=== wb_stage_flat ===
Figure 1. PDN straps and rails (wb_stage_flat).
Pins as bars on the die edge.
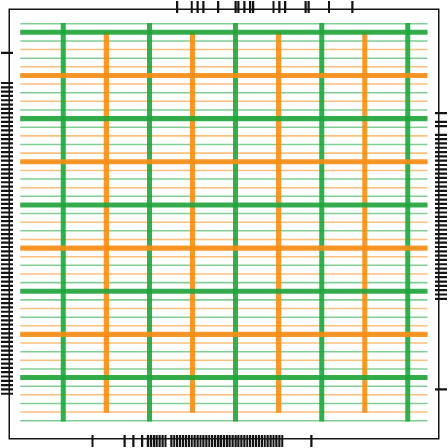

<file path="src/rtl/minisys_pkg.sv">
// rtl/minisys_pkg.sv - shared Minisys-1A encodings for the write-back stage
package minisys_pkg;

  typedef enum logic [1:0] {
    LD_WORD = 2'b00,
    LD_HALF = 2'b01,
    LD_BYTE = 2'b10,
    LD_RSVD = 2'b11
  } ld_size_e;

  localparam logic [4:0] REG_ZERO = 5'd0;

endpackage

</file>
<file path="src/rtl/wb_stage_if.sv">
// rtl/wb_stage_if.sv - memory-stage to write-back-stage handshake and payload bus
interface wb_stage_if;
  import minisys_pkg::*;

  logic        in_valid;
  logic        in_ready;
  logic [31:0] in_alu_result;
  logic [31:0] in_mem_rdata;
  logic [31:0] in_pc_plus4;
  logic [4:0]  in_waddr;
  logic        in_regwrite;
  logic        in_memtoreg;
  logic        in_link;
  logic [1:0]  in_ld_size;
  logic        in_ld_unsigned;
  logic        stall;
  logic        flush;

  modport master (
    output in_valid, in_alu_result, in_mem_rdata, in_pc_plus4, in_waddr,
           in_regwrite, in_memtoreg, in_link, in_ld_size, in_ld_unsigned,
           stall, flush,
    input  in_ready
  );

  modport slave (
    input  in_valid, in_alu_result, in_mem_rdata, in_pc_plus4, in_waddr,
           in_regwrite, in_memtoreg, in_link, in_ld_size, in_ld_unsigned,
           stall, flush,
    output in_ready
  );

endinterface

</file>
<file path="src/rtl/wb_stage_load_align.sv">
// rtl/wb_stage_load_align.sv - little-endian lane select with sign/zero extension
module load_align
  import minisys_pkg::*;
(
  input  logic [31:0] rdata,
  input  logic [1:0]  addr_lo,
  input  logic [1:0]  size,
  input  logic        ld_unsigned,
  output logic [31:0] data
);

  logic [7:0]  lane_b;
  logic [15:0] lane_h;

  always_comb begin
    lane_b = 8'd0;
    case (addr_lo)
      2'b00:   lane_b = rdata[7:0];
      2'b01:   lane_b = rdata[15:8];
      2'b10:   lane_b = rdata[23:16];
      default: lane_b = rdata[31:24];
    endcase
    lane_h = addr_lo[1] ? rdata[31:16] : rdata[15:0];
  end

  // The reserved size code falls through to a full-word load.
  always_comb begin
    data = rdata;
    case (size)
      LD_BYTE: data = {{24{lane_b[7] & ~ld_unsigned}}, lane_b};
      LD_HALF: data = {{16{lane_h[15] & ~ld_unsigned}}, lane_h};
      default: data = rdata;
    endcase
  end

endmodule

</file>
<file path="src/rtl/wb_stage.sv">
// rtl/wb_stage.sv - Minisys-1A write-back stage: result select, register-file write port, retire counter
module wb_stage
  import minisys_pkg::*;
#(
  parameter int RETIRE_W = 32
) (
  input  logic                clock,
  input  logic                reset_n,
  wb_stage_if.slave           mem,
  output logic                wb_valid,
  output logic [31:0]         wb_data,
  output logic [4:0]          wb_waddr,
  output logic                RegWrite,
  output logic                misalign,
  output logic [RETIRE_W-1:0] retire_count
);

  logic [31:0] load_data;
  logic [31:0] data_next;
  logic        misalign_next;
  logic        capture;
  logic        write_next;

  load_align u_load_align (
    .rdata       (mem.in_mem_rdata),
    .addr_lo     (mem.in_alu_result[1:0]),
    .size        (mem.in_ld_size),
    .ld_unsigned (mem.in_ld_unsigned),
    .data        (load_data)
  );

  assign mem.in_ready = !mem.stall;
  assign capture      = mem.in_valid && !mem.stall && !mem.flush;

  always_comb begin
    misalign_next = 1'b0;
    if (mem.in_memtoreg && !mem.in_link) begin
      case (mem.in_ld_size)
        LD_HALF: misalign_next = mem.in_alu_result[0];
        LD_BYTE: misalign_next = 1'b0;
        default: misalign_next = (mem.in_alu_result[1:0] != 2'b00);
      endcase
    end
  end

  always_comb begin
    data_next = mem.in_alu_result;
    if (mem.in_link)
      data_next = mem.in_pc_plus4;
    else if (mem.in_memtoreg)
      data_next = load_data;
  end

  // Write enable is resolved before the register so RegWrite is a clean flop output.
  assign write_next = mem.in_regwrite && !misalign_next && (mem.in_waddr != REG_ZERO);

  always_ff @(posedge clock or negedge reset_n) begin
    if (!reset_n) begin
      wb_valid     <= 1'b0;
      wb_data      <= 32'd0;
      wb_waddr     <= REG_ZERO;
      RegWrite     <= 1'b0;
      misalign     <= 1'b0;
      retire_count <= '0;
    end else if (capture) begin
      wb_valid <= 1'b1;
      wb_data  <= data_next;
      wb_waddr <= mem.in_waddr;
      RegWrite <= write_next;
      misalign <= misalign_next;
      if (!misalign_next)
        retire_count <= retire_count + RETIRE_W'(1);
    end else begin
      wb_valid <= 1'b0;
      RegWrite <= 1'b0;
      misalign <= 1'b0;
    end
  end

endmodule
</file>
<file path="src/flat_wrapper.sv">
// flat-port wrapper written by rule: the top's interface ports become plain ports
module wb_stage_flat import minisys_pkg::*;
#(
  parameter int RETIRE_W = 32
)
  (clock, reset_n, wb_valid, wb_data, wb_waddr, RegWrite, misalign, retire_count, mem_in_valid, mem_in_alu_result, mem_in_mem_rdata, mem_in_pc_plus4, mem_in_waddr, mem_in_regwrite, mem_in_memtoreg, mem_in_link, mem_in_ld_size, mem_in_ld_unsigned, mem_stall, mem_flush, mem_in_ready);
  wb_stage_if mem_i ();
  input  logic clock;
  input  logic reset_n;
  output logic wb_valid;
  output logic [31:0] wb_data;
  output logic [4:0] wb_waddr;
  output logic RegWrite;
  output logic misalign;
  output logic [RETIRE_W-1:0] retire_count;
  input wire logic [$bits(mem_i.in_valid)-1:0] mem_in_valid;
  input wire logic [$bits(mem_i.in_alu_result)-1:0] mem_in_alu_result;
  input wire logic [$bits(mem_i.in_mem_rdata)-1:0] mem_in_mem_rdata;
  input wire logic [$bits(mem_i.in_pc_plus4)-1:0] mem_in_pc_plus4;
  input wire logic [$bits(mem_i.in_waddr)-1:0] mem_in_waddr;
  input wire logic [$bits(mem_i.in_regwrite)-1:0] mem_in_regwrite;
  input wire logic [$bits(mem_i.in_memtoreg)-1:0] mem_in_memtoreg;
  input wire logic [$bits(mem_i.in_link)-1:0] mem_in_link;
  input wire logic [$bits(mem_i.in_ld_size)-1:0] mem_in_ld_size;
  input wire logic [$bits(mem_i.in_ld_unsigned)-1:0] mem_in_ld_unsigned;
  input wire logic [$bits(mem_i.stall)-1:0] mem_stall;
  input wire logic [$bits(mem_i.flush)-1:0] mem_flush;
  output wire logic [$bits(mem_i.in_ready)-1:0] mem_in_ready;
  assign mem_i.in_valid = mem_in_valid;
  assign mem_i.in_alu_result = mem_in_alu_result;
  assign mem_i.in_mem_rdata = mem_in_mem_rdata;
  assign mem_i.in_pc_plus4 = mem_in_pc_plus4;
  assign mem_i.in_waddr = mem_in_waddr;
  assign mem_i.in_regwrite = mem_in_regwrite;
  assign mem_i.in_memtoreg = mem_in_memtoreg;
  assign mem_i.in_link = mem_in_link;
  assign mem_i.in_ld_size = mem_in_ld_size;
  assign mem_i.in_ld_unsigned = mem_in_ld_unsigned;
  assign mem_i.stall = mem_stall;
  assign mem_i.flush = mem_flush;
  assign mem_in_ready = mem_i.in_ready;
  wb_stage #(.RETIRE_W(RETIRE_W)) u_core (.clock(clock), .reset_n(reset_n), .mem(mem_i), .wb_valid(wb_valid), .wb_data(wb_data), .wb_waddr(wb_waddr), .RegWrite(RegWrite), .misalign(misalign), .retire_count(retire_count));
endmodule
</file>
<file path="config.mk">
export PLATFORM = sky130hd
export DESIGN_NAME = wb_stage_flat
export DESIGN_NICKNAME = d
export VERILOG_FILES = /design/src/rtl/minisys_pkg.sv /design/src/rtl/wb_stage_if.sv /design/src/rtl/wb_stage_load_align.sv /design/src/rtl/wb_stage.sv /design/src/flat_wrapper.sv
export SDC_FILE = /design/constraint.sdc
export NUM_CORES = 1
export LEC_CHECK = 0
export ABC_AREA = 1
export CAP_MARGIN = 20
export CELL_PAD_IN_SITES_DETAIL_PLACEMENT = 0
export CELL_PAD_IN_SITES_GLOBAL_PLACEMENT = 1
export CORE_MARGIN = 3
export CORE_UTILIZATION = 31
export CTS_CLUSTER_DIAMETER = 200
export DETAILED_ROUTE_END_ITERATION = 10
export PLACE_DENSITY = 0.9
export SETUP_SLACK_MARGIN = 0.1
export SYNTH_ARGS = -nofsm -noshare
export SYNTH_HDL_FRONTEND = slang
export SYNTH_SLANG_ARGS = --single-unit
</file>
<file path="constraint.sdc">
create_clock -name clock -period 1.85 [get_ports clock]
set_input_delay 0.37 -clock clock [delete_from_list [all_inputs] [get_ports clock]]
set_output_delay 0.37 -clock clock [all_outputs]
set_load 0.05 [all_outputs]
</file>
=== wb_port_arbiter ===
`config.mk`:
```
export PLATFORM = sky130hd
export DESIGN_NAME = wb_port_arbiter
export DESIGN_NICKNAME = d
export VERILOG_FILES = /design/src/rtl/wb_pkg.sv /design/src/rtl/wb_hold_buf.sv /design/src/rtl/wb_port_arbiter.sv
export SDC_FILE = /design/constraint.sdc
export NUM_CORES = 1
export LEC_CHECK = 0
export CORE_ASPECT_RATIO = 1.75
export CORE_MARGIN = 4
export CORE_UTILIZATION = 46
export DETAILED_ROUTE_END_ITERATION = 10
export GPL_TIMING_DRIVEN = 0
export PLACE_DENSITY = 0.82
export SLEW_MARGIN = 20
export SYNTH_ARGS = -nofsm -noshare
export SYNTH_HDL_FRONTEND = slang
export SYNTH_SLANG_ARGS = --single-unit
```
`constraint.sdc`:
```
create_clock -name clk -period 2.35 [get_ports clk]
set_input_delay 0.705 -clock clk [delete_from_list [all_inputs] [get_ports clk]]
set_output_delay 0.705 -clock clk [all_outputs]
set_load 0.005 [all_outputs]
```
`src/rtl/wb_pkg.sv`:
```
// Shared constants for the writeback-port arbiter: FSM encoding, default
// register-index width and the hard-wired zero register.
package wb_pkg;

  localparam logic [1:0] IDLE  = 2'd0;
  localparam logic [1:0] HOLD  = 2'd1;
  localparam logic [1:0] FORCE = 2'd2;

  localparam int REG_BITS_DEF = 5;
  localparam int X0           = 0;

endpackage

```
`src/rtl/wb_hold_buf.sv`:
```
// One-entry holding buffer for a deferred long-latency result.
// Capture wins over clear/invalidate when both are requested.
module wb_hold_buf
  import wb_pkg::*;
#(
  parameter int WIDTH    = 32,
  parameter int REG_BITS = REG_BITS_DEF
) (
  input  logic                clk,
  input  logic                rst_n,
  input  logic                capture,
  input  logic                clear,
  input  logic                invalidate,
  input  logic [REG_BITS-1:0] rd_in,
  input  logic [WIDTH-1:0]    data_in,
  output logic                valid,
  output logic [REG_BITS-1:0] rd,
  output logic [WIDTH-1:0]    data
);

  always_ff @(posedge clk or negedge rst_n) begin
    if (!rst_n) begin
      valid <= 1'b0;
      rd    <= '0;
      data  <= '0;
    end else if (capture) begin
      valid <= 1'b1;
      rd    <= rd_in;
      data  <= data_in;
    end else if (clear || invalidate) begin
      valid <= 1'b0;
      rd    <= '0;
      data  <= '0;
    end
  end

endmodule

```
`src/rtl/wb_port_arbiter.sv`:
```
// Arbitrates the single register-file write port between the WB-stage result
// and a long-latency unit, deferring at most one LL result and resolving WAW.
//
// state | meaning
// IDLE  | buffer empty, LL results accepted
// HOLD  | one LL result buffered, waiting for a free write slot
// FORCE | buffered result starved; pipeline stalled while it is written
module wb_port_arbiter
  import wb_pkg::*;
#(
  parameter int WIDTH    = 32,
  parameter int REG_BITS = REG_BITS_DEF,
  parameter int MAX_WAIT = 4,
  parameter int CNT_W    = 16
) (
  input  logic                clk,
  input  logic                rst_n,
  input  logic                pipe_we,
  input  logic [REG_BITS-1:0] pipe_rd,
  input  logic [WIDTH-1:0]    pipe_data,
  input  logic                ll_valid,
  output logic                ll_ready,
  input  logic [REG_BITS-1:0] ll_rd,
  input  logic [WIDTH-1:0]    ll_data,
  output logic                rf_we,
  output logic [REG_BITS-1:0] rf_waddr,
  output logic [WIDTH-1:0]    rf_wdata,
  output logic                pipe_stall,
  output logic                pend_valid,
  output logic [REG_BITS-1:0] pend_rd,
  output logic [CNT_W-1:0]    drop_cnt
);

  localparam logic [REG_BITS-1:0] RD_X0    = REG_BITS'(X0);
  localparam logic [3:0]          WAIT_LIM = 4'(MAX_WAIT);

  logic [1:0]          state, state_nxt;
  logic [3:0]          wait_cnt, wait_nxt;
  logic                commit, hs;
  logic                cap, clr, inval, drop;
  logic                we_nxt;
  logic [REG_BITS-1:0] addr_nxt;
  logic [WIDTH-1:0]    data_nxt;
  logic                buf_valid;
  logic [REG_BITS-1:0] buf_rd;
  logic [WIDTH-1:0]    buf_data;

  // Gated by rst_n so every output reads 0 while reset is held.
  assign ll_ready   = rst_n && (state == IDLE);
  assign pipe_stall = (state == FORCE);
  assign commit     = pipe_we && (pipe_rd != RD_X0) && !pipe_stall;
  assign hs         = ll_valid && ll_ready;
  assign pend_valid = buf_valid;
  assign pend_rd    = buf_rd;

  always_comb begin
    state_nxt = state;
    wait_nxt  = wait_cnt;
    cap       = 1'b0;
    clr       = 1'b0;
    inval     = 1'b0;
    drop      = 1'b0;
    we_nxt    = 1'b0;
    addr_nxt  = '0;
    data_nxt  = '0;
    case (state)
      FORCE: begin
        we_nxt    = 1'b1;
        addr_nxt  = buf_rd;
        data_nxt  = buf_data;
        clr       = 1'b1;
        wait_nxt  = '0;
        state_nxt = IDLE;
      end
      HOLD: begin
        if (!commit) begin
          we_nxt    = 1'b1;
          addr_nxt  = buf_rd;
          data_nxt  = buf_data;
          clr       = 1'b1;
          wait_nxt  = '0;
          state_nxt = IDLE;
        end else begin
          we_nxt   = 1'b1;
          addr_nxt = pipe_rd;
          data_nxt = pipe_data;
          if (pipe_rd == buf_rd) begin
            // Younger pipeline write supersedes the buffered result.
            inval     = 1'b1;
            drop      = 1'b1;
            wait_nxt  = '0;
            state_nxt = IDLE;
          end else begin
            wait_nxt = wait_cnt + 4'd1;
            if (wait_nxt == WAIT_LIM) state_nxt = FORCE;
          end
        end
      end
      default: begin
        state_nxt = IDLE;
        wait_nxt  = '0;
        if (commit) begin
          we_nxt   = 1'b1;
          addr_nxt = pipe_rd;
          data_nxt = pipe_data;
          if (hs && (ll_rd != RD_X0)) begin
            if (ll_rd == pipe_rd) begin
              drop = 1'b1;
            end else begin
              cap       = 1'b1;
              state_nxt = HOLD;
            end
          end
        end else if (hs && (ll_rd != RD_X0)) begin
          we_nxt   = 1'b1;
          addr_nxt = ll_rd;
          data_nxt = ll_data;
        end
      end
    endcase
  end

  always_ff @(posedge clk or negedge rst_n) begin
    if (!rst_n) begin
      state    <= IDLE;
      wait_cnt <= '0;
      rf_we    <= 1'b0;
      rf_waddr <= '0;
      rf_wdata <= '0;
      drop_cnt <= '0;
    end else begin
      state    <= state_nxt;
      wait_cnt <= wait_nxt;
      rf_we    <= we_nxt;
      rf_waddr <= addr_nxt;
      rf_wdata <= data_nxt;
      if (drop && (drop_cnt != '1)) drop_cnt <= drop_cnt + CNT_W'(1);
    end
  end

  wb_hold_buf #(
    .WIDTH    (WIDTH),
    .REG_BITS (REG_BITS)
  ) u_hold_buf (
    .clk        (clk),
    .rst_n      (rst_n),
    .capture    (cap),
    .clear      (clr),
    .invalidate (inval),
    .rd_in      (ll_rd),
    .data_in    (ll_data),
    .valid      (buf_valid),
    .rd         (buf_rd),
    .data       (buf_data)
  );

endmodule
```
=== kbd_bus_master_ring_flat ===
File: src/rtl/kbd_bus_master_ring_if.sv
// Device-side byte handshake plus bus master signals for kbd_bus_master_ring.
// irq/ovf exist only when KBD_BUS_IRQ_EN is defined.
interface kbd_bus_master_ring_if #(
  parameter int DATA_W     = 32,
  parameter int ADDR_W     = 16,
  parameter int SIZE_W     = 12,
  parameter int FIFO_DEPTH = 16
);
  localparam int CNT_W = $clog2(FIFO_DEPTH) + 1;

  logic [7:0]        dev_data;
  logic              dev_valid;
  logic              dev_ready;
  logic              br;
  logic              bg;
  logic [ADDR_W-1:0] a_out;
  logic [SIZE_W-1:0] size_out;
  logic              rw_out;
  logic              ctrl_oe;
  logic              dest_out;
  logic [DATA_W-1:0] d_out;
  logic              d_oe;
  logic              ack_in;
  logic              busy;
  logic [CNT_W-1:0]  fifo_count;
`ifdef KBD_BUS_IRQ_EN
  logic              irq;
  logic              ovf;
`endif

  modport master (
    input  dev_data, dev_valid, bg, ack_in,
`ifdef KBD_BUS_IRQ_EN
    output irq, ovf,
`endif
    output dev_ready, br, a_out, size_out, rw_out, ctrl_oe, dest_out,
    output d_out, d_oe, busy, fifo_count
  );

  modport slave (
    output dev_data, dev_valid, bg, ack_in,
`ifdef KBD_BUS_IRQ_EN
    input  irq, ovf,
`endif
    input  dev_ready, br, a_out, size_out, rw_out, ctrl_oe, dest_out,
    input  d_out, d_oe, busy, fifo_count
  );
endinterface

File: src/rtl/kbd_bus_master_ring.sv
// Buffers device bytes in a FIFO and writes full bursts as bus master into a wrapping RAM ring.
// Optional IRQ/OVF outputs under KBD_BUS_IRQ_EN.
module kbd_bus_master_ring #(
  parameter int              DATA_W      = 32,
  parameter int              FIFO_DEPTH  = 16,
  parameter int              BURST_BYTES = 4,
  parameter int              ADDR_W      = 16,
  parameter int              SIZE_W      = 12,
  parameter logic [ADDR_W-1:0] BASE_ADDR = '0,
  parameter int              RING_BYTES  = 256
) (
  input  logic                   bus_clk_i,
  input  logic                   rst_i,
  kbd_bus_master_ring_if.master  bus
);
  localparam int BPB   = DATA_W / 8;
  localparam int PTR_W = $clog2(FIFO_DEPTH);
  localparam int CNT_W = PTR_W + 1;

  typedef enum logic [4:0] {
    S_IDLE = 5'b00001,
    S_REQ  = 5'b00010,
    S_ADDR = 5'b00100,
    S_XFER = 5'b01000,
    S_DONE = 5'b10000
  } state_e;

  state_e            state_q, state_d;
  logic [7:0]        mem_q [FIFO_DEPTH];
  logic [PTR_W-1:0]  wr_ptr_q, rd_ptr_q;
  logic [CNT_W-1:0]  count_q, count_d;
  logic [ADDR_W-1:0] offset_q, offset_d;
  logic [ADDR_W:0]   offset_inc;
  logic [SIZE_W-1:0] size_q, size_d;
  logic [DATA_W-1:0] head_dat;
  logic              push, pop;

  assign bus.dev_ready = (count_q != CNT_W'(FIFO_DEPTH));
  assign push          = bus.dev_valid & bus.dev_ready;
  assign pop           = (state_q == S_XFER) & bus.ack_in;

  always_ff @(posedge bus_clk_i) begin
    if (push) mem_q[wr_ptr_q] <= bus.dev_data;
  end

  // Oldest byte lands in the lowest lane; head only moves on an acked beat, so stalls hold D_OUT.
  always_comb begin
    head_dat = '0;
    for (int i = 0; i < BPB; i++) head_dat[8*i +: 8] = mem_q[rd_ptr_q + PTR_W'(i)];
  end

  always_comb begin
    count_d = count_q;
    if (push) count_d = count_d + 1'b1;
    if (pop)  count_d = count_d - CNT_W'(BPB);
  end

  assign offset_inc = {1'b0, offset_q} + (ADDR_W+1)'(BURST_BYTES);

  always_comb begin
    state_d  = state_q;
    offset_d = offset_q;
    size_d   = size_q;
    case (state_q)
      S_IDLE: if (count_q >= CNT_W'(BURST_BYTES)) state_d = S_REQ;
      S_REQ: begin
        if (bus.bg) begin
          state_d = S_ADDR;
          size_d  = SIZE_W'(BURST_BYTES);
        end
      end
      S_ADDR: state_d = S_XFER;
      S_XFER: begin
        if (bus.ack_in) begin
          size_d = size_q - SIZE_W'(BPB);
          if (size_q == SIZE_W'(BPB)) state_d = S_DONE;
        end
      end
      S_DONE: begin
        state_d  = S_IDLE;
        offset_d = (offset_inc == (ADDR_W+1)'(RING_BYTES)) ? '0 : offset_inc[ADDR_W-1:0];
      end
      default: state_d = S_IDLE;
    endcase
  end

  always_ff @(posedge bus_clk_i) begin
    if (rst_i) begin
      state_q  <= S_IDLE;
      wr_ptr_q <= '0;
      rd_ptr_q <= '0;
      count_q  <= '0;
      offset_q <= '0;
      size_q   <= '0;
    end else begin
      state_q  <= state_d;
      count_q  <= count_d;
      offset_q <= offset_d;
      size_q   <= size_d;
      if (push) wr_ptr_q <= wr_ptr_q + 1'b1;
      if (pop)  rd_ptr_q <= rd_ptr_q + PTR_W'(BPB);
    end
  end

  // Control lines stay driven through the data phase; everything is zero outside a transaction.
  always_comb begin
    bus.br       = (state_q == S_REQ) | (state_q == S_ADDR) | (state_q == S_XFER);
    bus.ctrl_oe  = (state_q == S_ADDR) | (state_q == S_XFER);
    bus.dest_out = bus.ctrl_oe;
    bus.rw_out   = bus.ctrl_oe;
    bus.a_out    = bus.ctrl_oe ? (BASE_ADDR + offset_q) : '0;
    bus.size_out = bus.ctrl_oe ? size_q : '0;
    bus.d_oe     = (state_q == S_XFER);
    bus.d_out    = bus.d_oe ? head_dat : '0;
    bus.busy     = (state_q != S_IDLE);
  end

  assign bus.fifo_count = count_q;

`ifdef KBD_BUS_IRQ_EN
  logic ovf_q;

  always_ff @(posedge bus_clk_i) begin
    if (rst_i)                                ovf_q <= 1'b0;
    else if (bus.dev_valid && !bus.dev_ready) ovf_q <= 1'b1;
  end

  assign bus.irq = (state_q == S_DONE);
  assign bus.ovf = ovf_q;
`endif

endmodule

File: src/flat_wrapper.sv
// flat-port wrapper written by rule: the top's interface ports become plain ports
module kbd_bus_master_ring_flat 
#(
  parameter int              DATA_W      = 32,
  parameter int              FIFO_DEPTH  = 16,
  parameter int              BURST_BYTES = 4,
  parameter int              ADDR_W      = 16,
  parameter int              SIZE_W      = 12,
  parameter logic [ADDR_W-1:0] BASE_ADDR = '0,
  parameter int              RING_BYTES  = 256
)
  (bus_clk_i, rst_i, bus_dev_data, bus_dev_valid, bus_bg, bus_ack_in, bus_dev_ready, bus_br, bus_a_out, bus_size_out, bus_rw_out, bus_ctrl_oe, bus_dest_out, bus_d_out, bus_d_oe, bus_busy, bus_fifo_count);
  kbd_bus_master_ring_if #(.DATA_W(DATA_W), .ADDR_W(ADDR_W), .SIZE_W(SIZE_W), .FIFO_DEPTH(FIFO_DEPTH)) bus_i ();
  input  logic bus_clk_i;
  input  logic rst_i;
  input wire logic [$bits(bus_i.dev_data)-1:0] bus_dev_data;
  input wire logic [$bits(bus_i.dev_valid)-1:0] bus_dev_valid;
  input wire logic [$bits(bus_i.bg)-1:0] bus_bg;
  input wire logic [$bits(bus_i.ack_in)-1:0] bus_ack_in;
  output wire logic [$bits(bus_i.dev_ready)-1:0] bus_dev_ready;
  output wire logic [$bits(bus_i.br)-1:0] bus_br;
  output wire logic [$bits(bus_i.a_out)-1:0] bus_a_out;
  output wire logic [$bits(bus_i.size_out)-1:0] bus_size_out;
  output wire logic [$bits(bus_i.rw_out)-1:0] bus_rw_out;
  output wire logic [$bits(bus_i.ctrl_oe)-1:0] bus_ctrl_oe;
  output wire logic [$bits(bus_i.dest_out)-1:0] bus_dest_out;
  output wire logic [$bits(bus_i.d_out)-1:0] bus_d_out;
  output wire logic [$bits(bus_i.d_oe)-1:0] bus_d_oe;
  output wire logic [$bits(bus_i.busy)-1:0] bus_busy;
  output wire logic [$bits(bus_i.fifo_count)-1:0] bus_fifo_count;
  assign bus_i.dev_data = bus_dev_data;
  assign bus_i.dev_valid = bus_dev_valid;
  assign bus_i.bg = bus_bg;
  assign bus_i.ack_in = bus_ack_in;
  assign bus_dev_ready = bus_i.dev_ready;
  assign bus_br = bus_i.br;
  assign bus_a_out = bus_i.a_out;
  assign bus_size_out = bus_i.size_out;
  assign bus_rw_out = bus_i.rw_out;
  assign bus_ctrl_oe = bus_i.ctrl_oe;
  assign bus_dest_out = bus_i.dest_out;
  assign bus_d_out = bus_i.d_out;
  assign bus_d_oe = bus_i.d_oe;
  assign bus_busy = bus_i.busy;
  assign bus_fifo_count = bus_i.fifo_count;
  kbd_bus_master_ring #(.DATA_W(DATA_W), .FIFO_DEPTH(FIFO_DEPTH), .BURST_BYTES(BURST_BYTES), .ADDR_W(ADDR_W), .SIZE_W(SIZE_W), .BASE_ADDR(BASE_ADDR), .RING_BYTES(RING_BYTES)) u_core (.bus_clk_i(bus_clk_i), .rst_i(rst_i), .bus(bus_i));
endmodule
File: config.mk
export PLATFORM = sky130hd
export DESIGN_NAME = kbd_bus_master_ring_flat
export DESIGN_NICKNAME = d
export VERILOG_FILES = /design/src/rtl/kbd_bus_master_ring_if.sv /design/src/rtl/kbd_bus_master_ring.sv /design/src/flat_wrapper.sv
export SDC_FILE = /design/constraint.sdc
export NUM_CORES = 1
export LEC_CHECK = 0
export ABC_CLOCK_PERIOD_IN_PS = 3400
export CAP_MARGIN = 20
export CORE_ASPECT_RATIO = 0.8
export CORE_MARGIN = 3
export CORE_UTILIZATION = 52
export CTS_BUF_LIST = sky130_fd_sc_hd__clkbuf_4 sky130_fd_sc_hd__clkbuf_8
export DETAILED_ROUTE_END_ITERATION = 10
export HOLD_SLACK_MARGIN = 0.12
export PLACE_DENSITY = 0.75
export SLEW_MARGIN = 15
export SYNTH_ARGS = -nofsm -noshare
export SYNTH_HDL_FRONTEND = slang
export SYNTH_SLANG_ARGS = --single-unit
File: constraint.sdc
create_clock -name bus_clk_i -period 3.4 [get_ports bus_clk_i]
set_clock_uncertainty 0.1 [all_clocks]
set_input_delay 0.85 -clock bus_clk_i [delete_from_list [all_inputs] [get_ports bus_clk_i]]
set_output_delay 0.85 -clock bus_clk_i [all_outputs]
set_load 0.02 [all_outputs]
Figure 2. Gate-type map (wb_stage_flat).
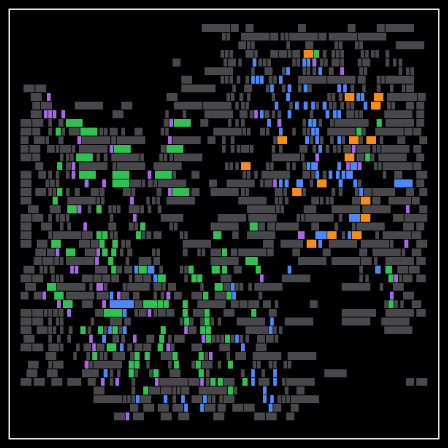
| family | colour | cells |
|---|---|---|
| aoi and oai cells | green | 93 |
| xor and xnor cells | orange | 16 |
| nor cells | blue | 91 |
| inv cells | purple | 60 |

Notes on Figure 1 above:
| net | colour |
|---|---|
| VDD | orange |
| VSS | green |
rows: 46
met4 straps: 9
met5 straps: 9
signal pins: 185
met1 rails: 47

==> flow_summary.yaml, wb_stage_flat <==
# synthesis and place-and-route metrics
cells_and_area:
  num-clock-buffers: 10
  clock_area_share_pct: 4.371
  layoutNonFillerInstCount: 1207
  sh_comb_area_pct: 37.88
  buf_share_pct: 27.82
  fin_nets: 1101
logic_synthesis:
  synth-main-ff-cell: "dfrtp_1"
  ys_seq_share_pct: 35.00
  fa_ha_area_share_pct: 0.7292
  ys_sh_aoi_pct: 12.03
  topCellsByArea: "dfrtp_1, nand2_1, nor2_1"
  common_cells: "nand2_1, nor2_1, dfrtp_1"
critical_path:
  r2r_slack_ps: 240
  crit_slowest_cell: "clkdlybuf4s50_1"
  worstPathCellList: "clkdlybuf4s50_1 > inv_1 > ha_2 > nand2_1 > nand2_2 > nand2_4 > nand2_8 > buf_4 > nor3_2 > xor2_1"
  r2r_end: "u_core.retire_count[16]"
  r2r_start: "u_core.retire_count[0]"
  cp.arrival_ps: 1930
power_and_ir_drop:
  comb_power_share_pct: 36.9
  internal_power_mw: 4.003
routing:
  routed-via-count: 5591
  route.met3.wl_um: 1288
  drt_wl_total_um: 18290
status:
  outcome: "finished, final reports clean"
sta:
  whs_ps: 476.7
  fin_crit_sh_pct: 90.29
clocking:
  cts.hold.buffers_added: 1
  htreeDepth: 3
  clk_pin_slew_ps: 60
floorplanning:
  pin_count: 185
  die-area_um2: 18190
  die_x_um: 134.9
global_routing:
  grt_start_max_net_pins: 27
wb_stage_flat: worst max-delay path: cells and delay by family:
kind                       cells  cell delay [ps]
buffers and inverters          3              740
xor gates and xnor gates       1              160
and+or+nand+nor                5              450
adders and majority gates      1              200
wb_stage_flat: sequential cells by signal (all words and copies together), names as in the netlist:
signal and cells:
u_core.RegWrite 1, u_core.misalign 1, u_core.retire_count 32, u_core.wb_data 32
u_core.wb_valid 1, u_core.wb_waddr 5
Figure 3. The clock network (kbd_bus_master_ring_flat).
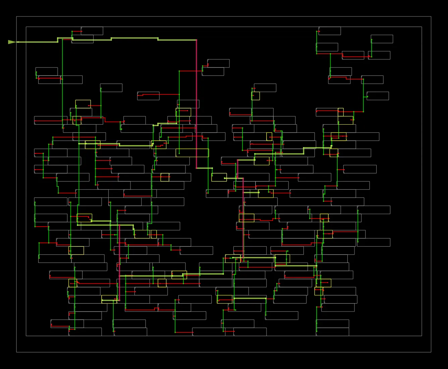
layout clock buffer count: 25
clock network power: 1.33 mW

==> flow_summary.yaml, kbd_bus_master_ring_flat <==
# synthesis and place-and-route metrics
status:
  outcome: "finished, final reports clean"
cells_and_area:
  largest_class: "sequential cells"
  utilization_pct: 64.32
  antenna_cells: 0
  drive_gt1_share_pct: 17.42
  sh_comb_area_pct: 28.10
  layout_top_cells: "edfxtp_1, clkdlybuf4s50_1, nor2_1"
  syn_to_final_growth_pct: 20.02
routing:
  viasPerCell: 5.629
  dr.pass1.iters: 5
  drc: 0
global_routing:
  grt_pass1_vias: 4413
  grtUsageTotal_pct: 19.80
  grt_start_max_net_pins: 35
critical_path:
  critPathKind: "reg2out"
  path_depth: 4
  r2r_cells: 7
  crit_family: "buffers and inverters"
  r2r_end: "u_core.offset_q[2]"
  cp-end-kind: "primary output"
  cp.arrival_ps: 2340
place:
  placed_cells: 768
  place_area_um2: 8412
flow_run:
  maxCapViolations: 0
  tool_warnings: 32
clocking:
  postCtsSetupRepairBufs: 0
  cts_tree: "built"
  cts_buffers: 17
  cts_buffer_depth: 2
logic_synthesis:
  synthMuxAreaShare_pct: 9.957
  yosys.area.top_type_share_pct: 52.38
  ys_warn_count: 0
  ys_cells: 516
  ys_sh_aoi_pct: 3.461
  synth_area_um2: 7338
  synth-seq-cells: 170
power_and_ir_drop:
  internal_power_mw: 2.979
  p_sw_uw: 755.6
  dominant_power_group: "sequential cells"
floorplanning:
  core_area_um2: 13690
sta:
  slew_headroom_pct: 52.57
  tightest_slew_ps: 709.3
min_path:
  holdPathStages: 2
  min_path_type: "reg2reg"
-- kbd_bus_master_ring_flat: metal layers --
metal	global-route usage, %	wire length [um]
met1	28.36	6730
met2	30.86	7087
met3	4.813	844
met4	5.541	111
met5	0	0
-- kbd_bus_master_ring_flat: sequential cells by signal, summed over array words and instances (netlist names), named ones only --
| signal | cells |
|---|---|
| u_core.offset_q | 14 |
| u_core.mem_q | 128 |
| u_core.bus.fifo_count | 5 |
| u_core.state_q | 5 |
| u_core.size_q | 10 |
| u_core.rd_ptr_q | 2 |
| u_core.wr_ptr_q | 4 |
Figure 4. The clock network (wb_port_arbiter).
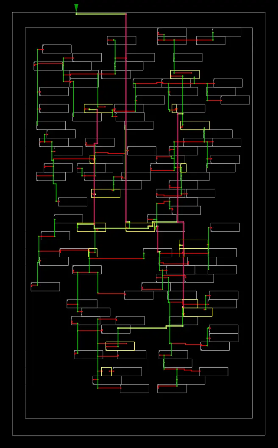
CTS buffer count: 9
clock network power: 1.36 mW

==> flow_summary.yaml, wb_port_arbiter <==
# synthesis and place-and-route metrics
status:
  outcome: "finished with violations"
  violations: "setup timing"
critical_path:
  cp_max_fo: 7
  crit_top_cell: "buf_6"
  cp-end-kind: "flip-flop"
  start_kind: "input pin"
global_routing:
  grt_overflow_total: 0
  antenna_found_initial: 0
  grtUsageTotal_pct: 22.37
power_and_ir_drop:
  powerSeq_mw: 2.02
  p_sw_mw: 1.044
sta:
  setup_ws_ps: -13.36
  fin_skew_ps: 5.788
  final-setup-viol-count: 1
cells_and_area:
  sh_comb_area_pct: 25.75
logic_synthesis:
  synth_cell_types: 48
  synth-seq-cells: 98
  yosys.area.top_type_share_pct: 57.36
floorplanning:
  num_rows: 46
  initCoreUtil_pct: 47.01
routing:
  dr.pass1.iters: 8
-- wb_port_arbiter: timing repair --
action,in CTS,in global routing
setup endpoints to repair,93,71
pin swaps,13,11
cloned,0,1
gates resized,42,31
buffers inserted,5,7
-- wb_port_arbiter: state kept, by name, indices dropped and copies added, names as in the netlist --
name / flops
rf_wdata: 32
u_hold_buf.data: 32
u_hold_buf.rd: 5
rf_waddr: 5
drop_cnt: 16
rf_we: 1
u_hold_buf.valid: 1
wait_cnt: 4
state: 2

=== icache_refill_ctrl ===
Figure 5. Sequential cells grouped by signal name (icache_refill_ctrl).
Other sequential cells in the stronger grey, the rest of the logic in the fainter grey.
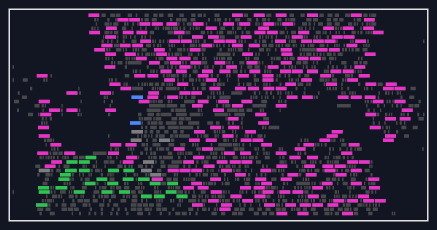

`config.mk`:
```
export PLATFORM = sky130hd
export DESIGN_NAME = icache_refill_ctrl
export DESIGN_NICKNAME = d
export VERILOG_FILES = /design/src/rtl/icache_refill_ctrl_pkg.sv /design/src/rtl/icache_refill_ctrl_refill_line_buffer.sv /design/src/rtl/icache_refill_ctrl.sv
export SDC_FILE = /design/constraint.sdc
export NUM_CORES = 1
export LEC_CHECK = 0
export ABC_CLOCK_PERIOD_IN_PS = 1550
export CORE_ASPECT_RATIO = 0.5
export CORE_UTILIZATION = 31
export CTS_CLUSTER_DIAMETER = 200
export CTS_CLUSTER_SIZE = 40
export DETAILED_ROUTE_END_ITERATION = 16
export PLACE_DENSITY = 0.7
export SYNTH_ARGS = -nofsm -noshare
export SYNTH_HDL_FRONTEND = slang
export SYNTH_SLANG_ARGS = --single-unit
```
`constraint.sdc`:
```
create_clock -name clk -period 1.55 [get_ports clk]
set_input_delay 0.31 -clock clk [delete_from_list [all_inputs] [get_ports clk]]
set_output_delay 0.31 -clock clk [all_outputs]
set_load 0.02 [all_outputs]
```
`src/rtl/icache_refill_ctrl_pkg.sv`:
```
// rtl/icache_refill_ctrl_pkg.sv - shared types and constants for the I-cache refill controller
//
// Purpose: refill FSM state encoding and default geometry shared by the
// refill controller and its line buffer.
// Contents: refillState_t (IDLE/REQ/RESP/WRITE), default widths, and the
// line-offset and beat-counter widths derived from the default geometry.
package icache_refill_ctrl_pkg;

  typedef enum logic [1:0] {
    IDLE  = 2'd0,
    REQ   = 2'd1,
    RESP  = 2'd2,
    WRITE = 2'd3
  } refillState_t;

  localparam int DEF_ADDR_W     = 32;
  localparam int DEF_LINE_BYTES = 32;
  localparam int DEF_BEAT_W     = 64;

  // Derived from the default geometry; the top re-derives these from its own
  // parameters so that overridden instances stay consistent.
  localparam int LINE_OFF_W = $clog2(DEF_LINE_BYTES);
  localparam int BEAT_CNT_W = $clog2((DEF_LINE_BYTES * 8) / DEF_BEAT_W);

endpackage

```
`src/rtl/icache_refill_ctrl_refill_line_buffer.sv`:
```
// rtl/icache_refill_ctrl_refill_line_buffer.sv - beat-indexed line assembly buffer
//
// Purpose: stores response beats into a LINE_W register, beat 0 in the least
// significant slot, and tracks the beat index.
// Ports:
//   clk, reset      clock, synchronous active-high reset (clears buffer and counter)
//   clear           restart the beat counter at 0 (new refill)
//   beatValid       store beatData at the current beat slot and advance
//   beatData        response beat
//   lineData        assembled line
//   lastBeat        combinational: the beat being accepted fills the final slot
module refill_line_buffer
  import icache_refill_ctrl_pkg::*;
#(
  parameter int BEAT_W = DEF_BEAT_W,
  parameter int BEATS  = 4,
  parameter int CNT_W  = 2
) (
  input  logic                      clk,
  input  logic                      reset,
  input  logic                      clear,
  input  logic                      beatValid,
  input  logic [BEAT_W-1:0]         beatData,
  output logic [BEAT_W*BEATS-1:0]   lineData,
  output logic                      lastBeat
);

  logic [CNT_W-1:0] beatCnt;

  assign lastBeat = beatValid && (beatCnt == CNT_W'(BEATS - 1));

  always_ff @(posedge clk) begin
    if (reset) begin
      beatCnt  <= '0;
      lineData <= '0;
    end else if (clear) begin
      beatCnt <= '0;
    end else if (beatValid) begin
      // Wrap explicitly on the last beat so the next refill starts at slot 0.
      beatCnt <= lastBeat ? '0 : beatCnt + CNT_W'(1);
      for (int b = 0; b < BEATS; b++) begin
        if (beatCnt == CNT_W'(b)) begin
          lineData[b*BEAT_W +: BEAT_W] <= beatData;
        end
      end
    end
  end

endmodule

```
`src/rtl/icache_refill_ctrl.sv`:
```
// rtl/icache_refill_ctrl.sv - L1 I-cache miss handler: one line request, beat collection, line install
//
// Purpose: on an I-cache miss, requests the aligned line from lower memory,
// assembles the multi-beat response and writes the line into the cache with
// a one-cycle strobe. Stalls fetch while a refill is in flight.
// Optional: define ICACHE_REFILL_STATS_EN to add refill / stall counters.
// Ports:
//   clk, reset                      clock, synchronous active-high reset
//   miss_i, missAddr_i              miss flag and missing address from the I-cache
//   memReqValid_o/Ready_i/Addr_o    line request handshake
//   memRespValid_i/Data_i/Err_i     response beats
//   wrEnable_o, wrAddr_o, instBlock_o  cache line write
//   refillBusy_o                    fetch stall
//   refillErr_o                     one-cycle pulse when a refill is dropped on error
//   refillCount_o, stallCycles_o    (ICACHE_REFILL_STATS_EN only) saturating counters
module icache_refill_ctrl
  import icache_refill_ctrl_pkg::*;
#(
  parameter int ADDR_W     = DEF_ADDR_W,
  parameter int LINE_BYTES = DEF_LINE_BYTES,
  parameter int BEAT_W     = DEF_BEAT_W,
  parameter int LINE_W     = LINE_BYTES * 8,
  parameter int BEATS      = LINE_W / BEAT_W
) (
  input  logic              clk,
  input  logic              reset,
  input  logic              miss_i,
  input  logic [ADDR_W-1:0] missAddr_i,
  output logic              memReqValid_o,
  input  logic              memReqReady_i,
  output logic [ADDR_W-1:0] memReqAddr_o,
  input  logic              memRespValid_i,
  input  logic [BEAT_W-1:0] memRespData_i,
  input  logic              memRespErr_i,
  output logic              wrEnable_o,
  output logic [ADDR_W-1:0] wrAddr_o,
  output logic [LINE_W-1:0] instBlock_o,
  output logic              refillBusy_o,
`ifdef ICACHE_REFILL_STATS_EN
  output logic [31:0]       refillCount_o,
  output logic [31:0]       stallCycles_o,
`endif
  output logic              refillErr_o
);

  localparam int OFF_W = $clog2(LINE_BYTES);
  localparam int CNT_W = $clog2(BEATS);
  localparam logic [ADDR_W-1:0] OFF_MASK = ADDR_W'((64'd1 << OFF_W) - 64'd1);

  refillState_t      state;
  logic [ADDR_W-1:0] lineAddr;
  logic              errFlag;
  logic              reqFire;
  logic              beatValid;
  logic              lastBeat;

  assign reqFire   = (state == REQ) && memReqReady_i;
  // Beats are only meaningful while waiting for the response.
  assign beatValid = (state == RESP) && memRespValid_i;

  // The request and write addresses are both the latched line address.
  assign memReqAddr_o = lineAddr;
  assign wrAddr_o     = lineAddr;

  refill_line_buffer #(
    .BEAT_W (BEAT_W),
    .BEATS  (BEATS),
    .CNT_W  (CNT_W)
  ) u_lineBuf (
    .clk       (clk),
    .reset     (reset),
    .clear     (reqFire),
    .beatValid (beatValid),
    .beatData  (memRespData_i),
    .lineData  (instBlock_o),
    .lastBeat  (lastBeat)
  );

  always_ff @(posedge clk) begin
    if (reset) begin
      state         <= IDLE;
      lineAddr      <= '0;
      errFlag       <= 1'b0;
      memReqValid_o <= 1'b0;
      wrEnable_o    <= 1'b0;
      refillBusy_o  <= 1'b0;
      refillErr_o   <= 1'b0;
    end else begin
      wrEnable_o  <= 1'b0;
      refillErr_o <= 1'b0;
      case (state)
        IDLE: begin
          if (miss_i) begin
            lineAddr      <= missAddr_i & ~OFF_MASK;
            memReqValid_o <= 1'b1;
            refillBusy_o  <= 1'b1;
            state         <= REQ;
          end
        end
        REQ: begin
          if (memReqReady_i) begin
            memReqValid_o <= 1'b0;
            errFlag       <= 1'b0;
            state         <= RESP;
          end
        end
        RESP: begin
          if (memRespValid_i) begin
            if (memRespErr_i) begin
              errFlag <= 1'b1;
            end
            if (lastBeat) begin
              // The current beat's error counts too; it is not in errFlag yet.
              if (errFlag || memRespErr_i) begin
                refillErr_o  <= 1'b1;
                refillBusy_o <= 1'b0;
                state        <= IDLE;
              end else begin
                wrEnable_o <= 1'b1;
                state      <= WRITE;
              end
            end
          end
        end
        WRITE: begin
          refillBusy_o <= 1'b0;
          state        <= IDLE;
        end
        default: begin
          state <= IDLE;
        end
      endcase
    end
  end

`ifdef ICACHE_REFILL_STATS_EN
  always_ff @(posedge clk) begin
    if (reset) begin
      refillCount_o <= '0;
      stallCycles_o <= '0;
    end else begin
      if (reqFire && (refillCount_o != '1)) begin
        refillCount_o <= refillCount_o + 32'd1;
      end
      if (refillBusy_o && (stallCycles_o != '1)) begin
        stallCycles_o <= stallCycles_o + 32'd1;
      end
    end
  end
`endif

endmodule
```
=== barrier_gen ===
==> config.mk <==
export PLATFORM = sky130hd
export DESIGN_NAME = barrier_gen
export DESIGN_NICKNAME = d
export VERILOG_FILES = /design/src/rtl/barrier_gen_pkg.sv /design/src/rtl/edge_detect.sv /design/src/rtl/barrier_gen.sv
export SDC_FILE = /design/constraint.sdc
export NUM_CORES = 1
export LEC_CHECK = 0
export CAP_MARGIN = 20
export CORE_AREA = 4 4 97 99
export CTS_CLUSTER_DIAMETER = 40
export CTS_CLUSTER_SIZE = 10
export DETAILED_ROUTE_END_ITERATION = 8
export DIE_AREA = 0 0 101 103
export SLEW_MARGIN = 10
export SYNTH_ARGS = -nofsm -noshare
export SYNTH_HDL_FRONTEND = slang
export SYNTH_SLANG_ARGS = --single-unit
export TNS_END_PERCENT = 1
==> constraint.sdc <==
create_clock -name clk -period 1.5 [get_ports clk]
set_input_delay 0.15 -clock clk [delete_from_list [all_inputs] [get_ports clk]]
set_output_delay 0.15 -clock clk [all_outputs]
set_load 0.05 [all_outputs]
==> src/rtl/barrier_gen_pkg.sv <==
// Shared definitions for the scrolling obstacle generator: field width,
// controller states and the LFSR polynomial used to place obstacles.
package barrier_gen_pkg;

    localparam int BARRIER_W = 40;

    // Default LFSR start value; must never be zero or the LFSR locks up.
    localparam logic [7:0] DEFAULT_SEED = 8'hA5;

    // Feedback taps on bits 7, 5, 4 and 3 (x^8 + x^6 + x^5 + x^4 + 1).
    localparam logic [7:0] LFSR_TAPS = 8'b1011_1000;

    typedef enum logic [1:0] {
        IDLE = 2'd0,
        RUN  = 2'd1,
        HALT = 2'd2
    } state_t;

    // One shift of the LFSR: old bits move up, parity of the taps enters at bit 0.
    function automatic logic [7:0] lfsr_next(input logic [7:0] cur);
        return {cur[6:0], ^(cur & LFSR_TAPS)};
    endfunction

endpackage

==> src/rtl/edge_detect.sv <==
// Rising-edge detector for a slow level signal sampled on the system clock.
module edge_detect (
    input  logic clk,
    input  logic rst,
    input  logic in,
    output logic rise
);

    logic prev;

    // Remember last cycle's level so a low-to-high change can be spotted.
    always_ff @(posedge clk) begin
        if (rst) begin
            prev <= 1'b0;
        end else begin
            prev <= in;
        end
    end

    assign rise = in & ~prev;

endmodule

==> src/rtl/barrier_gen.sv <==
// Obstacle field generator: on every scroll step the field shifts one column,
// an LFSR decides whether a new obstacle enters (subject to a minimum gap),
// and obstacles falling off the far end are counted as score.
module barrier_gen
    import barrier_gen_pkg::*;
#(
    parameter int         MIN_GAP = 3,
    parameter logic [7:0] SEED    = DEFAULT_SEED
) (
    input  logic                 clk,
    input  logic                 rst,
    input  logic                 barrier_clock,
    input  logic                 start,
    input  logic                 hit,
    output logic [BARRIER_W-1:0] barrier,
    output logic [7:0]           score,
    output logic                 running
);

    localparam logic [7:0] GAP_MAX = 8'(MIN_GAP);

    state_t     state;
    logic [7:0] lfsr;
    logic [7:0] next_lfsr;
    logic [7:0] gap;
    logic       step;
    logic       new_bit;

    edge_detect u_edge (
        .clk  (clk),
        .rst  (rst),
        .in   (barrier_clock),
        .rise (step)
    );

    assign next_lfsr = lfsr_next(lfsr);

    // A new obstacle needs both a lucky LFSR draw and enough empty columns behind it.
    assign new_bit = (next_lfsr[1:0] == 2'b00) && (gap >= GAP_MAX);

    assign running = (state == RUN);

    // Controller plus all game state: hit beats a step, start restarts a fresh field.
    always_ff @(posedge clk) begin
        if (rst) begin
            state   <= IDLE;
            barrier <= '0;
            score   <= 8'h00;
            lfsr    <= SEED;
            gap     <= GAP_MAX;
        end else begin
            case (state)
                IDLE, HALT: begin
                    if (start) begin
                        state   <= RUN;
                        barrier <= '0;
                        score   <= 8'h00;
                        gap     <= GAP_MAX;
                    end
                end
                RUN: begin
                    if (hit) begin
                        state <= HALT;
                    end else if (step) begin
                        lfsr    <= next_lfsr;
                        barrier <= {barrier[BARRIER_W-2:0], new_bit};
                        if (new_bit) begin
                            gap <= 8'd0;
                        end else if (gap < GAP_MAX) begin
                            gap <= gap + 8'd1;
                        end
                        if (barrier[BARRIER_W-1] && (score != 8'hFF)) begin
                            score <= score + 8'd1;
                        end
                    end
                end
                default: begin
                    state <= IDLE;
                end
            endcase
        end
    end

endmodule

=== alu_issue ===
$ cat src/rtl/cpu_types_pkg.sv
// Shared CPU datapath types used by the decode/execute boundary.
// It also holds the small helpers the issue stage uses to decide which operand registers an instruction reads.
package cpu_types_pkg;

    typedef logic [31:0] word_t;
    typedef logic [4:0]  regbits_t;

    typedef enum logic [3:0] {
        ALU_SLL  = 4'd0,
        ALU_SRL  = 4'd1,
        ALU_ADD  = 4'd2,
        ALU_SUB  = 4'd3,
        ALU_AND  = 4'd4,
        ALU_OR   = 4'd5,
        ALU_XOR  = 4'd6,
        ALU_NOR  = 4'd7,
        ALU_SLT  = 4'd8,
        ALU_SLTU = 4'd9,
        ALU_SRA  = 4'd10,
        ALU_LUI  = 4'd11
    } aluop_t;

    typedef enum logic {
        ASEL_RS = 1'b0,
        ASEL_RT = 1'b1
    } asel_t;

    typedef enum logic [1:0] {
        BSEL_RT    = 2'd0,
        BSEL_IMM   = 2'd1,
        BSEL_SHAMT = 2'd2
    } bsel_t;

    // Marker driven onto operand B for the unused select encoding.
    localparam word_t BSEL_BAD_WORD = 32'h0BAD_C0DE;

    function automatic logic reads_rs(input asel_t asel);
        return (asel == ASEL_RS);
    endfunction

    function automatic logic reads_rt(input asel_t asel, input bsel_t bsel);
        return (asel == ASEL_RT) || (bsel == BSEL_RT);
    endfunction

endpackage

$ cat src/rtl/alu_issue_fwd_mux.sv
// Forwarding select for one source operand.
// The EX/MEM result takes priority over MEM/WB. A load still in EX/MEM has no data yet, and register $0 never forwards.
module fwd_mux
    import cpu_types_pkg::*;
(
    input  regbits_t i_reg,
    input  word_t    i_reg_data,
    input  logic     i_exmem_wen,
    input  logic     i_exmem_memread,
    input  regbits_t i_exmem_wsel,
    input  word_t    i_exmem_wdat,
    input  logic     i_memwb_wen,
    input  regbits_t i_memwb_wsel,
    input  word_t    i_memwb_wdat,
    output word_t    o_data
);

    // Pick the youngest producer of i_reg, falling back to register-file data.
    always_comb begin
        o_data = i_reg_data;
        if (i_exmem_wen && !i_exmem_memread && (i_exmem_wsel == i_reg) && (i_reg != 5'd0)) begin
            o_data = i_exmem_wdat;
        end else if (i_memwb_wen && (i_memwb_wsel == i_reg) && (i_reg != 5'd0)) begin
            o_data = i_memwb_wdat;
        end else begin
            o_data = i_reg_data;
        end
    end

endmodule

$ cat src/rtl/alu_issue.sv
// One-entry decode-to-execute pipeline register.
// It detects load-use hazards, inserts a bubble for them, and forwards EX/MEM and MEM/WB results onto the ALU operands.
module alu_issue
    import cpu_types_pkg::*;
#(
    parameter int STALL_CNT_W = 16
) (
    input  logic                   CLK,
    input  logic                   RST,
    input  logic                   in_valid,
    output logic                   in_ready,
    input  aluop_t                 in_aluop,
    input  regbits_t               in_rs,
    input  regbits_t               in_rt,
    input  word_t                  in_rdat1,
    input  word_t                  in_rdat2,
    input  word_t                  in_imm,
    input  logic [4:0]             in_shamt,
    input  asel_t                  in_asel,
    input  bsel_t                  in_bsel,
    input  regbits_t               in_wsel,
    input  logic                   in_wen,
    input  logic                   in_memread,
    input  logic                   exmem_wen,
    input  logic                   exmem_memread,
    input  regbits_t               exmem_wsel,
    input  word_t                  exmem_wdat,
    input  logic                   memwb_wen,
    input  regbits_t               memwb_wsel,
    input  word_t                  memwb_wdat,
    input  logic                   flush,
    input  logic                   ex_ready,
    output logic                   out_valid,
    output aluop_t                 out_aluop,
    output word_t                  out_a,
    output word_t                  out_b,
    output regbits_t               out_wsel,
    output logic                   out_wen,
    output logic                   out_memread,
    output logic [STALL_CNT_W-1:0] stall_count
);

    localparam logic [STALL_CNT_W-1:0] CNT_MAX = {STALL_CNT_W{1'b1}};
    localparam logic [STALL_CNT_W-1:0] CNT_ONE = {{(STALL_CNT_W-1){1'b0}}, 1'b1};

    logic                   r_valid;
    aluop_t                 r_aluop;
    regbits_t               r_rs;
    regbits_t               r_rt;
    word_t                  r_rdat1;
    word_t                  r_rdat2;
    word_t                  r_imm;
    logic [4:0]             r_shamt;
    asel_t                  r_asel;
    bsel_t                  r_bsel;
    regbits_t               r_wsel;
    logic                   r_wen;
    logic                   r_memread;
    logic [STALL_CNT_W-1:0] r_stall_cnt;

    logic  w_advance;
    logic  w_src_match;
    logic  w_hazard;
    logic  w_capture;
    word_t w_fwd_rs;
    word_t w_fwd_rt;
    word_t w_out_b;

    // The held load's result is not ready until MEM, so a reader of its destination has to wait one cycle.
    assign w_src_match = (reads_rs(in_asel) && (r_wsel == in_rs))
                      || (reads_rt(in_asel, in_bsel) && (r_wsel == in_rt));
    assign w_hazard    = in_valid && r_valid && r_memread && r_wen
                      && (r_wsel != 5'd0) && w_src_match;
    assign w_advance   = ex_ready || !r_valid;
    assign in_ready    = flush || (w_advance && !w_hazard);
    assign w_capture   = in_valid && in_ready;

    // Pipeline register: reset, flush, capture, bubble, drain or hold.
    always_ff @(posedge CLK) begin
        if (RST) begin
            r_valid     <= 1'b0;
            r_aluop     <= ALU_SLL;
            r_rs        <= 5'd0;
            r_rt        <= 5'd0;
            r_rdat1     <= 32'd0;
            r_rdat2     <= 32'd0;
            r_imm       <= 32'd0;
            r_shamt     <= 5'd0;
            r_asel      <= ASEL_RS;
            r_bsel      <= BSEL_RT;
            r_wsel      <= 5'd0;
            r_wen       <= 1'b0;
            r_memread   <= 1'b0;
            r_stall_cnt <= {STALL_CNT_W{1'b0}};
        end else if (flush) begin
            r_valid <= 1'b0;
        end else if (w_capture) begin
            r_valid   <= 1'b1;
            r_aluop   <= in_aluop;
            r_rs      <= in_rs;
            r_rt      <= in_rt;
            r_rdat1   <= in_rdat1;
            r_rdat2   <= in_rdat2;
            r_imm     <= in_imm;
            r_shamt   <= in_shamt;
            r_asel    <= in_asel;
            r_bsel    <= in_bsel;
            r_wsel    <= in_wsel;
            r_wen     <= in_wen;
            r_memread <= in_memread;
        end else if (w_advance && w_hazard) begin
            r_valid <= 1'b0;
            if (r_stall_cnt != CNT_MAX) begin
                r_stall_cnt <= r_stall_cnt + CNT_ONE;
            end else begin
                r_stall_cnt <= r_stall_cnt;
            end
        end else if (w_advance) begin
            r_valid <= 1'b0;
        end else begin
            r_valid <= r_valid;
        end
    end

    fwd_mux u_fwd_rs (
        .i_reg           (r_rs),
        .i_reg_data      (r_rdat1),
        .i_exmem_wen     (exmem_wen),
        .i_exmem_memread (exmem_memread),
        .i_exmem_wsel    (exmem_wsel),
        .i_exmem_wdat    (exmem_wdat),
        .i_memwb_wen     (memwb_wen),
        .i_memwb_wsel    (memwb_wsel),
        .i_memwb_wdat    (memwb_wdat),
        .o_data          (w_fwd_rs)
    );

    fwd_mux u_fwd_rt (
        .i_reg           (r_rt),
        .i_reg_data      (r_rdat2),
        .i_exmem_wen     (exmem_wen),
        .i_exmem_memread (exmem_memread),
        .i_exmem_wsel    (exmem_wsel),
        .i_exmem_wdat    (exmem_wdat),
        .i_memwb_wen     (memwb_wen),
        .i_memwb_wsel    (memwb_wsel),
        .i_memwb_wdat    (memwb_wdat),
        .o_data          (w_fwd_rt)
    );

    // Operand B source select for the held instruction.
    always_comb begin
        w_out_b = BSEL_BAD_WORD;
        case (r_bsel)
            BSEL_RT:    w_out_b = w_fwd_rt;
            BSEL_IMM:   w_out_b = r_imm;
            BSEL_SHAMT: w_out_b = {27'd0, r_shamt};
            default:    w_out_b = BSEL_BAD_WORD;
        endcase
    end

    assign out_a       = (r_asel == ASEL_RT) ? w_fwd_rt : w_fwd_rs;
    assign out_b       = w_out_b;
    assign out_valid   = r_valid;
    assign out_aluop   = r_aluop;
    assign out_wsel    = r_wsel;
    assign out_wen     = r_wen;
    assign out_memread = r_memread;
    assign stall_count = r_stall_cnt;

endmodule

$ cat config.mk
export PLATFORM = sky130hd
export DESIGN_NAME = alu_issue
export DESIGN_NICKNAME = d
export VERILOG_FILES = /design/src/rtl/cpu_types_pkg.sv /design/src/rtl/alu_issue_fwd_mux.sv /design/src/rtl/alu_issue.sv
export SDC_FILE = /design/constraint.sdc
export NUM_CORES = 1
export LEC_CHECK = 0
export ABC_AREA = 0
export ABC_CLOCK_PERIOD_IN_PS = 6100
export CORE_MARGIN = 1
export CORE_UTILIZATION = 47
export CTS_CLUSTER_SIZE = 25
export DETAILED_ROUTE_END_ITERATION = 6
export DONT_BUFFER_PORTS = 1
export GPL_ROUTABILITY_DRIVEN = 1
export GPL_TIMING_DRIVEN = 0
export PLACE_DENSITY = 0.69
export SYNTH_ARGS = -nofsm -noshare
export SYNTH_HDL_FRONTEND = slang
export SYNTH_SLANG_ARGS = --single-unit
export TNS_END_PERCENT = 50
$ cat constraint.sdc
create_clock -name CLK -period 6.1 [get_ports CLK]
set_input_delay 1.83 -clock CLK [delete_from_list [all_inputs] [get_ports CLK]]
set_output_delay 1.83 -clock CLK [all_outputs]
set_load 0.005 [all_outputs]
Figure 6. PDN straps and rails (icache_refill_ctrl).
Pins as bars on the die edge.
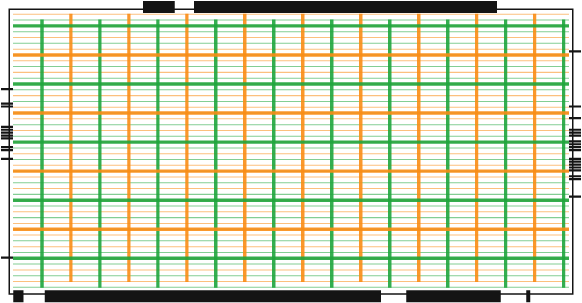
| net | colour |
|---|---|
| VDD | orange |
| VSS | green |
met4 straps: 19
met5 straps: 9
met1 rails: 48
signal pins: 426
rows: 47
Die Ht: 132.6 um
Core Region: 33,280 um2
die outline width: 263.1 um
Max VDD drop: 0.0005852 V

Figure 7. Layout detail (icache_refill_ctrl).
Window x 41 to 91, y 74 to 124 um. Cells in grey, sequential cells in the stronger grey; small squares are vias.
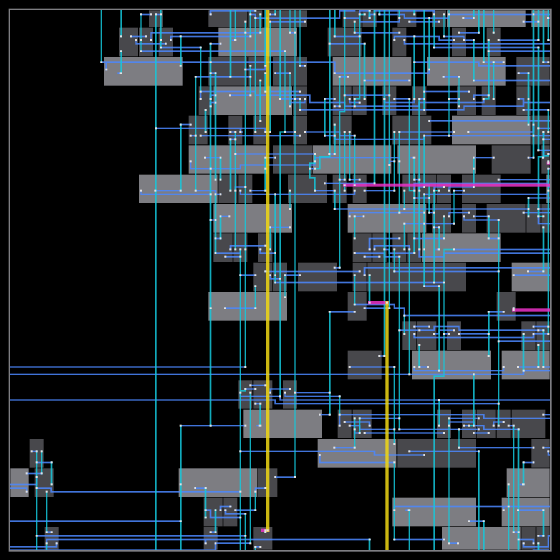
| layer | colour |
|---|---|
| metal 3 | magenta |
| metal 1 | blue |
| metal 2 | cyan |
| metal 4 | yellow |
netlist names of flops here include: u_lineBuf.lineData (23), u_lineBuf.beatCnt (1)
cells with their middle in the window: 117
most frequent: nand2_1 (48), a21oi_1 (24), dfxtp_1 (23)
sequential cells in the window: 24

About Figure 5:
| signal | colour | flops |
|---|---|---|
| u_lineBuf.lineData | magenta | 256 |
| memReqAddr_o | green | 27 |
| u_lineBuf.beatCnt | blue | 2 |
sequential cell power: 7.77 mW
fraction of area in registers: 39.64%
register area: 5853 um2
final core occ: 44.36%

==> flow_summary.yaml, icache_refill_ctrl <==
# synthesis and place-and-route metrics
min_path:
  holdPathStages: 2
logic_synthesis:
  fa_ha_area_share_pct: 0.4735
  synthMuxAreaShare_pct: 0
  edf_count: 0
  top_cell: "nand2_1"
  synthArstFlopShare_pct: 0
power_and_ir_drop:
  leakagePower_nw: 5.655
  power_density_nw_per_um2: 885.8
  switching_share_pct: 26.26
  share_seq_of_total_power_pct: 59.4
  internal_power_mw: 9.645
clocking:
  cts.hold.buffers_added: 0
  clkLatencyLatePin_ps: 500
  htreeDepth: 1
  postCtsSetupRepairBufs: 0
critical_path:
  path_depth: 1
  critPathKind: "reg2out"
  required_ps: 1240
  start_kind: "flip-flop"
  crit_slowest_cell: "dfxtp_1"
  cp.arrival_ps: 1210
cells_and_area:
  num-fill-cells: 3399
  syn_to_final_growth_pct: 39.69
  nFlopsAndLatches: 292
  antenna_cells: 0
sta:
  final-setup-viol-count: 0
  setup_ws_ps: 31.22
  report.final.slew_viol_count: 0
routing:
  drt_wl_total_um: 36570
  dr.pass1.iters: 4
  ant_nets: 0
  routed-via-count: 9724
global_routing:
  use_met2_pct: 35.61
  met3_usage_pct: 1.936
floorplanning:
  initCoreUtil_pct: 31.76
status:
  outcome: "finished, final reports clean"
==> icache_refill_ctrl: layer usage <==
layer	vias to the layer above	routed length (um)
met3	70	1134
li1	4850	-
met1	4587	15260
met4	0	1421
met2	217	18760
met5	-	0
==> icache_refill_ctrl: registers in the layout, summed over array words and instances (netlist names) <==
name                cells
refillErr_o             1
errFlag                 1
memReqValid_o           1
memReqAddr_o           27
state                   2
u_lineBuf.lineData    256
u_lineBuf.beatCnt       2
refillBusy_o            1
wrEnable_o              1
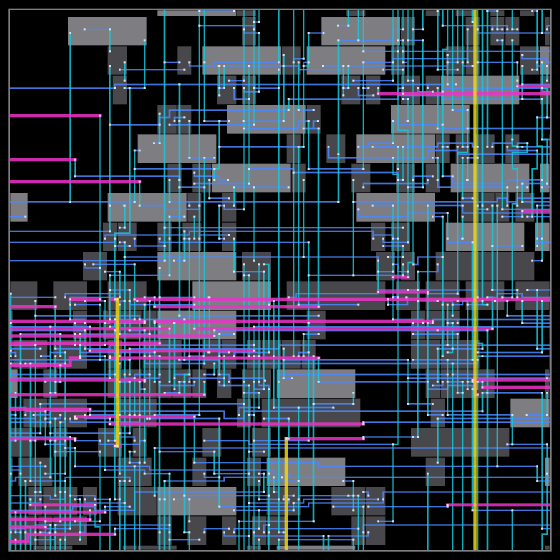
Figure 8: alu_issue, layout detail.
Window x 8 to 58, y 73 to 123 um. Cells in grey, sequential cells in the stronger grey; small squares are vias.
| layer | colour |
|---|---|
| metal 3 | magenta |
| metal 1 | blue |
| metal 2 | cyan |
| metal 4 | yellow |
sequential cells in the window: 21
netlist names of flops here include: r_imm (11), r_rdat2 (7), r_shamt (3)
cells with their middle in the window: 149
most frequent: nand2_1 (49), a21oi_1 (22), dfxtp_1 (21)

Figure 9. Sequential cells grouped by signal name (alu_issue).
Other sequential cells in the stronger grey, the rest of the logic in the fainter grey.
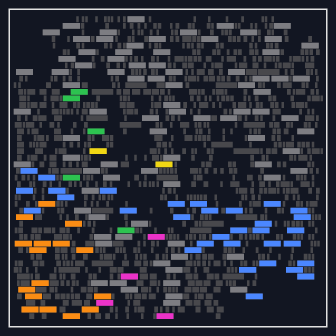
| signal | colour | flops |
|---|---|---|
| stall_count | orange | 16 |
| r_bsel | yellow | 2 |
| out_aluop | magenta | 4 |
| r_shamt | green | 5 |
| r_rdat1 | blue | 32 |

==> flow_summary.yaml, alu_issue <==
# synthesis and place-and-route metrics
status:
  outcome: "finished, final reports clean"
floorplanning:
  core_area_um2: 16000
cells_and_area:
  final-comb-area_um2: 4517
  seq_share_pct: 33.32
  n_all_inverters: 3
  antenna_cells: 0
  layoutNonFillerInstCount: 1338
  nFlopsAndLatches: 142
global_routing:
  met3_usage_pct: 11.64
  grt_use_met1_pct: 41.03
  top_usage_layer: "met2"
power_and_ir_drop:
  power.share.clock_pct: 43.5
  ir_drop_v: 0.0002005
  comb_power_share_pct: 11.0
  power_density_nw_per_um2: 256.8
sta:
  slew_headroom_pct: 46.58
  rsz0062_at_grt: "false"
routing:
  routed-via-count: 8171
  dr_wl_met2_um: 14180
  met1_length_um: 11590
clocking:
  cts_buffers: 17
  cts_buffer_depth: 2
  cts_tree: "built"
  cts-resized-gates: 0
flow_run:
  maxCapViolations: 0
  tool_warnings: 26
critical_path:
  r2r_cells: 8
logic_synthesis:
  yosys.area_share.simple_pct: 26.22
  top_cell: "nand2_1"
place:
  placed_cells: 1309
==> alu_issue: flip-flops by register name, indices dropped and copies added (netlist names) <==
register	cells
out_memread	1
r_rdat2	32
r_imm	32
r_asel	1
stall_count	16
r_bsel	2
r_shamt	5
out_aluop	4
out_wsel	5
r_rs	5
r_rdat1	32
out_wen	1
out_valid	1
r_rt	5
==> alu_issue: final timing paths <==
check | start | end
max | memwb_wsel[0] | out_b[24]
min | r_rdat2[31] | r_rdat2[31]
max reg2reg | out_wsel[4] | r_imm[18]
min reg2reg | r_rdat2[31] | r_rdat2[31]
Figure 10. Gate-type map (barrier_gen).
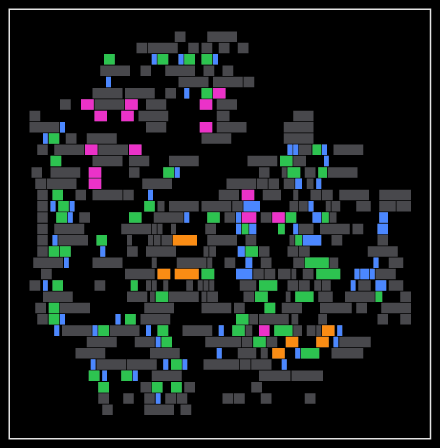
| family | colour | cells |
|---|---|---|
| non-inverting ao/oa cells | magenta | 15 |
| nor cells | blue | 60 |
| xor and xnor cells | orange | 7 |
| aoi and oai cells | green | 55 |
fraction of area in multi-input gates: 33.39%
most numerous logic cell after layout: buf_4
Final Instance Count excl. Fillers: 467

Figure 11. Layout detail (barrier_gen).
Window x 0 to 50, y 52 to 102 um. Cells in grey, sequential cells in the stronger grey; small squares are vias.
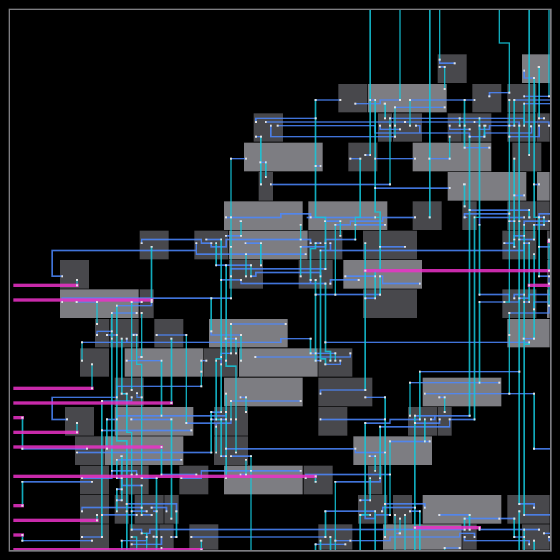
| layer | colour |
|---|---|
| metal 3 | magenta |
| metal 1 | blue |
| metal 2 | cyan |
sequential cells in the window: 21
netlist names of flops here include: barrier (20), lfsr (1)
cells with their middle in the window: 83
most frequent: dfxtp_1 (21), buf_4 (19), nor2_1 (13)

==> flow_summary.yaml, barrier_gen <==
# synthesis and place-and-route metrics
global_routing:
  grt_pass1_wl_um: 10920
  antenna_found_initial: 0
status:
  outcome: "finished with violations"
  violations: "setup timing"
min_path:
  holdPathStages: 2
  min_path_type: "in2reg"
floorplanning:
  die_h_um: 103
  die-area_um2: 10400
  initCoreUtil_pct: 29.48
logic_synthesis:
  yosys.area.top_type_share_pct: 53.20
  ys_sh_aoi_pct: 20.94
  ys_warn_count: 0
  ys_seq_share_pct: 53.20
  topCellsByArea: "dfxtp_1, a22oi_1, nor2_1"
  synth-main-ff-cell: "dfxtp_1"
cells_and_area:
  largest_class: "sequential cells"
  seqCellArea_um2: 1356
power_and_ir_drop:
  internal_power_mw: 2.569
  switching_share_pct: 26.05
sta:
  setup_ws_ps: -141.7
  rsz0062_at_grt: "true"
  fin_crit_sh_pct: 109.4
  final-setup-viol-count: 21
critical_path:
  cp-end-kind: "flip-flop"
  endpoint: "score[7]"
  crit_start: "u_edge.prev"
routing:
  route.met3.wl_um: 360
  dr.pass1.iters: 5
  met1_length_um: 2943
place:
  placed_cells: 449
clocking:
  root_buffer: "clkbuf_8"
## barrier_gen: logic make-up after synthesis
logic type	count (synthesis)
fa+ha+maj	2
mux	2
buf+inv	18
compound gates	70
flops	67
simple gates	104
xor+xnor	7
## barrier_gen: placed cells by master, fill, tap and decap left out, types with 4 or more instances in the layout
master,instances
nand3_1,10
nor3_1,4
nor2_1,48
nand2_1,21
a22oi_1,28
a21oi_2,5
dfxtp_2,6
xnor2_1,4
buf_4,81
dfxtp_1,59
clkbuf_8,10
clkdlybuf4s50_1,4
a22o_1,11

==> gallery <==
The clock network.
picture 1
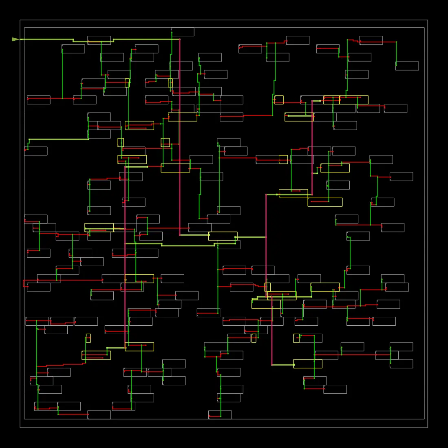
picture 2
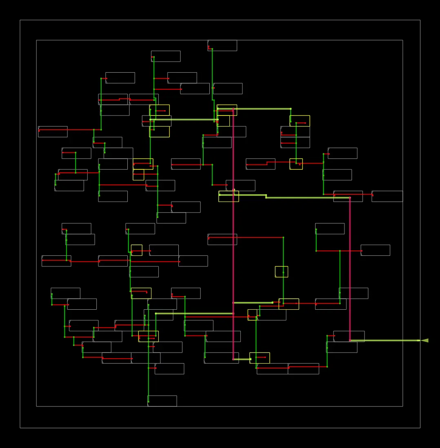
picture 3
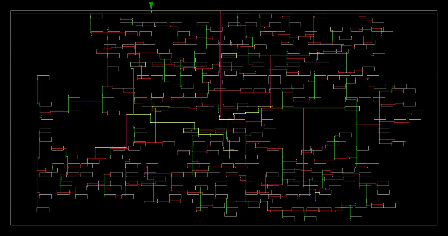
picture 3 -> icache_refill_ctrl
picture 1 -> alu_issue
picture 2 -> barrier_gen
Of these, fewest sequential cells: picture 2


=== signed_count_monitor_flat ===
Figure 12. PDN straps and rails (signed_count_monitor_flat).
Pins as bars on the die edge.
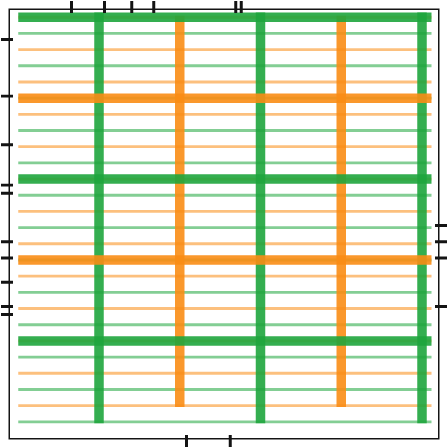

<file path="src/rtl/signed_count_monitor_if.sv">
// Sample/result bus for signed_count_monitor: sample strobe in, windowed result out over VALID/READY.
// DROPS exists only when SIGNED_COUNT_MONITOR_DROP_EN is defined.
interface signed_count_monitor_if #(
  parameter int unsigned DW = 4,
  parameter int unsigned AW = 8
);
  logic          CE;
  logic [DW-1:0] D;
  logic [AW-1:0] Q;
  logic [3:0]    WRAPS;
  logic          OVF;
  logic          VALID;
  logic          READY;
`ifdef SIGNED_COUNT_MONITOR_DROP_EN
  logic [7:0]    DROPS;
`endif

  modport master (
    output CE,
    output D,
    output READY,
    input  Q,
    input  WRAPS,
    input  OVF,
`ifdef SIGNED_COUNT_MONITOR_DROP_EN
    input  DROPS,
`endif
    input  VALID
  );

  modport slave (
    input  CE,
    input  D,
    input  READY,
    output Q,
    output WRAPS,
    output OVF,
`ifdef SIGNED_COUNT_MONITOR_DROP_EN
    output DROPS,
`endif
    output VALID
  );
endinterface

</file>
<file path="src/rtl/signed_count_monitor.sv">
// Sums N signed samples into a saturating accumulator, counts +max -> -min wraps, and presents each
// window result over VALID/READY. Optional DROPS counter: SIGNED_COUNT_MONITOR_DROP_EN.
module signed_count_monitor #(
  parameter int unsigned DW = 4,
  parameter int unsigned AW = 8,
  parameter int unsigned N  = 8
) (
  input logic                  C,
  input logic                  CLR,
  signed_count_monitor_if.slave bus
);

  typedef enum logic [0:0] {StAcc, StHold} state_e;

  state_e        r_state;
  logic [AW-1:0] r_acc;
  logic [7:0]    r_cnt;
  logic [3:0]    r_wraps;
  logic          r_ovf;
  logic [DW-1:0] r_prev;
  logic [AW-1:0] r_q;
  logic [3:0]    r_q_wraps;
  logic          r_q_ovf;
  logic          r_valid;
`ifdef SIGNED_COUNT_MONITOR_DROP_EN
  logic [7:0]    r_drops;
`endif

  logic [AW:0]   w_sum;
  logic          w_sat;
  logic [AW-1:0] w_acc_nxt;
  logic          w_wrap;
  logic [3:0]    w_wraps_nxt;
  logic          w_ovf_nxt;
  logic          w_last;

  // One guard bit: overflow when the two top bits of the widened sum disagree.
  always_comb begin
    w_sum     = {r_acc[AW-1], r_acc} + {{(AW - DW + 1){bus.D[DW-1]}}, bus.D};
    w_sat     = w_sum[AW] ^ w_sum[AW-1];
    w_acc_nxt = w_sum[AW-1:0];
    if (w_sat) begin
      w_acc_nxt = w_sum[AW] ? {1'b1, {(AW - 1){1'b0}}} : {1'b0, {(AW - 1){1'b1}}};
    end
    w_wrap      = (r_prev == {1'b0, {(DW - 1){1'b1}}}) && (bus.D == {1'b1, {(DW - 1){1'b0}}});
    w_wraps_nxt = (w_wrap && (r_wraps != 4'hf)) ? r_wraps + 4'd1 : r_wraps;
    w_ovf_nxt   = r_ovf | w_sat;
    w_last      = (r_cnt == 8'(N - 1));
  end

  always_ff @(posedge C) begin
    if (CLR) begin
      r_state   <= StAcc;
      r_acc     <= '0;
      r_cnt     <= '0;
      r_wraps   <= '0;
      r_ovf     <= 1'b0;
      r_prev    <= '0;
      r_q       <= '0;
      r_q_wraps <= '0;
      r_q_ovf   <= 1'b0;
      r_valid   <= 1'b0;
`ifdef SIGNED_COUNT_MONITOR_DROP_EN
      r_drops   <= '0;
`endif
    end else begin
      unique case (r_state)
        StAcc: begin
          if (bus.CE) begin
            r_prev <= bus.D;
            if (w_last) begin
              r_q       <= w_acc_nxt;
              r_q_wraps <= w_wraps_nxt;
              r_q_ovf   <= w_ovf_nxt;
              r_valid   <= 1'b1;
              r_state   <= StHold;
              r_acc     <= '0;
              r_cnt     <= '0;
              r_wraps   <= '0;
              r_ovf     <= 1'b0;
`ifdef SIGNED_COUNT_MONITOR_DROP_EN
              r_drops   <= '0;
`endif
            end else begin
              r_acc   <= w_acc_nxt;
              r_cnt   <= r_cnt + 8'd1;
              r_wraps <= w_wraps_nxt;
              r_ovf   <= w_ovf_nxt;
            end
          end
        end
        StHold: begin
          // Samples are discarded here, but prev still tracks so boundary wraps are seen.
          if (bus.CE) begin
            r_prev <= bus.D;
`ifdef SIGNED_COUNT_MONITOR_DROP_EN
            if (r_drops != 8'hff) r_drops <= r_drops + 8'd1;
`endif
          end
          if (bus.READY) begin
            r_valid <= 1'b0;
            r_state <= StAcc;
          end
        end
        default: r_state <= StAcc;
      endcase
    end
  end

  assign bus.Q     = r_q;
  assign bus.WRAPS = r_q_wraps;
  assign bus.OVF   = r_q_ovf;
  assign bus.VALID = r_valid;
`ifdef SIGNED_COUNT_MONITOR_DROP_EN
  assign bus.DROPS = r_drops;
`endif

endmodule
</file>
<file path="src/flat_wrapper.sv">
// flat-port wrapper written by rule: the top's interface ports become plain ports
module signed_count_monitor_flat 
#(
  parameter int unsigned DW = 4,
  parameter int unsigned AW = 8,
  parameter int unsigned N  = 8
)
  (C, CLR, bus_CE, bus_D, bus_READY, bus_Q, bus_WRAPS, bus_OVF, bus_VALID);
  signed_count_monitor_if #(.DW(DW), .AW(AW)) bus_i ();
  input logic C;
  input logic CLR;
  input wire logic [$bits(bus_i.CE)-1:0] bus_CE;
  input wire logic [$bits(bus_i.D)-1:0] bus_D;
  input wire logic [$bits(bus_i.READY)-1:0] bus_READY;
  output wire logic [$bits(bus_i.Q)-1:0] bus_Q;
  output wire logic [$bits(bus_i.WRAPS)-1:0] bus_WRAPS;
  output wire logic [$bits(bus_i.OVF)-1:0] bus_OVF;
  output wire logic [$bits(bus_i.VALID)-1:0] bus_VALID;
  assign bus_i.CE = bus_CE;
  assign bus_i.D = bus_D;
  assign bus_i.READY = bus_READY;
  assign bus_Q = bus_i.Q;
  assign bus_WRAPS = bus_i.WRAPS;
  assign bus_OVF = bus_i.OVF;
  assign bus_VALID = bus_i.VALID;
  signed_count_monitor #(.DW(DW), .AW(AW), .N(N)) u_core (.C(C), .CLR(CLR), .bus(bus_i));
endmodule
</file>
<file path="config.mk">
export PLATFORM = sky130hd
export DESIGN_NAME = signed_count_monitor_flat
export DESIGN_NICKNAME = d
export VERILOG_FILES = /design/src/rtl/signed_count_monitor_if.sv /design/src/rtl/signed_count_monitor.sv /design/src/flat_wrapper.sv
export SDC_FILE = /design/constraint.sdc
export NUM_CORES = 1
export LEC_CHECK = 0
export ABC_AREA = 1
export CAP_MARGIN = 0
export CORE_UTILIZATION = 45
export CTS_BUF_LIST = sky130_fd_sc_hd__clkbuf_8
export DETAILED_ROUTE_END_ITERATION = 7
export PLACE_DENSITY_LB_ADDON = 0.12
export SYNTH_ARGS = -nofsm -noshare
export SYNTH_HDL_FRONTEND = slang
export SYNTH_SLANG_ARGS = --single-unit
</file>
<file path="constraint.sdc">
create_clock -name C -period 3.83 [get_ports C]
set_clock_uncertainty 0.1 [all_clocks]
set_input_delay 0.766 -clock C [delete_from_list [all_inputs] [get_ports C]]
set_output_delay 0.766 -clock C [all_outputs]
set_load 0.1 [all_outputs]
</file>
=== column_select_rx ===
[config.mk]
export PLATFORM = sky130hd
export DESIGN_NAME = column_select_rx
export DESIGN_NICKNAME = d
export VERILOG_FILES = /design/src/rtl/column_select_pkg.sv /design/src/rtl/sync_edge.sv /design/src/rtl/column_select_rx.sv
export SDC_FILE = /design/constraint.sdc
export NUM_CORES = 1
export LEC_CHECK = 0
export CELL_PAD_IN_SITES_DETAIL_PLACEMENT = 2
export CELL_PAD_IN_SITES_GLOBAL_PLACEMENT = 2
export CORE_MARGIN = 5
export CORE_UTILIZATION = 40
export DETAILED_ROUTE_END_ITERATION = 8
export GPL_TIMING_DRIVEN = 0
export MAX_ROUTING_LAYER = met4
export PLACE_DENSITY_LB_ADDON = 0.1
export SETUP_SLACK_MARGIN = 0.02
export SLEW_MARGIN = 20
export SYNTH_ARGS = -nofsm -noshare
export SYNTH_HDL_FRONTEND = slang
export SYNTH_SLANG_ARGS = --single-unit
[constraint.sdc]
create_clock -name clk -period 6.26 [get_ports clk]
set_input_delay 0.939 -clock clk [delete_from_list [all_inputs] [get_ports clk]]
set_output_delay 0.939 -clock clk [all_outputs]
set_load 0.02 [all_outputs]
[src/rtl/column_select_pkg.sv]
// Shared definitions for the column-select chain transmitter and receiver.
// Provides the chain-length and index-width helpers and the sequence FSM state type.
package column_select_pkg;

    // Total chain length: one bit per column plus trailing non-column bits.
    function automatic int unsigned chain_len(input int unsigned cols,
                                              input int unsigned extra_bits);
        return cols + extra_bits;
    endfunction

    // Width of a column index; never narrower than one bit.
    function automatic int unsigned index_width(input int unsigned n);
        return (n > 32'd1) ? $unsigned($clog2(n)) : 32'd1;
    endfunction

    // Column stepping checker: no one-hot reference yet, or tracking the last index.
    typedef enum logic {
        SEQ_NO_REF = 1'b0,
        SEQ_TRACK  = 1'b1
    } seq_state_t;

endpackage

[src/rtl/sync_edge.sv]
// Two-flop synchronizer followed by a registered rising-edge detector.
// Ports:
//   clk, rst_n : system clock, async active-low reset
//   din        : asynchronous input strobe
//   rise       : one-cycle pulse, registered, two cycles after din is first sampled high
module sync_edge (
    input  logic clk,
    input  logic rst_n,
    input  logic din,
    output logic rise
);

    logic meta_q;
    logic sync_q;
    logic prev_q;

    // Synchronize, remember the previous level, register the rise.
    always_ff @(posedge clk or negedge rst_n) begin
        if (!rst_n) begin
            meta_q <= 1'b0;
            sync_q <= 1'b0;
            prev_q <= 1'b0;
            rise   <= 1'b0;
        end else begin
            meta_q <= din;
            sync_q <= meta_q;
            prev_q <= sync_q;
            rise   <= sync_q & ~prev_q;
        end
    end

endmodule

[src/rtl/column_select_rx.sv]
// Receiver model of the 74HC595-style column-select chain.
// Rebuilds shift and storage registers from the serial pins, decodes the latched
// column vector and checks that the selected column steps by one (or restarts at 0).
// Ports:
//   clk, rst_n   : system clock, async active-low reset
//   ser_clk      : shift clock pin (async)
//   ser_data     : serial data pin (async)
//   ser_stcp     : storage latch strobe pin (async)
//   ser_n_enable : active-low output enable pin (async)
//   columns      : storage column bits, zero while disabled
//   extra        : storage trailing bits, ungated
//   enabled      : synchronized inverse of ser_n_enable
//   col_valid    : one-cycle pulse per latch
//   col_index    : lowest set column in storage, 0 if none
//   one_hot      : exactly one column bit set in storage
//   shift_count  : shifts between previous and current latch, saturating
//   seq_error    : stepping violation, qualified by col_valid
module column_select_rx
    import column_select_pkg::*;
#(
    parameter  int unsigned COLUMN_NUMBER = 16,
    parameter  int unsigned EXTRA_BITS    = 1,
    parameter  int unsigned CNT_W         = 8,
    localparam int unsigned CHAIN         = chain_len(COLUMN_NUMBER, EXTRA_BITS),
    localparam int unsigned IDX_W         = index_width(COLUMN_NUMBER)
) (
    input  logic                     clk,
    input  logic                     rst_n,
    input  logic                     ser_clk,
    input  logic                     ser_data,
    input  logic                     ser_stcp,
    input  logic                     ser_n_enable,
    output logic [COLUMN_NUMBER-1:0] columns,
    output logic [EXTRA_BITS-1:0]    extra,
    output logic                     enabled,
    output logic                     col_valid,
    output logic [IDX_W-1:0]         col_index,
    output logic                     one_hot,
    output logic [CNT_W-1:0]         shift_count,
    output logic                     seq_error
);

    localparam logic [CNT_W-1:0] CNT_MAX  = {CNT_W{1'b1}};
    localparam logic [IDX_W-1:0] LAST_IDX = IDX_W'(COLUMN_NUMBER - 1);

    logic                     shift_ev;
    logic                     latch_ev;
    logic                     data_meta_q;
    logic                     data_sync_q;
    logic                     data_q;
    logic                     en_meta_q;
    logic [CHAIN-1:0]         sr;
    logic [CHAIN-1:0]         st;
    logic [CNT_W-1:0]         cnt;
    logic [CNT_W-1:0]         cnt_inc_c;
    logic [COLUMN_NUMBER-1:0] sr_cols_c;
    logic                     one_hot_c;
    logic [IDX_W-1:0]         low_idx_c;
    logic                     found_c;
    logic [IDX_W-1:0]         exp_idx_c;
    logic                     seq_err_c;
    logic [IDX_W-1:0]         prev_index;
    seq_state_t               state_q;
    seq_state_t               state_d;

    sync_edge u_clk_edge (
        .clk   (clk),
        .rst_n (rst_n),
        .din   (ser_clk),
        .rise  (shift_ev)
    );

    sync_edge u_stcp_edge (
        .clk   (clk),
        .rst_n (rst_n),
        .din   (ser_stcp),
        .rise  (latch_ev)
    );

    // Data gets the same three-register depth as the shift-clock edge path.
    // Enable is synchronized inverted so its second stage is the output itself.
    always_ff @(posedge clk or negedge rst_n) begin
        if (!rst_n) begin
            data_meta_q <= 1'b0;
            data_sync_q <= 1'b0;
            data_q      <= 1'b0;
            en_meta_q   <= 1'b0;
            enabled     <= 1'b0;
        end else begin
            data_meta_q <= ser_data;
            data_sync_q <= data_meta_q;
            data_q      <= data_sync_q;
            en_meta_q   <= ~ser_n_enable;
            enabled     <= en_meta_q;
        end
    end

    assign cnt_inc_c = (cnt == CNT_MAX) ? cnt : cnt + CNT_W'(1);
    assign sr_cols_c = sr[COLUMN_NUMBER-1:0];

    // Decode the value about to be latched (pre-shift sr).
    always_comb begin
        low_idx_c = '0;
        found_c   = 1'b0;
        for (int unsigned i = 0; i < COLUMN_NUMBER; i++) begin
            if (sr_cols_c[i] && !found_c) begin
                low_idx_c = IDX_W'(i);
                found_c   = 1'b1;
            end
        end
        one_hot_c = (sr_cols_c != '0) &&
                    ((sr_cols_c & (sr_cols_c - COLUMN_NUMBER'(1))) == '0);
    end

    // Sequence FSM: state register.
    always_ff @(posedge clk or negedge rst_n) begin
        if (!rst_n) begin
            state_q    <= SEQ_NO_REF;
            prev_index <= '0;
        end else begin
            state_q <= state_d;
            if (latch_ev && one_hot_c) begin
                prev_index <= low_idx_c;
            end
        end
    end

    // Sequence FSM: next state. Any non-one-hot latch drops the reference.
    always_comb begin
        state_d = state_q;
        if (latch_ev) begin
            state_d = one_hot_c ? SEQ_TRACK : SEQ_NO_REF;
        end
    end

    // Sequence FSM: error output. Index 0 is always an accepted restart.
    always_comb begin
        seq_err_c = 1'b0;
        exp_idx_c = (prev_index == LAST_IDX) ? '0 : prev_index + IDX_W'(1);
        case (state_q)
            SEQ_TRACK: begin
                if (one_hot_c && (low_idx_c != exp_idx_c) && (low_idx_c != '0)) begin
                    seq_err_c = 1'b1;
                end
            end
            default: seq_err_c = 1'b0;
        endcase
    end

    // Shift, storage, counter and registered decode outputs.
    always_ff @(posedge clk or negedge rst_n) begin
        if (!rst_n) begin
            sr          <= '0;
            st          <= '0;
            cnt         <= '0;
            col_valid   <= 1'b0;
            col_index   <= '0;
            one_hot     <= 1'b0;
            shift_count <= '0;
            seq_error   <= 1'b0;
        end else begin
            col_valid <= latch_ev;
            if (shift_ev) begin
                sr <= {sr[CHAIN-2:0], data_q};
            end
            if (latch_ev) begin
                st          <= sr;
                col_index   <= low_idx_c;
                one_hot     <= one_hot_c;
                seq_error   <= seq_err_c;
                // A coinciding shift is counted toward this latch.
                shift_count <= shift_ev ? cnt_inc_c : cnt;
                cnt         <= '0;
            end else if (shift_ev) begin
                cnt <= cnt_inc_c;
            end
        end
    end

    assign columns = st[COLUMN_NUMBER-1:0] & {COLUMN_NUMBER{enabled}};
    assign extra   = st[CHAIN-1:COLUMN_NUMBER];

endmodule

=== mem_access_unit_flat ===
==> src/rtl/mem_access_unit_if.sv <==
// Memory-side bus of the load/store unit.
// master : drives bus_req, bus_we, bus_addr, bus_be and bus_wdata; samples bus_rdata and bus_ack.
// slave  : the data memory, the mirror image of master.
interface mem_access_unit_if #(
    parameter int addr_width = 32,
    parameter int data_width = 32
);
    logic                  bus_req;
    logic                  bus_we;
    logic [addr_width-1:0] bus_addr;
    logic [3:0]            bus_be;
    logic [data_width-1:0] bus_wdata;
    logic [data_width-1:0] bus_rdata;
    logic                  bus_ack;

    modport master (
        output bus_req, bus_we, bus_addr, bus_be, bus_wdata,
        input  bus_rdata, bus_ack
    );

    modport slave (
        input  bus_req, bus_we, bus_addr, bus_be, bus_wdata,
        output bus_rdata, bus_ack
    );
endinterface

==> src/rtl/mem_access_unit.sv <==
// Multi-cycle load/store front end between the execute stage and data memory.
// Checks alignment, builds the word address, byte enables and lane-replicated
// store data, runs a req/ack handshake with an ack timeout and returns load
// data right-justified and zero-filled.
// Ports:
//   clk, rst                         clock, async active-high reset
//   req_valid/we/size/addr/wdata     core request, held stable while stall=1
//   stall                            combinational pipeline freeze
//   done, misaligned, bus_timeout    one-cycle status pulses
//   rd_data                          load result for the load-extension block
//   bus                              memory bus (master side)
//
// state  | meaning
// IDLE   | waiting for a request; misaligned requests are answered here
// ACCESS | bus_req high, waiting for bus_ack or the timeout
// RESP   | done pulse, core released
module mem_access_unit #(
    parameter int data_width     = 32,
    parameter int addr_width     = 32,
    parameter int timeout_cycles = 16
) (
    input  logic                  clk,
    input  logic                  rst,
    input  logic                  req_valid,
    input  logic                  req_we,
    input  logic [1:0]            req_size,
    input  logic [addr_width-1:0] req_addr,
    input  logic [data_width-1:0] req_wdata,
    output logic                  stall,
    output logic                  done,
    output logic [data_width-1:0] rd_data,
    output logic                  misaligned,
    output logic                  bus_timeout,
    mem_access_unit_if.master     bus
);

    typedef enum logic [1:0] {
        ST_IDLE   = 2'd0,
        ST_ACCESS = 2'd1,
        ST_RESP   = 2'd2
    } state_t;

    localparam logic [7:0] timeout_limit = 8'(timeout_cycles);

    state_t                state_q, state_d;
    logic [7:0]            cnt_q, cnt_d;
    logic                  bus_req_q, bus_req_d;
    logic                  bus_we_q, bus_we_d;
    logic [addr_width-1:0] bus_addr_q, bus_addr_d;
    logic [3:0]            bus_be_q, bus_be_d;
    logic [data_width-1:0] bus_wdata_q, bus_wdata_d;
    logic [1:0]            size_q, size_d;
    logic [1:0]            addr_lo_q, addr_lo_d;
    logic [data_width-1:0] rd_data_q, rd_data_d;
    logic                  done_q, done_d;
    logic                  misaligned_q, misaligned_d;
    logic                  bus_timeout_q, bus_timeout_d;

    logic                  req_misaligned;
    logic [3:0]            req_be;
    logic [data_width-1:0] req_wdata_rep;
    logic [data_width-1:0] load_shifted;
    logic [data_width-1:0] load_data;

    // Request decode; size 3 behaves exactly like a word access.
    always_comb begin
        req_misaligned = 1'b0;
        req_be         = 4'b1111;
        req_wdata_rep  = req_wdata;
        case (req_size)
            2'd0: begin
                req_be        = 4'b0001 << req_addr[1:0];
                req_wdata_rep = {4{req_wdata[7:0]}};
            end
            2'd1: begin
                req_misaligned = req_addr[0];
                req_be         = req_addr[1] ? 4'b1100 : 4'b0011;
                req_wdata_rep  = {2{req_wdata[15:0]}};
            end
            default: begin
                req_misaligned = (req_addr[1:0] != 2'b00);
            end
        endcase
    end

    // Load data is shifted down to bit 0, then bytes outside the access are cleared.
    always_comb begin
        load_shifted = bus.bus_rdata >> {addr_lo_q, 3'b000};
        case (size_q)
            2'd0:    load_data = {{(data_width-8){1'b0}}, load_shifted[7:0]};
            2'd1:    load_data = {{(data_width-16){1'b0}}, load_shifted[15:0]};
            default: load_data = load_shifted;
        endcase
    end

    always_comb begin
        state_d       = state_q;
        cnt_d         = cnt_q;
        bus_req_d     = bus_req_q;
        bus_we_d      = bus_we_q;
        bus_addr_d    = bus_addr_q;
        bus_be_d      = bus_be_q;
        bus_wdata_d   = bus_wdata_q;
        size_d        = size_q;
        addr_lo_d     = addr_lo_q;
        rd_data_d     = rd_data_q;
        done_d        = 1'b0;
        misaligned_d  = 1'b0;
        bus_timeout_d = 1'b0;
        stall         = 1'b0;

        case (state_q)
            ST_IDLE: begin
                if (req_valid) begin
                    if (req_misaligned) begin
                        misaligned_d = 1'b1;
                        done_d       = 1'b1;
                    end else begin
                        stall       = 1'b1;
                        bus_req_d   = 1'b1;
                        bus_we_d    = req_we;
                        bus_addr_d  = {req_addr[addr_width-1:2], 2'b00};
                        bus_be_d    = req_be;
                        bus_wdata_d = req_wdata_rep;
                        size_d      = req_size;
                        addr_lo_d   = req_addr[1:0];
                        cnt_d       = 8'd1;
                        state_d     = ST_ACCESS;
                    end
                end
            end
            ST_ACCESS: begin
                stall = 1'b1;
                // An ack on the last allowed cycle takes priority over the timeout.
                if (bus.bus_ack) begin
                    bus_req_d = 1'b0;
                    done_d    = 1'b1;
                    if (!bus_we_q) begin
                        rd_data_d = load_data;
                    end
                    state_d = ST_RESP;
                end else if (cnt_q == timeout_limit) begin
                    bus_req_d     = 1'b0;
                    rd_data_d     = '0;
                    bus_timeout_d = 1'b1;
                    done_d        = 1'b1;
                    state_d       = ST_RESP;
                end else begin
                    cnt_d = cnt_q + 8'd1;
                end
            end
            ST_RESP: begin
                state_d = ST_IDLE;
            end
            default: begin
                state_d = ST_IDLE;
            end
        endcase
    end

    always_ff @(posedge clk or posedge rst) begin
        if (rst) begin
            state_q       <= ST_IDLE;
            cnt_q         <= '0;
            bus_req_q     <= 1'b0;
            bus_we_q      <= 1'b0;
            bus_addr_q    <= '0;
            bus_be_q      <= '0;
            bus_wdata_q   <= '0;
            size_q        <= '0;
            addr_lo_q     <= '0;
            rd_data_q     <= '0;
            done_q        <= 1'b0;
            misaligned_q  <= 1'b0;
            bus_timeout_q <= 1'b0;
        end else begin
            state_q       <= state_d;
            cnt_q         <= cnt_d;
            bus_req_q     <= bus_req_d;
            bus_we_q      <= bus_we_d;
            bus_addr_q    <= bus_addr_d;
            bus_be_q      <= bus_be_d;
            bus_wdata_q   <= bus_wdata_d;
            size_q        <= size_d;
            addr_lo_q     <= addr_lo_d;
            rd_data_q     <= rd_data_d;
            done_q        <= done_d;
            misaligned_q  <= misaligned_d;
            bus_timeout_q <= bus_timeout_d;
        end
    end

    assign done          = done_q;
    assign misaligned    = misaligned_q;
    assign bus_timeout   = bus_timeout_q;
    assign rd_data       = rd_data_q;
    assign bus.bus_req   = bus_req_q;
    assign bus.bus_we    = bus_we_q;
    assign bus.bus_addr  = bus_addr_q;
    assign bus.bus_be    = bus_be_q;
    assign bus.bus_wdata = bus_wdata_q;

endmodule

==> src/flat_wrapper.sv <==
// flat-port wrapper written by rule: the top's interface ports become plain ports
module mem_access_unit_flat 
#(
    parameter int data_width     = 32,
    parameter int addr_width     = 32,
    parameter int timeout_cycles = 16
)
  (clk, rst, req_valid, req_we, req_size, req_addr, req_wdata, stall, done, rd_data, misaligned, bus_timeout, bus_bus_req, bus_bus_we, bus_bus_addr, bus_bus_be, bus_bus_wdata, bus_bus_rdata, bus_bus_ack);
  mem_access_unit_if #(.addr_width(addr_width), .data_width(data_width)) bus_i ();
  input  logic clk;
  input  logic rst;
  input  logic req_valid;
  input  logic req_we;
  input  logic [1:0] req_size;
  input  logic [addr_width-1:0] req_addr;
  input  logic [data_width-1:0] req_wdata;
  output logic stall;
  output logic done;
  output logic [data_width-1:0] rd_data;
  output logic misaligned;
  output logic bus_timeout;
  output wire logic [$bits(bus_i.bus_req)-1:0] bus_bus_req;
  output wire logic [$bits(bus_i.bus_we)-1:0] bus_bus_we;
  output wire logic [$bits(bus_i.bus_addr)-1:0] bus_bus_addr;
  output wire logic [$bits(bus_i.bus_be)-1:0] bus_bus_be;
  output wire logic [$bits(bus_i.bus_wdata)-1:0] bus_bus_wdata;
  input wire logic [$bits(bus_i.bus_rdata)-1:0] bus_bus_rdata;
  input wire logic [$bits(bus_i.bus_ack)-1:0] bus_bus_ack;
  assign bus_bus_req = bus_i.bus_req;
  assign bus_bus_we = bus_i.bus_we;
  assign bus_bus_addr = bus_i.bus_addr;
  assign bus_bus_be = bus_i.bus_be;
  assign bus_bus_wdata = bus_i.bus_wdata;
  assign bus_i.bus_rdata = bus_bus_rdata;
  assign bus_i.bus_ack = bus_bus_ack;
  mem_access_unit #(.data_width(data_width), .addr_width(addr_width), .timeout_cycles(timeout_cycles)) u_core (.clk(clk), .rst(rst), .req_valid(req_valid), .req_we(req_we), .req_size(req_size), .req_addr(req_addr), .req_wdata(req_wdata), .stall(stall), .done(done), .rd_data(rd_data), .misaligned(misaligned), .bus_timeout(bus_timeout), .bus(bus_i));
endmodule
==> config.mk <==
export PLATFORM = sky130hd
export DESIGN_NAME = mem_access_unit_flat
export DESIGN_NICKNAME = d
export VERILOG_FILES = /design/src/rtl/mem_access_unit_if.sv /design/src/rtl/mem_access_unit.sv /design/src/flat_wrapper.sv
export SDC_FILE = /design/constraint.sdc
export NUM_CORES = 1
export LEC_CHECK = 0
export CAP_MARGIN = 0
export CELL_PAD_IN_SITES_DETAIL_PLACEMENT = 0
export CELL_PAD_IN_SITES_GLOBAL_PLACEMENT = 1
export CORE_MARGIN = 5
export CORE_UTILIZATION = 37
export DETAILED_ROUTE_END_ITERATION = 12
export MAX_ROUTING_LAYER = met4
export PLACE_DENSITY = 0.89
export REMOVE_ABC_BUFFERS = 1
export SYNTH_ARGS = -nofsm -noshare
export SYNTH_HDL_FRONTEND = slang
export SYNTH_SLANG_ARGS = --single-unit
==> constraint.sdc <==
create_clock -name clk -period 11.6 [get_ports clk]
set_input_delay 1.74 -clock clk [delete_from_list [all_inputs] [get_ports clk]]
set_output_delay 1.74 -clock clk [all_outputs]
set_load 0.01 [all_outputs]
=== fpu_addsub_arbiter ===
`config.mk`:
```
export PLATFORM = sky130hd
export DESIGN_NAME = fpu_addsub_arbiter
export DESIGN_NICKNAME = d
export VERILOG_FILES = /design/src/rtl/fpu_addsub_arbiter.sv
export SDC_FILE = /design/constraint.sdc
export NUM_CORES = 1
export LEC_CHECK = 0
export CAP_MARGIN = 20
export CORE_MARGIN = 2
export CORE_UTILIZATION = 35
export CTS_BUF_LIST = sky130_fd_sc_hd__clkbuf_4
export DETAILED_ROUTE_END_ITERATION = 8
export GPL_ROUTABILITY_DRIVEN = 0
export PLACE_DENSITY = 0.79
export SYNTH_ARGS = -nofsm -noshare
export SYNTH_HDL_FRONTEND = slang
export SYNTH_SLANG_ARGS = --single-unit
```
`constraint.sdc`:
```
create_clock -name clk -period 1.7 [get_ports clk]
set_input_delay 0.17 -clock clk [delete_from_list [all_inputs] [get_ports clk]]
set_output_delay 0.17 -clock clk [all_outputs]
set_load 0.005 [all_outputs]
```
`src/rtl/fpu_addsub_arbiter.sv`:
```
// ---------------------------------------------------------------------------
// fpu_addsub_arbiter
//
// Shares one FP16 add/sub unit between two requesters. A round-robin grant
// picks a requester in IDLE, its operands are latched, the unit is launched
// by a one-cycle pulse on its reset, and the arbiter waits for the unit's
// done. The result and overflow/underflow flags come back tagged with the
// requester ID. A timeout counter forces a response (result 0, timeout flag
// set) if the unit never signals done.
//
// Optional build macro: ZERO_BYPASS_EN
//   When defined, an accepted operation with a zero operand skips the unit
//   and responds one cycle after the handshake.
//
// Handshake: a request transfers on any cycle where reqN_valid & reqN_ready
// are both high. reqN_ready depends only on arbiter state and the other
// requester's valid, never on the requester's own operands. There is no
// back-pressure on the response: resp_valid is a single-cycle pulse.
//
// Ports:
//   clk, reset                     clock, synchronous active-high reset
//   req0_* / req1_*                requester valid/ready, operands, add/sub
//   resp_valid/id/result/ofuf/timeout   tagged response
//   u_X, u_Y, u_addSub, u_reset    drive the shared add/sub unit
//   u_done, u_result, u_OFUF       status returned by the unit
//
// Parameters:
//   TIMEOUT_CYCLES  cycles spent in WAIT before a timeout response (>= 2)
//   CNT_W           timeout counter width, must hold TIMEOUT_CYCLES
// ---------------------------------------------------------------------------
module fpu_addsub_arbiter #(
    parameter int TIMEOUT_CYCLES = 64,
    parameter int CNT_W          = 7
) (
    input  logic        clk,
    input  logic        reset,

    input  logic        req0_valid,
    output logic        req0_ready,
    input  logic [15:0] req0_x,
    input  logic [15:0] req0_y,
    input  logic        req0_sub,

    input  logic        req1_valid,
    output logic        req1_ready,
    input  logic [15:0] req1_x,
    input  logic [15:0] req1_y,
    input  logic        req1_sub,

    output logic        resp_valid,
    output logic        resp_id,
    output logic [15:0] resp_result,
    output logic [1:0]  resp_ofuf,
    output logic        resp_timeout,

    output logic [15:0] u_X,
    output logic [15:0] u_Y,
    output logic        u_addSub,
    output logic        u_reset,
    input  logic        u_done,
    input  logic [15:0] u_result,
    input  logic [1:0]  u_OFUF
);

    typedef enum logic [2:0] {
        ST_IDLE    = 3'd0,
        ST_LAUNCH  = 3'd1,
        ST_RELEASE = 3'd2,
        ST_WAIT    = 3'd3,
        ST_RESP    = 3'd4
    } state_t;

    state_t             r_state;
    state_t             w_next;

    logic               r_rr_ptr;
    logic [15:0]        r_x;
    logic [15:0]        r_y;
    logic               r_sub;
    logic               r_cur_id;
    logic [CNT_W-1:0]   r_cnt;
    logic [15:0]        r_res;
    logic [1:0]         r_ofuf;
    logic               r_timeout;

    logic               w_idle;
    logic               w_grant;
    logic               w_hs;
    logic [15:0]        w_sel_x;
    logic [15:0]        w_sel_y;
    logic               w_sel_sub;
    logic               w_bypass;
    logic               w_cnt_last;
`ifdef ZERO_BYPASS_EN
    logic [15:0]        w_bypass_res;
`endif

    // Grant: a lone valid requester wins; on contention rr_ptr decides.
    // With no valid request the grant simply parks on rr_ptr.
    always_comb begin
        w_grant = r_rr_ptr;
        if (req0_valid && !req1_valid) begin
            w_grant = 1'b0;
        end else if (req1_valid && !req0_valid) begin
            w_grant = 1'b1;
        end
    end

    assign w_idle     = (r_state == ST_IDLE);
    assign req0_ready = w_idle & ~reset & ~w_grant;
    assign req1_ready = w_idle & ~reset &  w_grant;
    assign w_hs       = (req0_valid & req0_ready) | (req1_valid & req1_ready);

    assign w_sel_x    = w_grant ? req1_x   : req0_x;
    assign w_sel_y    = w_grant ? req1_y   : req0_y;
    assign w_sel_sub  = w_grant ? req1_sub : req0_sub;

    assign w_cnt_last = (r_cnt == CNT_W'(TIMEOUT_CYCLES - 1));

`ifdef ZERO_BYPASS_EN
    assign w_bypass = (w_sel_x == 16'h0000) || (w_sel_y == 16'h0000);

    // 0 op y is y (sign flipped for subtract); x op 0 is x.
    always_comb begin
        w_bypass_res = w_sel_x;
        if (w_sel_x == 16'h0000 && w_sel_y == 16'h0000) begin
            w_bypass_res = 16'h0000;
        end else if (w_sel_x == 16'h0000) begin
            w_bypass_res = {w_sel_y[15] ^ w_sel_sub, w_sel_y[14:0]};
        end
    end
`else
    assign w_bypass = 1'b0;
`endif

    // Next-state logic
    always_comb begin
        w_next = r_state;
        case (r_state)
            ST_IDLE: begin
                if (w_hs) begin
                    w_next = w_bypass ? ST_RESP : ST_LAUNCH;
                end
            end
            ST_LAUNCH:  w_next = ST_RELEASE;
            ST_RELEASE: w_next = ST_WAIT;
            ST_WAIT: begin
                if (u_done || w_cnt_last) begin
                    w_next = ST_RESP;
                end
            end
            ST_RESP:    w_next = ST_IDLE;
            default:    w_next = ST_IDLE;
        endcase
    end

    always_ff @(posedge clk) begin
        if (reset) begin
            r_state <= ST_IDLE;
        end else begin
            r_state <= w_next;
        end
    end

    // Operand, arbitration and response registers
    always_ff @(posedge clk) begin
        if (reset) begin
            r_rr_ptr  <= 1'b0;
            r_x       <= 16'h0000;
            r_y       <= 16'h0000;
            r_sub     <= 1'b0;
            r_cur_id  <= 1'b0;
            r_cnt     <= '0;
            r_res     <= 16'h0000;
            r_ofuf    <= 2'b00;
            r_timeout <= 1'b0;
        end else begin
            case (r_state)
                ST_IDLE: begin
                    if (w_hs) begin
                        r_x      <= w_sel_x;
                        r_y      <= w_sel_y;
                        r_sub    <= w_sel_sub;
                        r_cur_id <= w_grant;
                        r_rr_ptr <= ~w_grant;
`ifdef ZERO_BYPASS_EN
                        if (w_bypass) begin
                            r_res     <= w_bypass_res;
                            r_ofuf    <= 2'b00;
                            r_timeout <= 1'b0;
                        end
`endif
                    end
                end
                ST_RELEASE: begin
                    r_cnt <= '0;
                end
                ST_WAIT: begin
                    // done wins over a timeout landing in the same cycle
                    if (u_done) begin
                        r_res     <= u_result;
                        r_ofuf    <= u_OFUF;
                        r_timeout <= 1'b0;
                    end else if (w_cnt_last) begin
                        r_res     <= 16'h0000;
                        r_ofuf    <= 2'b00;
                        r_timeout <= 1'b1;
                    end else begin
                        r_cnt <= r_cnt + CNT_W'(1);
                    end
                end
                default: begin
                end
            endcase
        end
    end

    // The unit is held in reset whenever the arbiter is, and pulsed for
    // exactly the LAUNCH cycle; it may load operands from RELEASE on.
    assign u_reset      = reset | (r_state == ST_LAUNCH);
    assign u_X          = r_x;
    assign u_Y          = r_y;
    assign u_addSub     = r_sub;

    assign resp_valid   = (r_state == ST_RESP) & ~reset;
    assign resp_id      = r_cur_id;
    assign resp_result  = r_res;
    assign resp_ofuf    = r_ofuf;
    assign resp_timeout = r_timeout;

endmodule

```

==> gallery <==
The clock network.
image #1
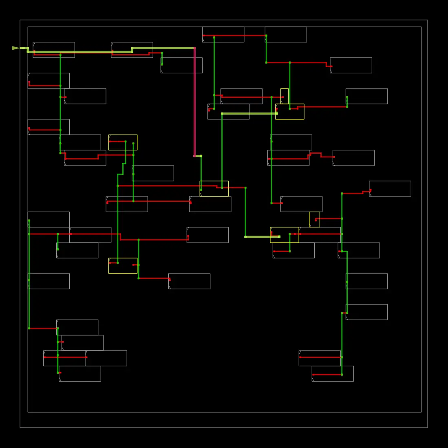
image #2
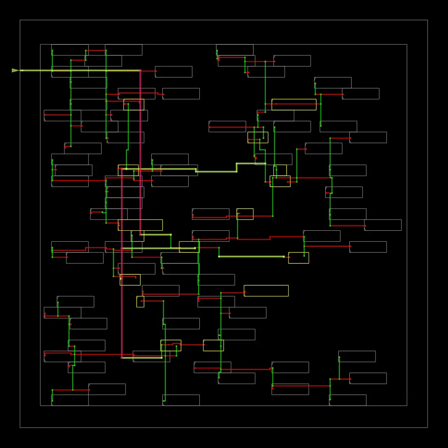
image #3
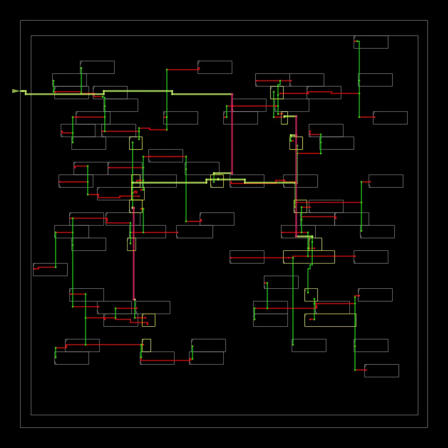
image #4
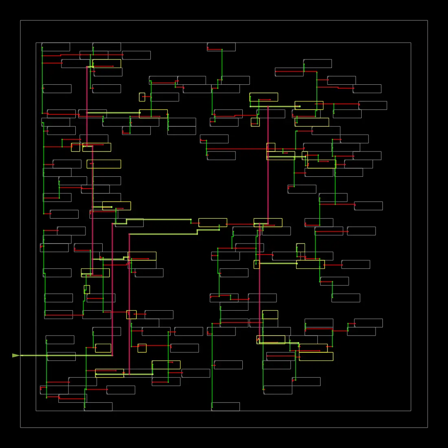
image #2 -> column_select_rx
image #3 -> fpu_addsub_arbiter
image #4 -> mem_access_unit_flat
image #1 -> signed_count_monitor_flat
- most clock buffers: image #4

Figure 13. Sequential cells grouped by signal name (signed_count_monitor_flat).
Other sequential cells in the stronger grey, the rest of the logic in the fainter grey.
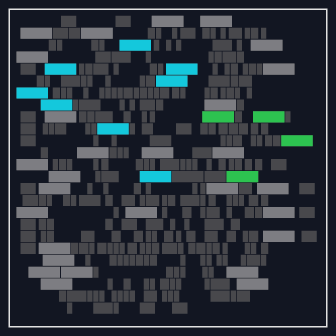
| signal | colour | flops |
|---|---|---|
| u_core.r_cnt | cyan | 8 |
| u_core.r_prev | green | 4 |
not coloured: 28

About Figure 12:
| net | colour |
|---|---|
| VSS | green |
| VDD | orange |
met1 rails: 26
met4 straps: 5
rows: 25
signal pins: 22
met5 straps: 5

==> flow_summary.yaml, signed_count_monitor_flat <==
# synthesis and place-and-route metrics
place:
  gp_congestion: 0.8082
  port_buffers: 21
  dp_hpwl_um: 3390
clocking:
  cts_sinks: 40
  postCtsSetupRepairBufs: 0
power_and_ir_drop:
  p_sw_uw: 331.9
  ir_drop_v: 0.0002311
  share_seq_of_total_power_pct: 45.5
  power.share.clock_pct: 26.5
  power_density_nw_per_um2: 395.6
  switching_share_pct: 33.52
sta:
  final-setup-viol-count: 0
  report.final.slew_viol_count: 0
  slew_headroom_pct: 35.22
flow_run:
  maxCapViolations: 0
global_routing:
  grt_pass1_vias: 1693
  use_met2_pct: 30.71
  grtUsageTotal_pct: 19.75
logic_synthesis:
  top_area_cell: "dfxtp_1"
  yosys.area.top_type_share_pct: 36.38
  synth_area_um2: 2201
  ys_warn_count: 0
  synthArstFlopShare_pct: 0
  edf_count: 0
  syn_inst: 305
  fp_nets: 324
  ys_chip_area_um2: 2201
  ys_cells: 305
routing:
  routed.top_layer: "met4"
  met1_length_um: 2521
  dr_wl_met2_um: 2092
floorplanning:
  pin_count: 22
  die_x_um: 71.94
  nWellTaps: 67
  initCoreUtil_pct: 46.60
cells_and_area:
  seqCellArea_um2: 800.8
  syn_to_final_growth_pct: 13.76
  multi_input_comb_cells: 219
  buffers: 22
  antenna_cells: 0
critical_path:
  path_buffers: 3
  path_depth: 14
  cp.arrival_ps: 2970
  crit_start: "bus_D[0]"
status:
  outcome: "finished, final reports clean"
[signed_count_monitor_flat: metrics by stage]
step / area [um2] / power [mW] / utilization, %
global route: 2504 / 1.055 / 53.01
detailed placement: 2426 / 0.7352 / 51.36
global placement: 2426 / 0.7337 / 51.36
floorplan: 2201 / 0.6968 / -
CTS: 2504 / 0.9954 / 53.01
finish: 2504 / 0.9904 / 53.01
[signed_count_monitor_flat: worst paths after layout]
check	to	slack, ps
worst max-delay path	u_core.bus.OVF	940
worst min-delay path	u_core.r_cnt[2]	360
worst max register to register	u_core.bus.OVF	1640
worst min register to register	u_core.r_cnt[2]	360
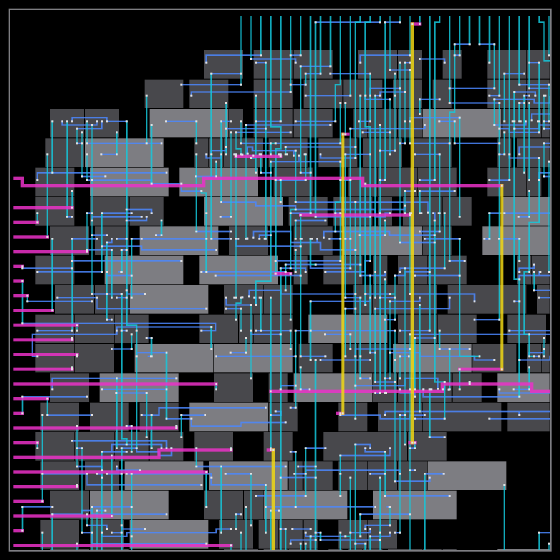
Figure 14: fpu_addsub_arbiter, layout detail.
Window x 0 to 50, y 38 to 88 um. Cells in grey, sequential cells in the stronger grey; small squares are vias.
| layer | colour |
|---|---|
| metal 1 | blue |
| metal 3 | magenta |
| metal 4 | yellow |
| metal 2 | cyan |
cells with their middle in the window: 155
netlist names of flops here include: u_X (11), resp_result (10), r_state (2)
sequential cells in the window: 28
most frequent: clkdlybuf4s50_1 (53), dfxtp_1 (26), nor2_1 (13)

==> flow_summary.yaml, fpu_addsub_arbiter <==
# synthesis and place-and-route metrics
sta:
  max_freq_mhz: 575.9
  setup_ws_ps: -36.39
  fin_crit_sh_pct: 102.1
  final-setup-viol-count: 5
  report.final.slew_viol_count: 0
power_and_ir_drop:
  leakagePower_nw: 1.679
  comb-power_uw: 926
  powerSeq_mw: 1.65
  internal_power_mw: 2.763
  p_sw_uw: 934.9
cells_and_area:
  layoutNonFillerInstCount: 496
  syn_to_final_growth_pct: 77.76
  multi_input_comb_cells: 144
  final_layout_top_logic_cell: "clkdlybuf4s50_1"
  largest_class: "buffers"
  antenna_cells: 0
  fin_area_um2: 4350
  n_all_inverters: 7
place:
  place_ws_ps: -160.5
  dp_hpwl_um: 5535
logic_synthesis:
  synth-seq-cells: 64
  syn_inst: 235
  fp_nets: 325
  fa_ha_area_share_pct: 0.9202
  synthMuxAreaShare_pct: 0.4090
  xor_area_share_pct: 0
clocking:
  clkLatencyLatePin_ps: 390
  postCtsSetupRepairBufs: 3
  cts_buffer_depth: 2
  cts_tree: "built"
status:
  violations: "setup timing"
  outcome: "finished with violations"
global_routing:
  grt_pass1_wl_um: 11480
  grt_use_met1_pct: 21.96
critical_path:
  cp_max_fo: 13
routing:
  drc: 0
  viasPerCell: 5.258
min_path:
  min_path_type: "in2reg"
floorplanning:
  initCoreUtil_pct: 36.02
  core_area_um2: 6794
[fpu_addsub_arbiter: cells in the mapped netlist, types with 2 or more instances]
library cell  instances  area, um2
nand3_1               3      15.01
nand2b_1              2      12.51
and3_1                6      37.54
a211oi_1              3      22.52
nor2_1               37      138.9
nor4_4                2      42.54
a222oi_1             33      330.3
clkbuf_1              5      18.77
a21oi_2               2      17.52
a31oi_1               7      43.79
buf_2                11      55.05
a211o_1               2      17.52
inv_1                 7      26.28
dfxtp_1              64       1281
a22o_1               18      157.7
and2_1                2      12.51
buf_6                 3      33.78
a21oi_1               3      15.01
a21o_1                2      15.01
nand2_1               7      26.28
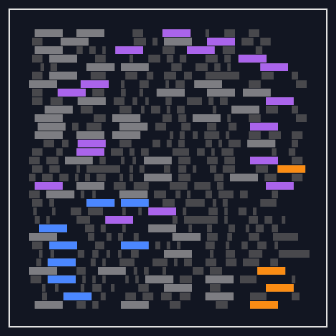
Figure 15: column_select_rx, sequential cells grouped by signal name.
Other sequential cells in the stronger grey, the rest of the logic in the fainter grey.
| signal | colour | flops |
|---|---|---|
| cnt | blue | 8 |
| prev_index | orange | 4 |
| st | purple | 17 |
not coloured: 45
fraction of area in registers: 44.98%
sequential cell power: 685 uW
final core occ: 50.35%

Figure 16. Layout detail (column_select_rx).
Window x 0 to 50, y 51 to 101 um. Cells in grey, sequential cells in the stronger grey; small squares are vias.
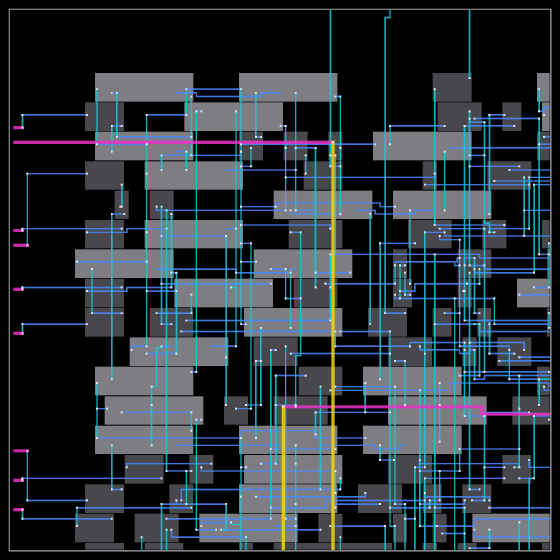
| layer | colour |
|---|---|
| metal 2 | cyan |
| metal 1 | blue |
| metal 3 | magenta |
| metal 4 | yellow |
cells with their middle in the window: 75
sequential cells in the window: 25
most frequent: dfrtp_1 (25), mux2_2 (11), clkdlybuf4s50_1 (11)
netlist names of flops here include: sr (6), st (5)

==> flow_summary.yaml, column_select_rx <==
# synthesis and place-and-route metrics
status:
  outcome: "finished, final reports clean"
logic_synthesis:
  top_area_cell: "dfrtp_1"
  synthMuxAreaShare_pct: 13.93
  topCellsByArea: "dfrtp_1, mux2_2, nor2_1"
  synthArstFlopShare_pct: 100.0
  top_cell: "dfrtp_1"
  ys_sh_aoi_pct: 9.388
  synthTopLogicFamily: "simple AND/OR/NAND/NOR gates"
  ys_seq_share_pct: 55.58
sta:
  fin_crit_sh_pct: 47.58
  final-setup-viol-count: 0
  max_freq_mhz: 335.7
routing:
  routed-via-count: 2394
  met1_length_um: 3638
  drt_iter0_drc: 37
  route.met3.wl_um: 224
floorplanning:
  num_rows: 33
  initCoreUtil_pct: 40.76
critical_path:
  crit_family: "AND-OR/OR-AND gates"
  cp-end-kind: "flip-flop"
  r2r_start: "sr[6]"
  critPathKind: "reg2reg"
clocking:
  cts.hold.buffers_added: 0
  clk_pin_slew_ps: 80
flow_run:
  tool_warnings: 26
cells_and_area:
  sh_comb_area_pct: 33.56
  clock_area_share_pct: 6.018
  buffers: 55
place:
  port_buffers: 38
  dp_hpwl_um: 5628
global_routing:
  top_usage_layer: "met2"
min_path:
  holdPathStages: 0
power_and_ir_drop:
  leakagePower_nw: 1.793
-- column_select_rx: state kept, by name (all words and copies together), names as in the netlist, 4 cells and up --
signal	flops
st	17
col_index	4
sr	17
cnt	8
shift_count	8
prev_index	4
-- column_select_rx: report_power, final --
part           leakage (nW)  switching (mW)  total (mW)  internal (mW)
registers             0.952          0.0993       0.685          0.586
clock network         0.126           0.193       0.461          0.269
logic                 0.715           0.280       0.550          0.270
total                  1.79           0.572        1.70           1.12
Figure 17. Gate-type map (mem_access_unit_flat).
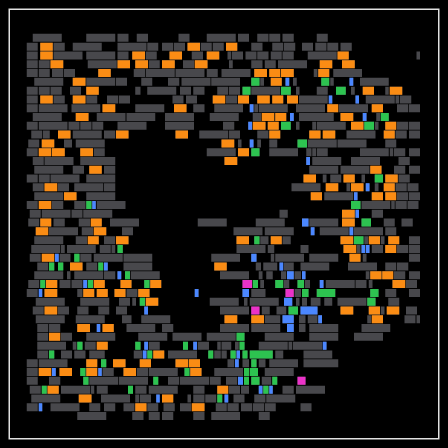
| family | colour | cells |
|---|---|---|
| nor cells | blue | 52 |
| non-inverting ao/oa cells | magenta | 4 |
| mux cells | orange | 132 |
| aoi and oai cells | green | 60 |
most numerous logic cell after layout: clkdlybuf4s50_1
Final Instance Count excl. Fillers: 868
fraction of area in multi-input gates: 28.41%

Figure 18. PDN straps and rails (mem_access_unit_flat).
Pins as bars on the die edge.
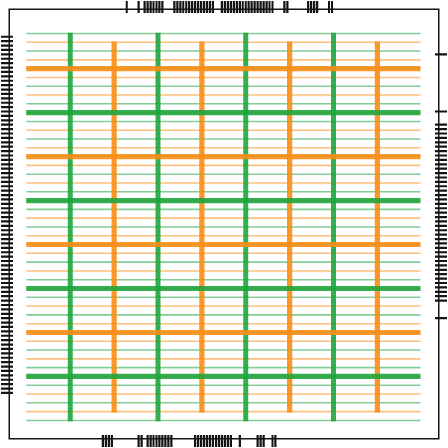
| net | colour |
|---|---|
| VSS | green |
| VDD | orange |
met4 straps: 8
signal pins: 209

==> flow_summary.yaml, mem_access_unit_flat <==
# synthesis and place-and-route metrics
status:
  outcome: "finished, final reports clean"
cells_and_area:
  buf_share_pct: 25.27
  seqCellArea_um2: 2928
  num-fill-cells: 1210
  utilization_pct: 56.96
logic_synthesis:
  synth_cell_types: 41
  yosys.area.top_type_share_pct: 52.83
  synth_area_um2: 5542
  synthArstFlopShare_pct: 100.0
  syn_inst: 470
  top_cell: "dfrtp_1"
power_and_ir_drop:
  pg_clk_uw: 533
  switching_share_pct: 30.36
  internal_power_mw: 1.334
clocking:
  cts-resized-gates: 0
  cts.hold.buffers_added: 0
  htreeDepth: 4
place:
  placed_cells: 836
  dp_hpwl_um: 10660
  gp_congestion: 0.8112
critical_path:
  cp_max_fo: 13
  path_depth: 6
  start_kind: "input pin"
  path_buffers: 2
  crit_start: "req_size[0]"
  r2r_end: "u_core.bus.bus_addr[8]"
global_routing:
  grt_overflow_total: 0
  grtUsageTotal_pct: 17.89
routing:
  routed-via-count: 4326
  drt_iter0_drc: 154
  dr.pass1.iters: 4
  drc: 0
sta:
  tightest_slew_ps: 1156
  fin_crit_sh_pct: 48.60
floorplanning:
  die_h_um: 132.4
  die-area_um2: 17520
-- mem_access_unit_flat: per-layer routing --
layer	up-vias	track usage, %	routed length (um)
li1	2042	-	-
met1	2088	20.50	6170
met2	170	27.77	7114
met3	26	7.786	1405
met4	0	6.787	314
met5	-	-	0
-- mem_access_unit_flat: cells by family after synthesis --
logic type	Yosys count	synth area share, %
simple gates	99	8.196
compound gates	64	7.519
flops	117	52.83
mux	132	25.54
xor+xnor	4	0.6323
fa+ha+maj	2	0.4515
buf+inv	51	4.764
other cells	1	0.06767


==> screenshots <==
Gate-type map.
shot_01.png
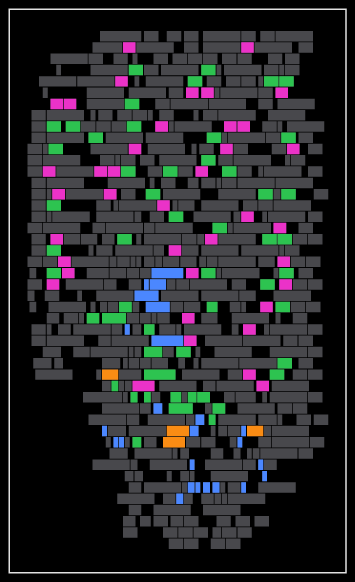
shot_02.png
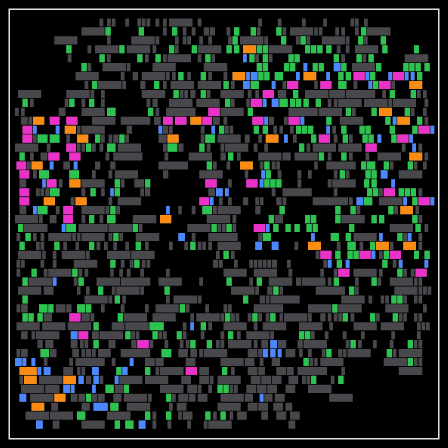
shot_03.png
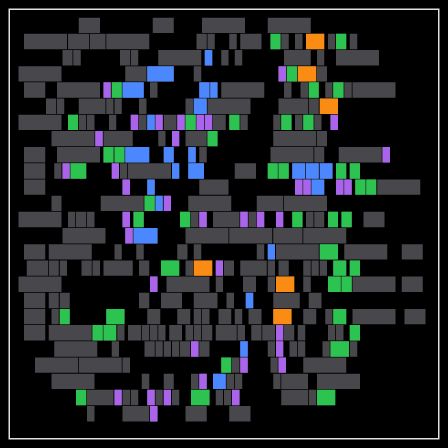
shot_04.png
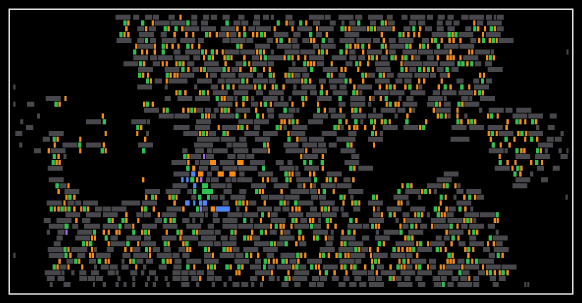
shot_05.png
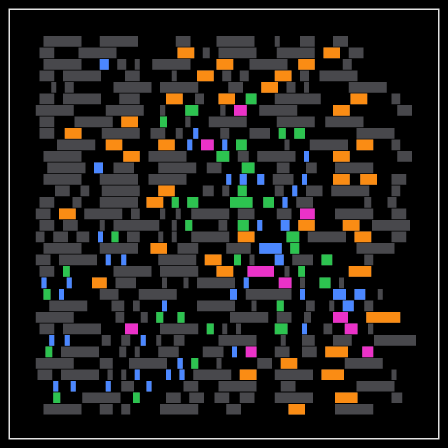
shot_06.png
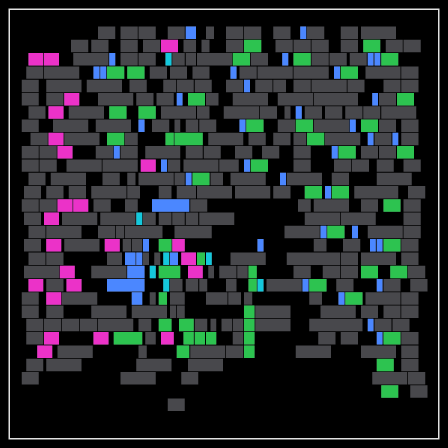
fpu_addsub_arbiter is shot_06.png.
column_select_rx is shot_05.png.
signed_count_monitor_flat is shot_03.png.
icache_refill_ctrl is shot_04.png.
wb_port_arbiter is shot_01.png.
alu_issue is shot_02.png.
Of these, most cells: shot_04.png

Key to shot_02.png:
| family | colour | cells |
|---|---|---|
| aoi and oai cells | green | 272 |
| non-inverting ao/oa cells | magenta | 46 |
| nor cells | blue | 84 |
| mux cells | orange | 28 |


==> gallery <==
PDN straps and rails.
Pins as bars on the die edge.
(a)
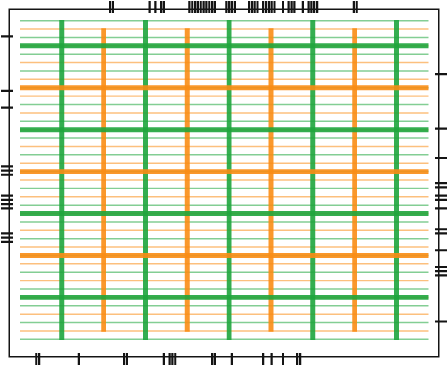
(b)
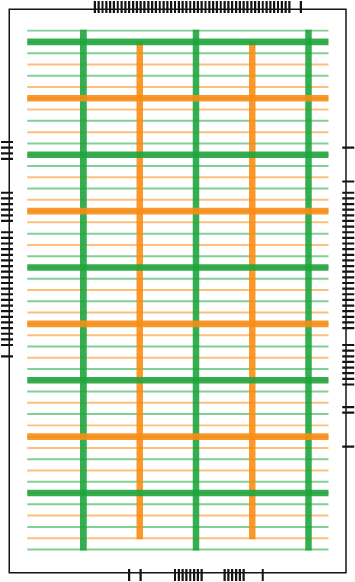
(c)
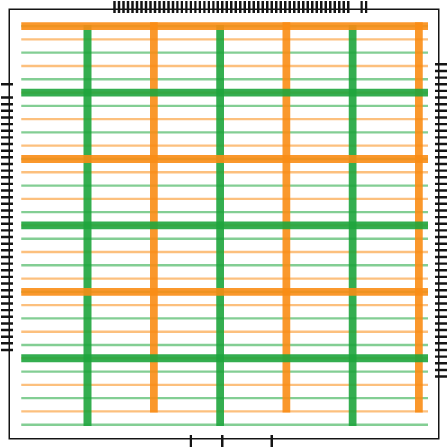
(d)
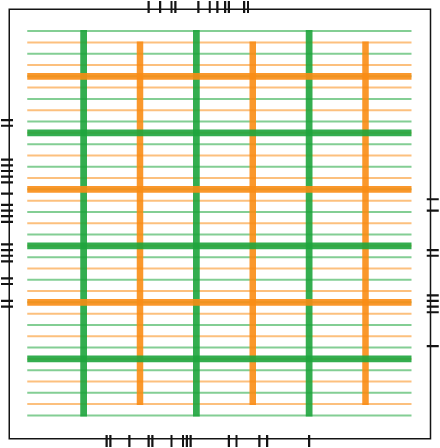
(e)
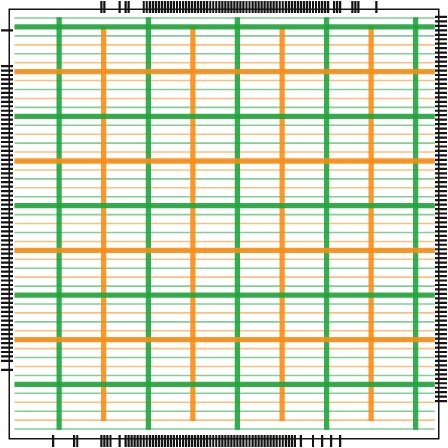
(f)
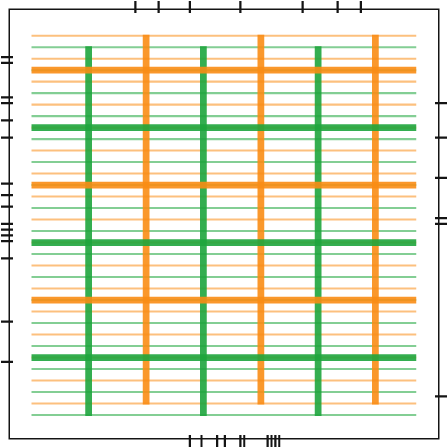
barrier_gen -> (d)
alu_issue -> (e)
fpu_addsub_arbiter -> (c)
wb_port_arbiter -> (b)
kbd_bus_master_ring_flat -> (a)
column_select_rx -> (f)

Power figures rest on the tool's default switching activity, not on a simulated workload.
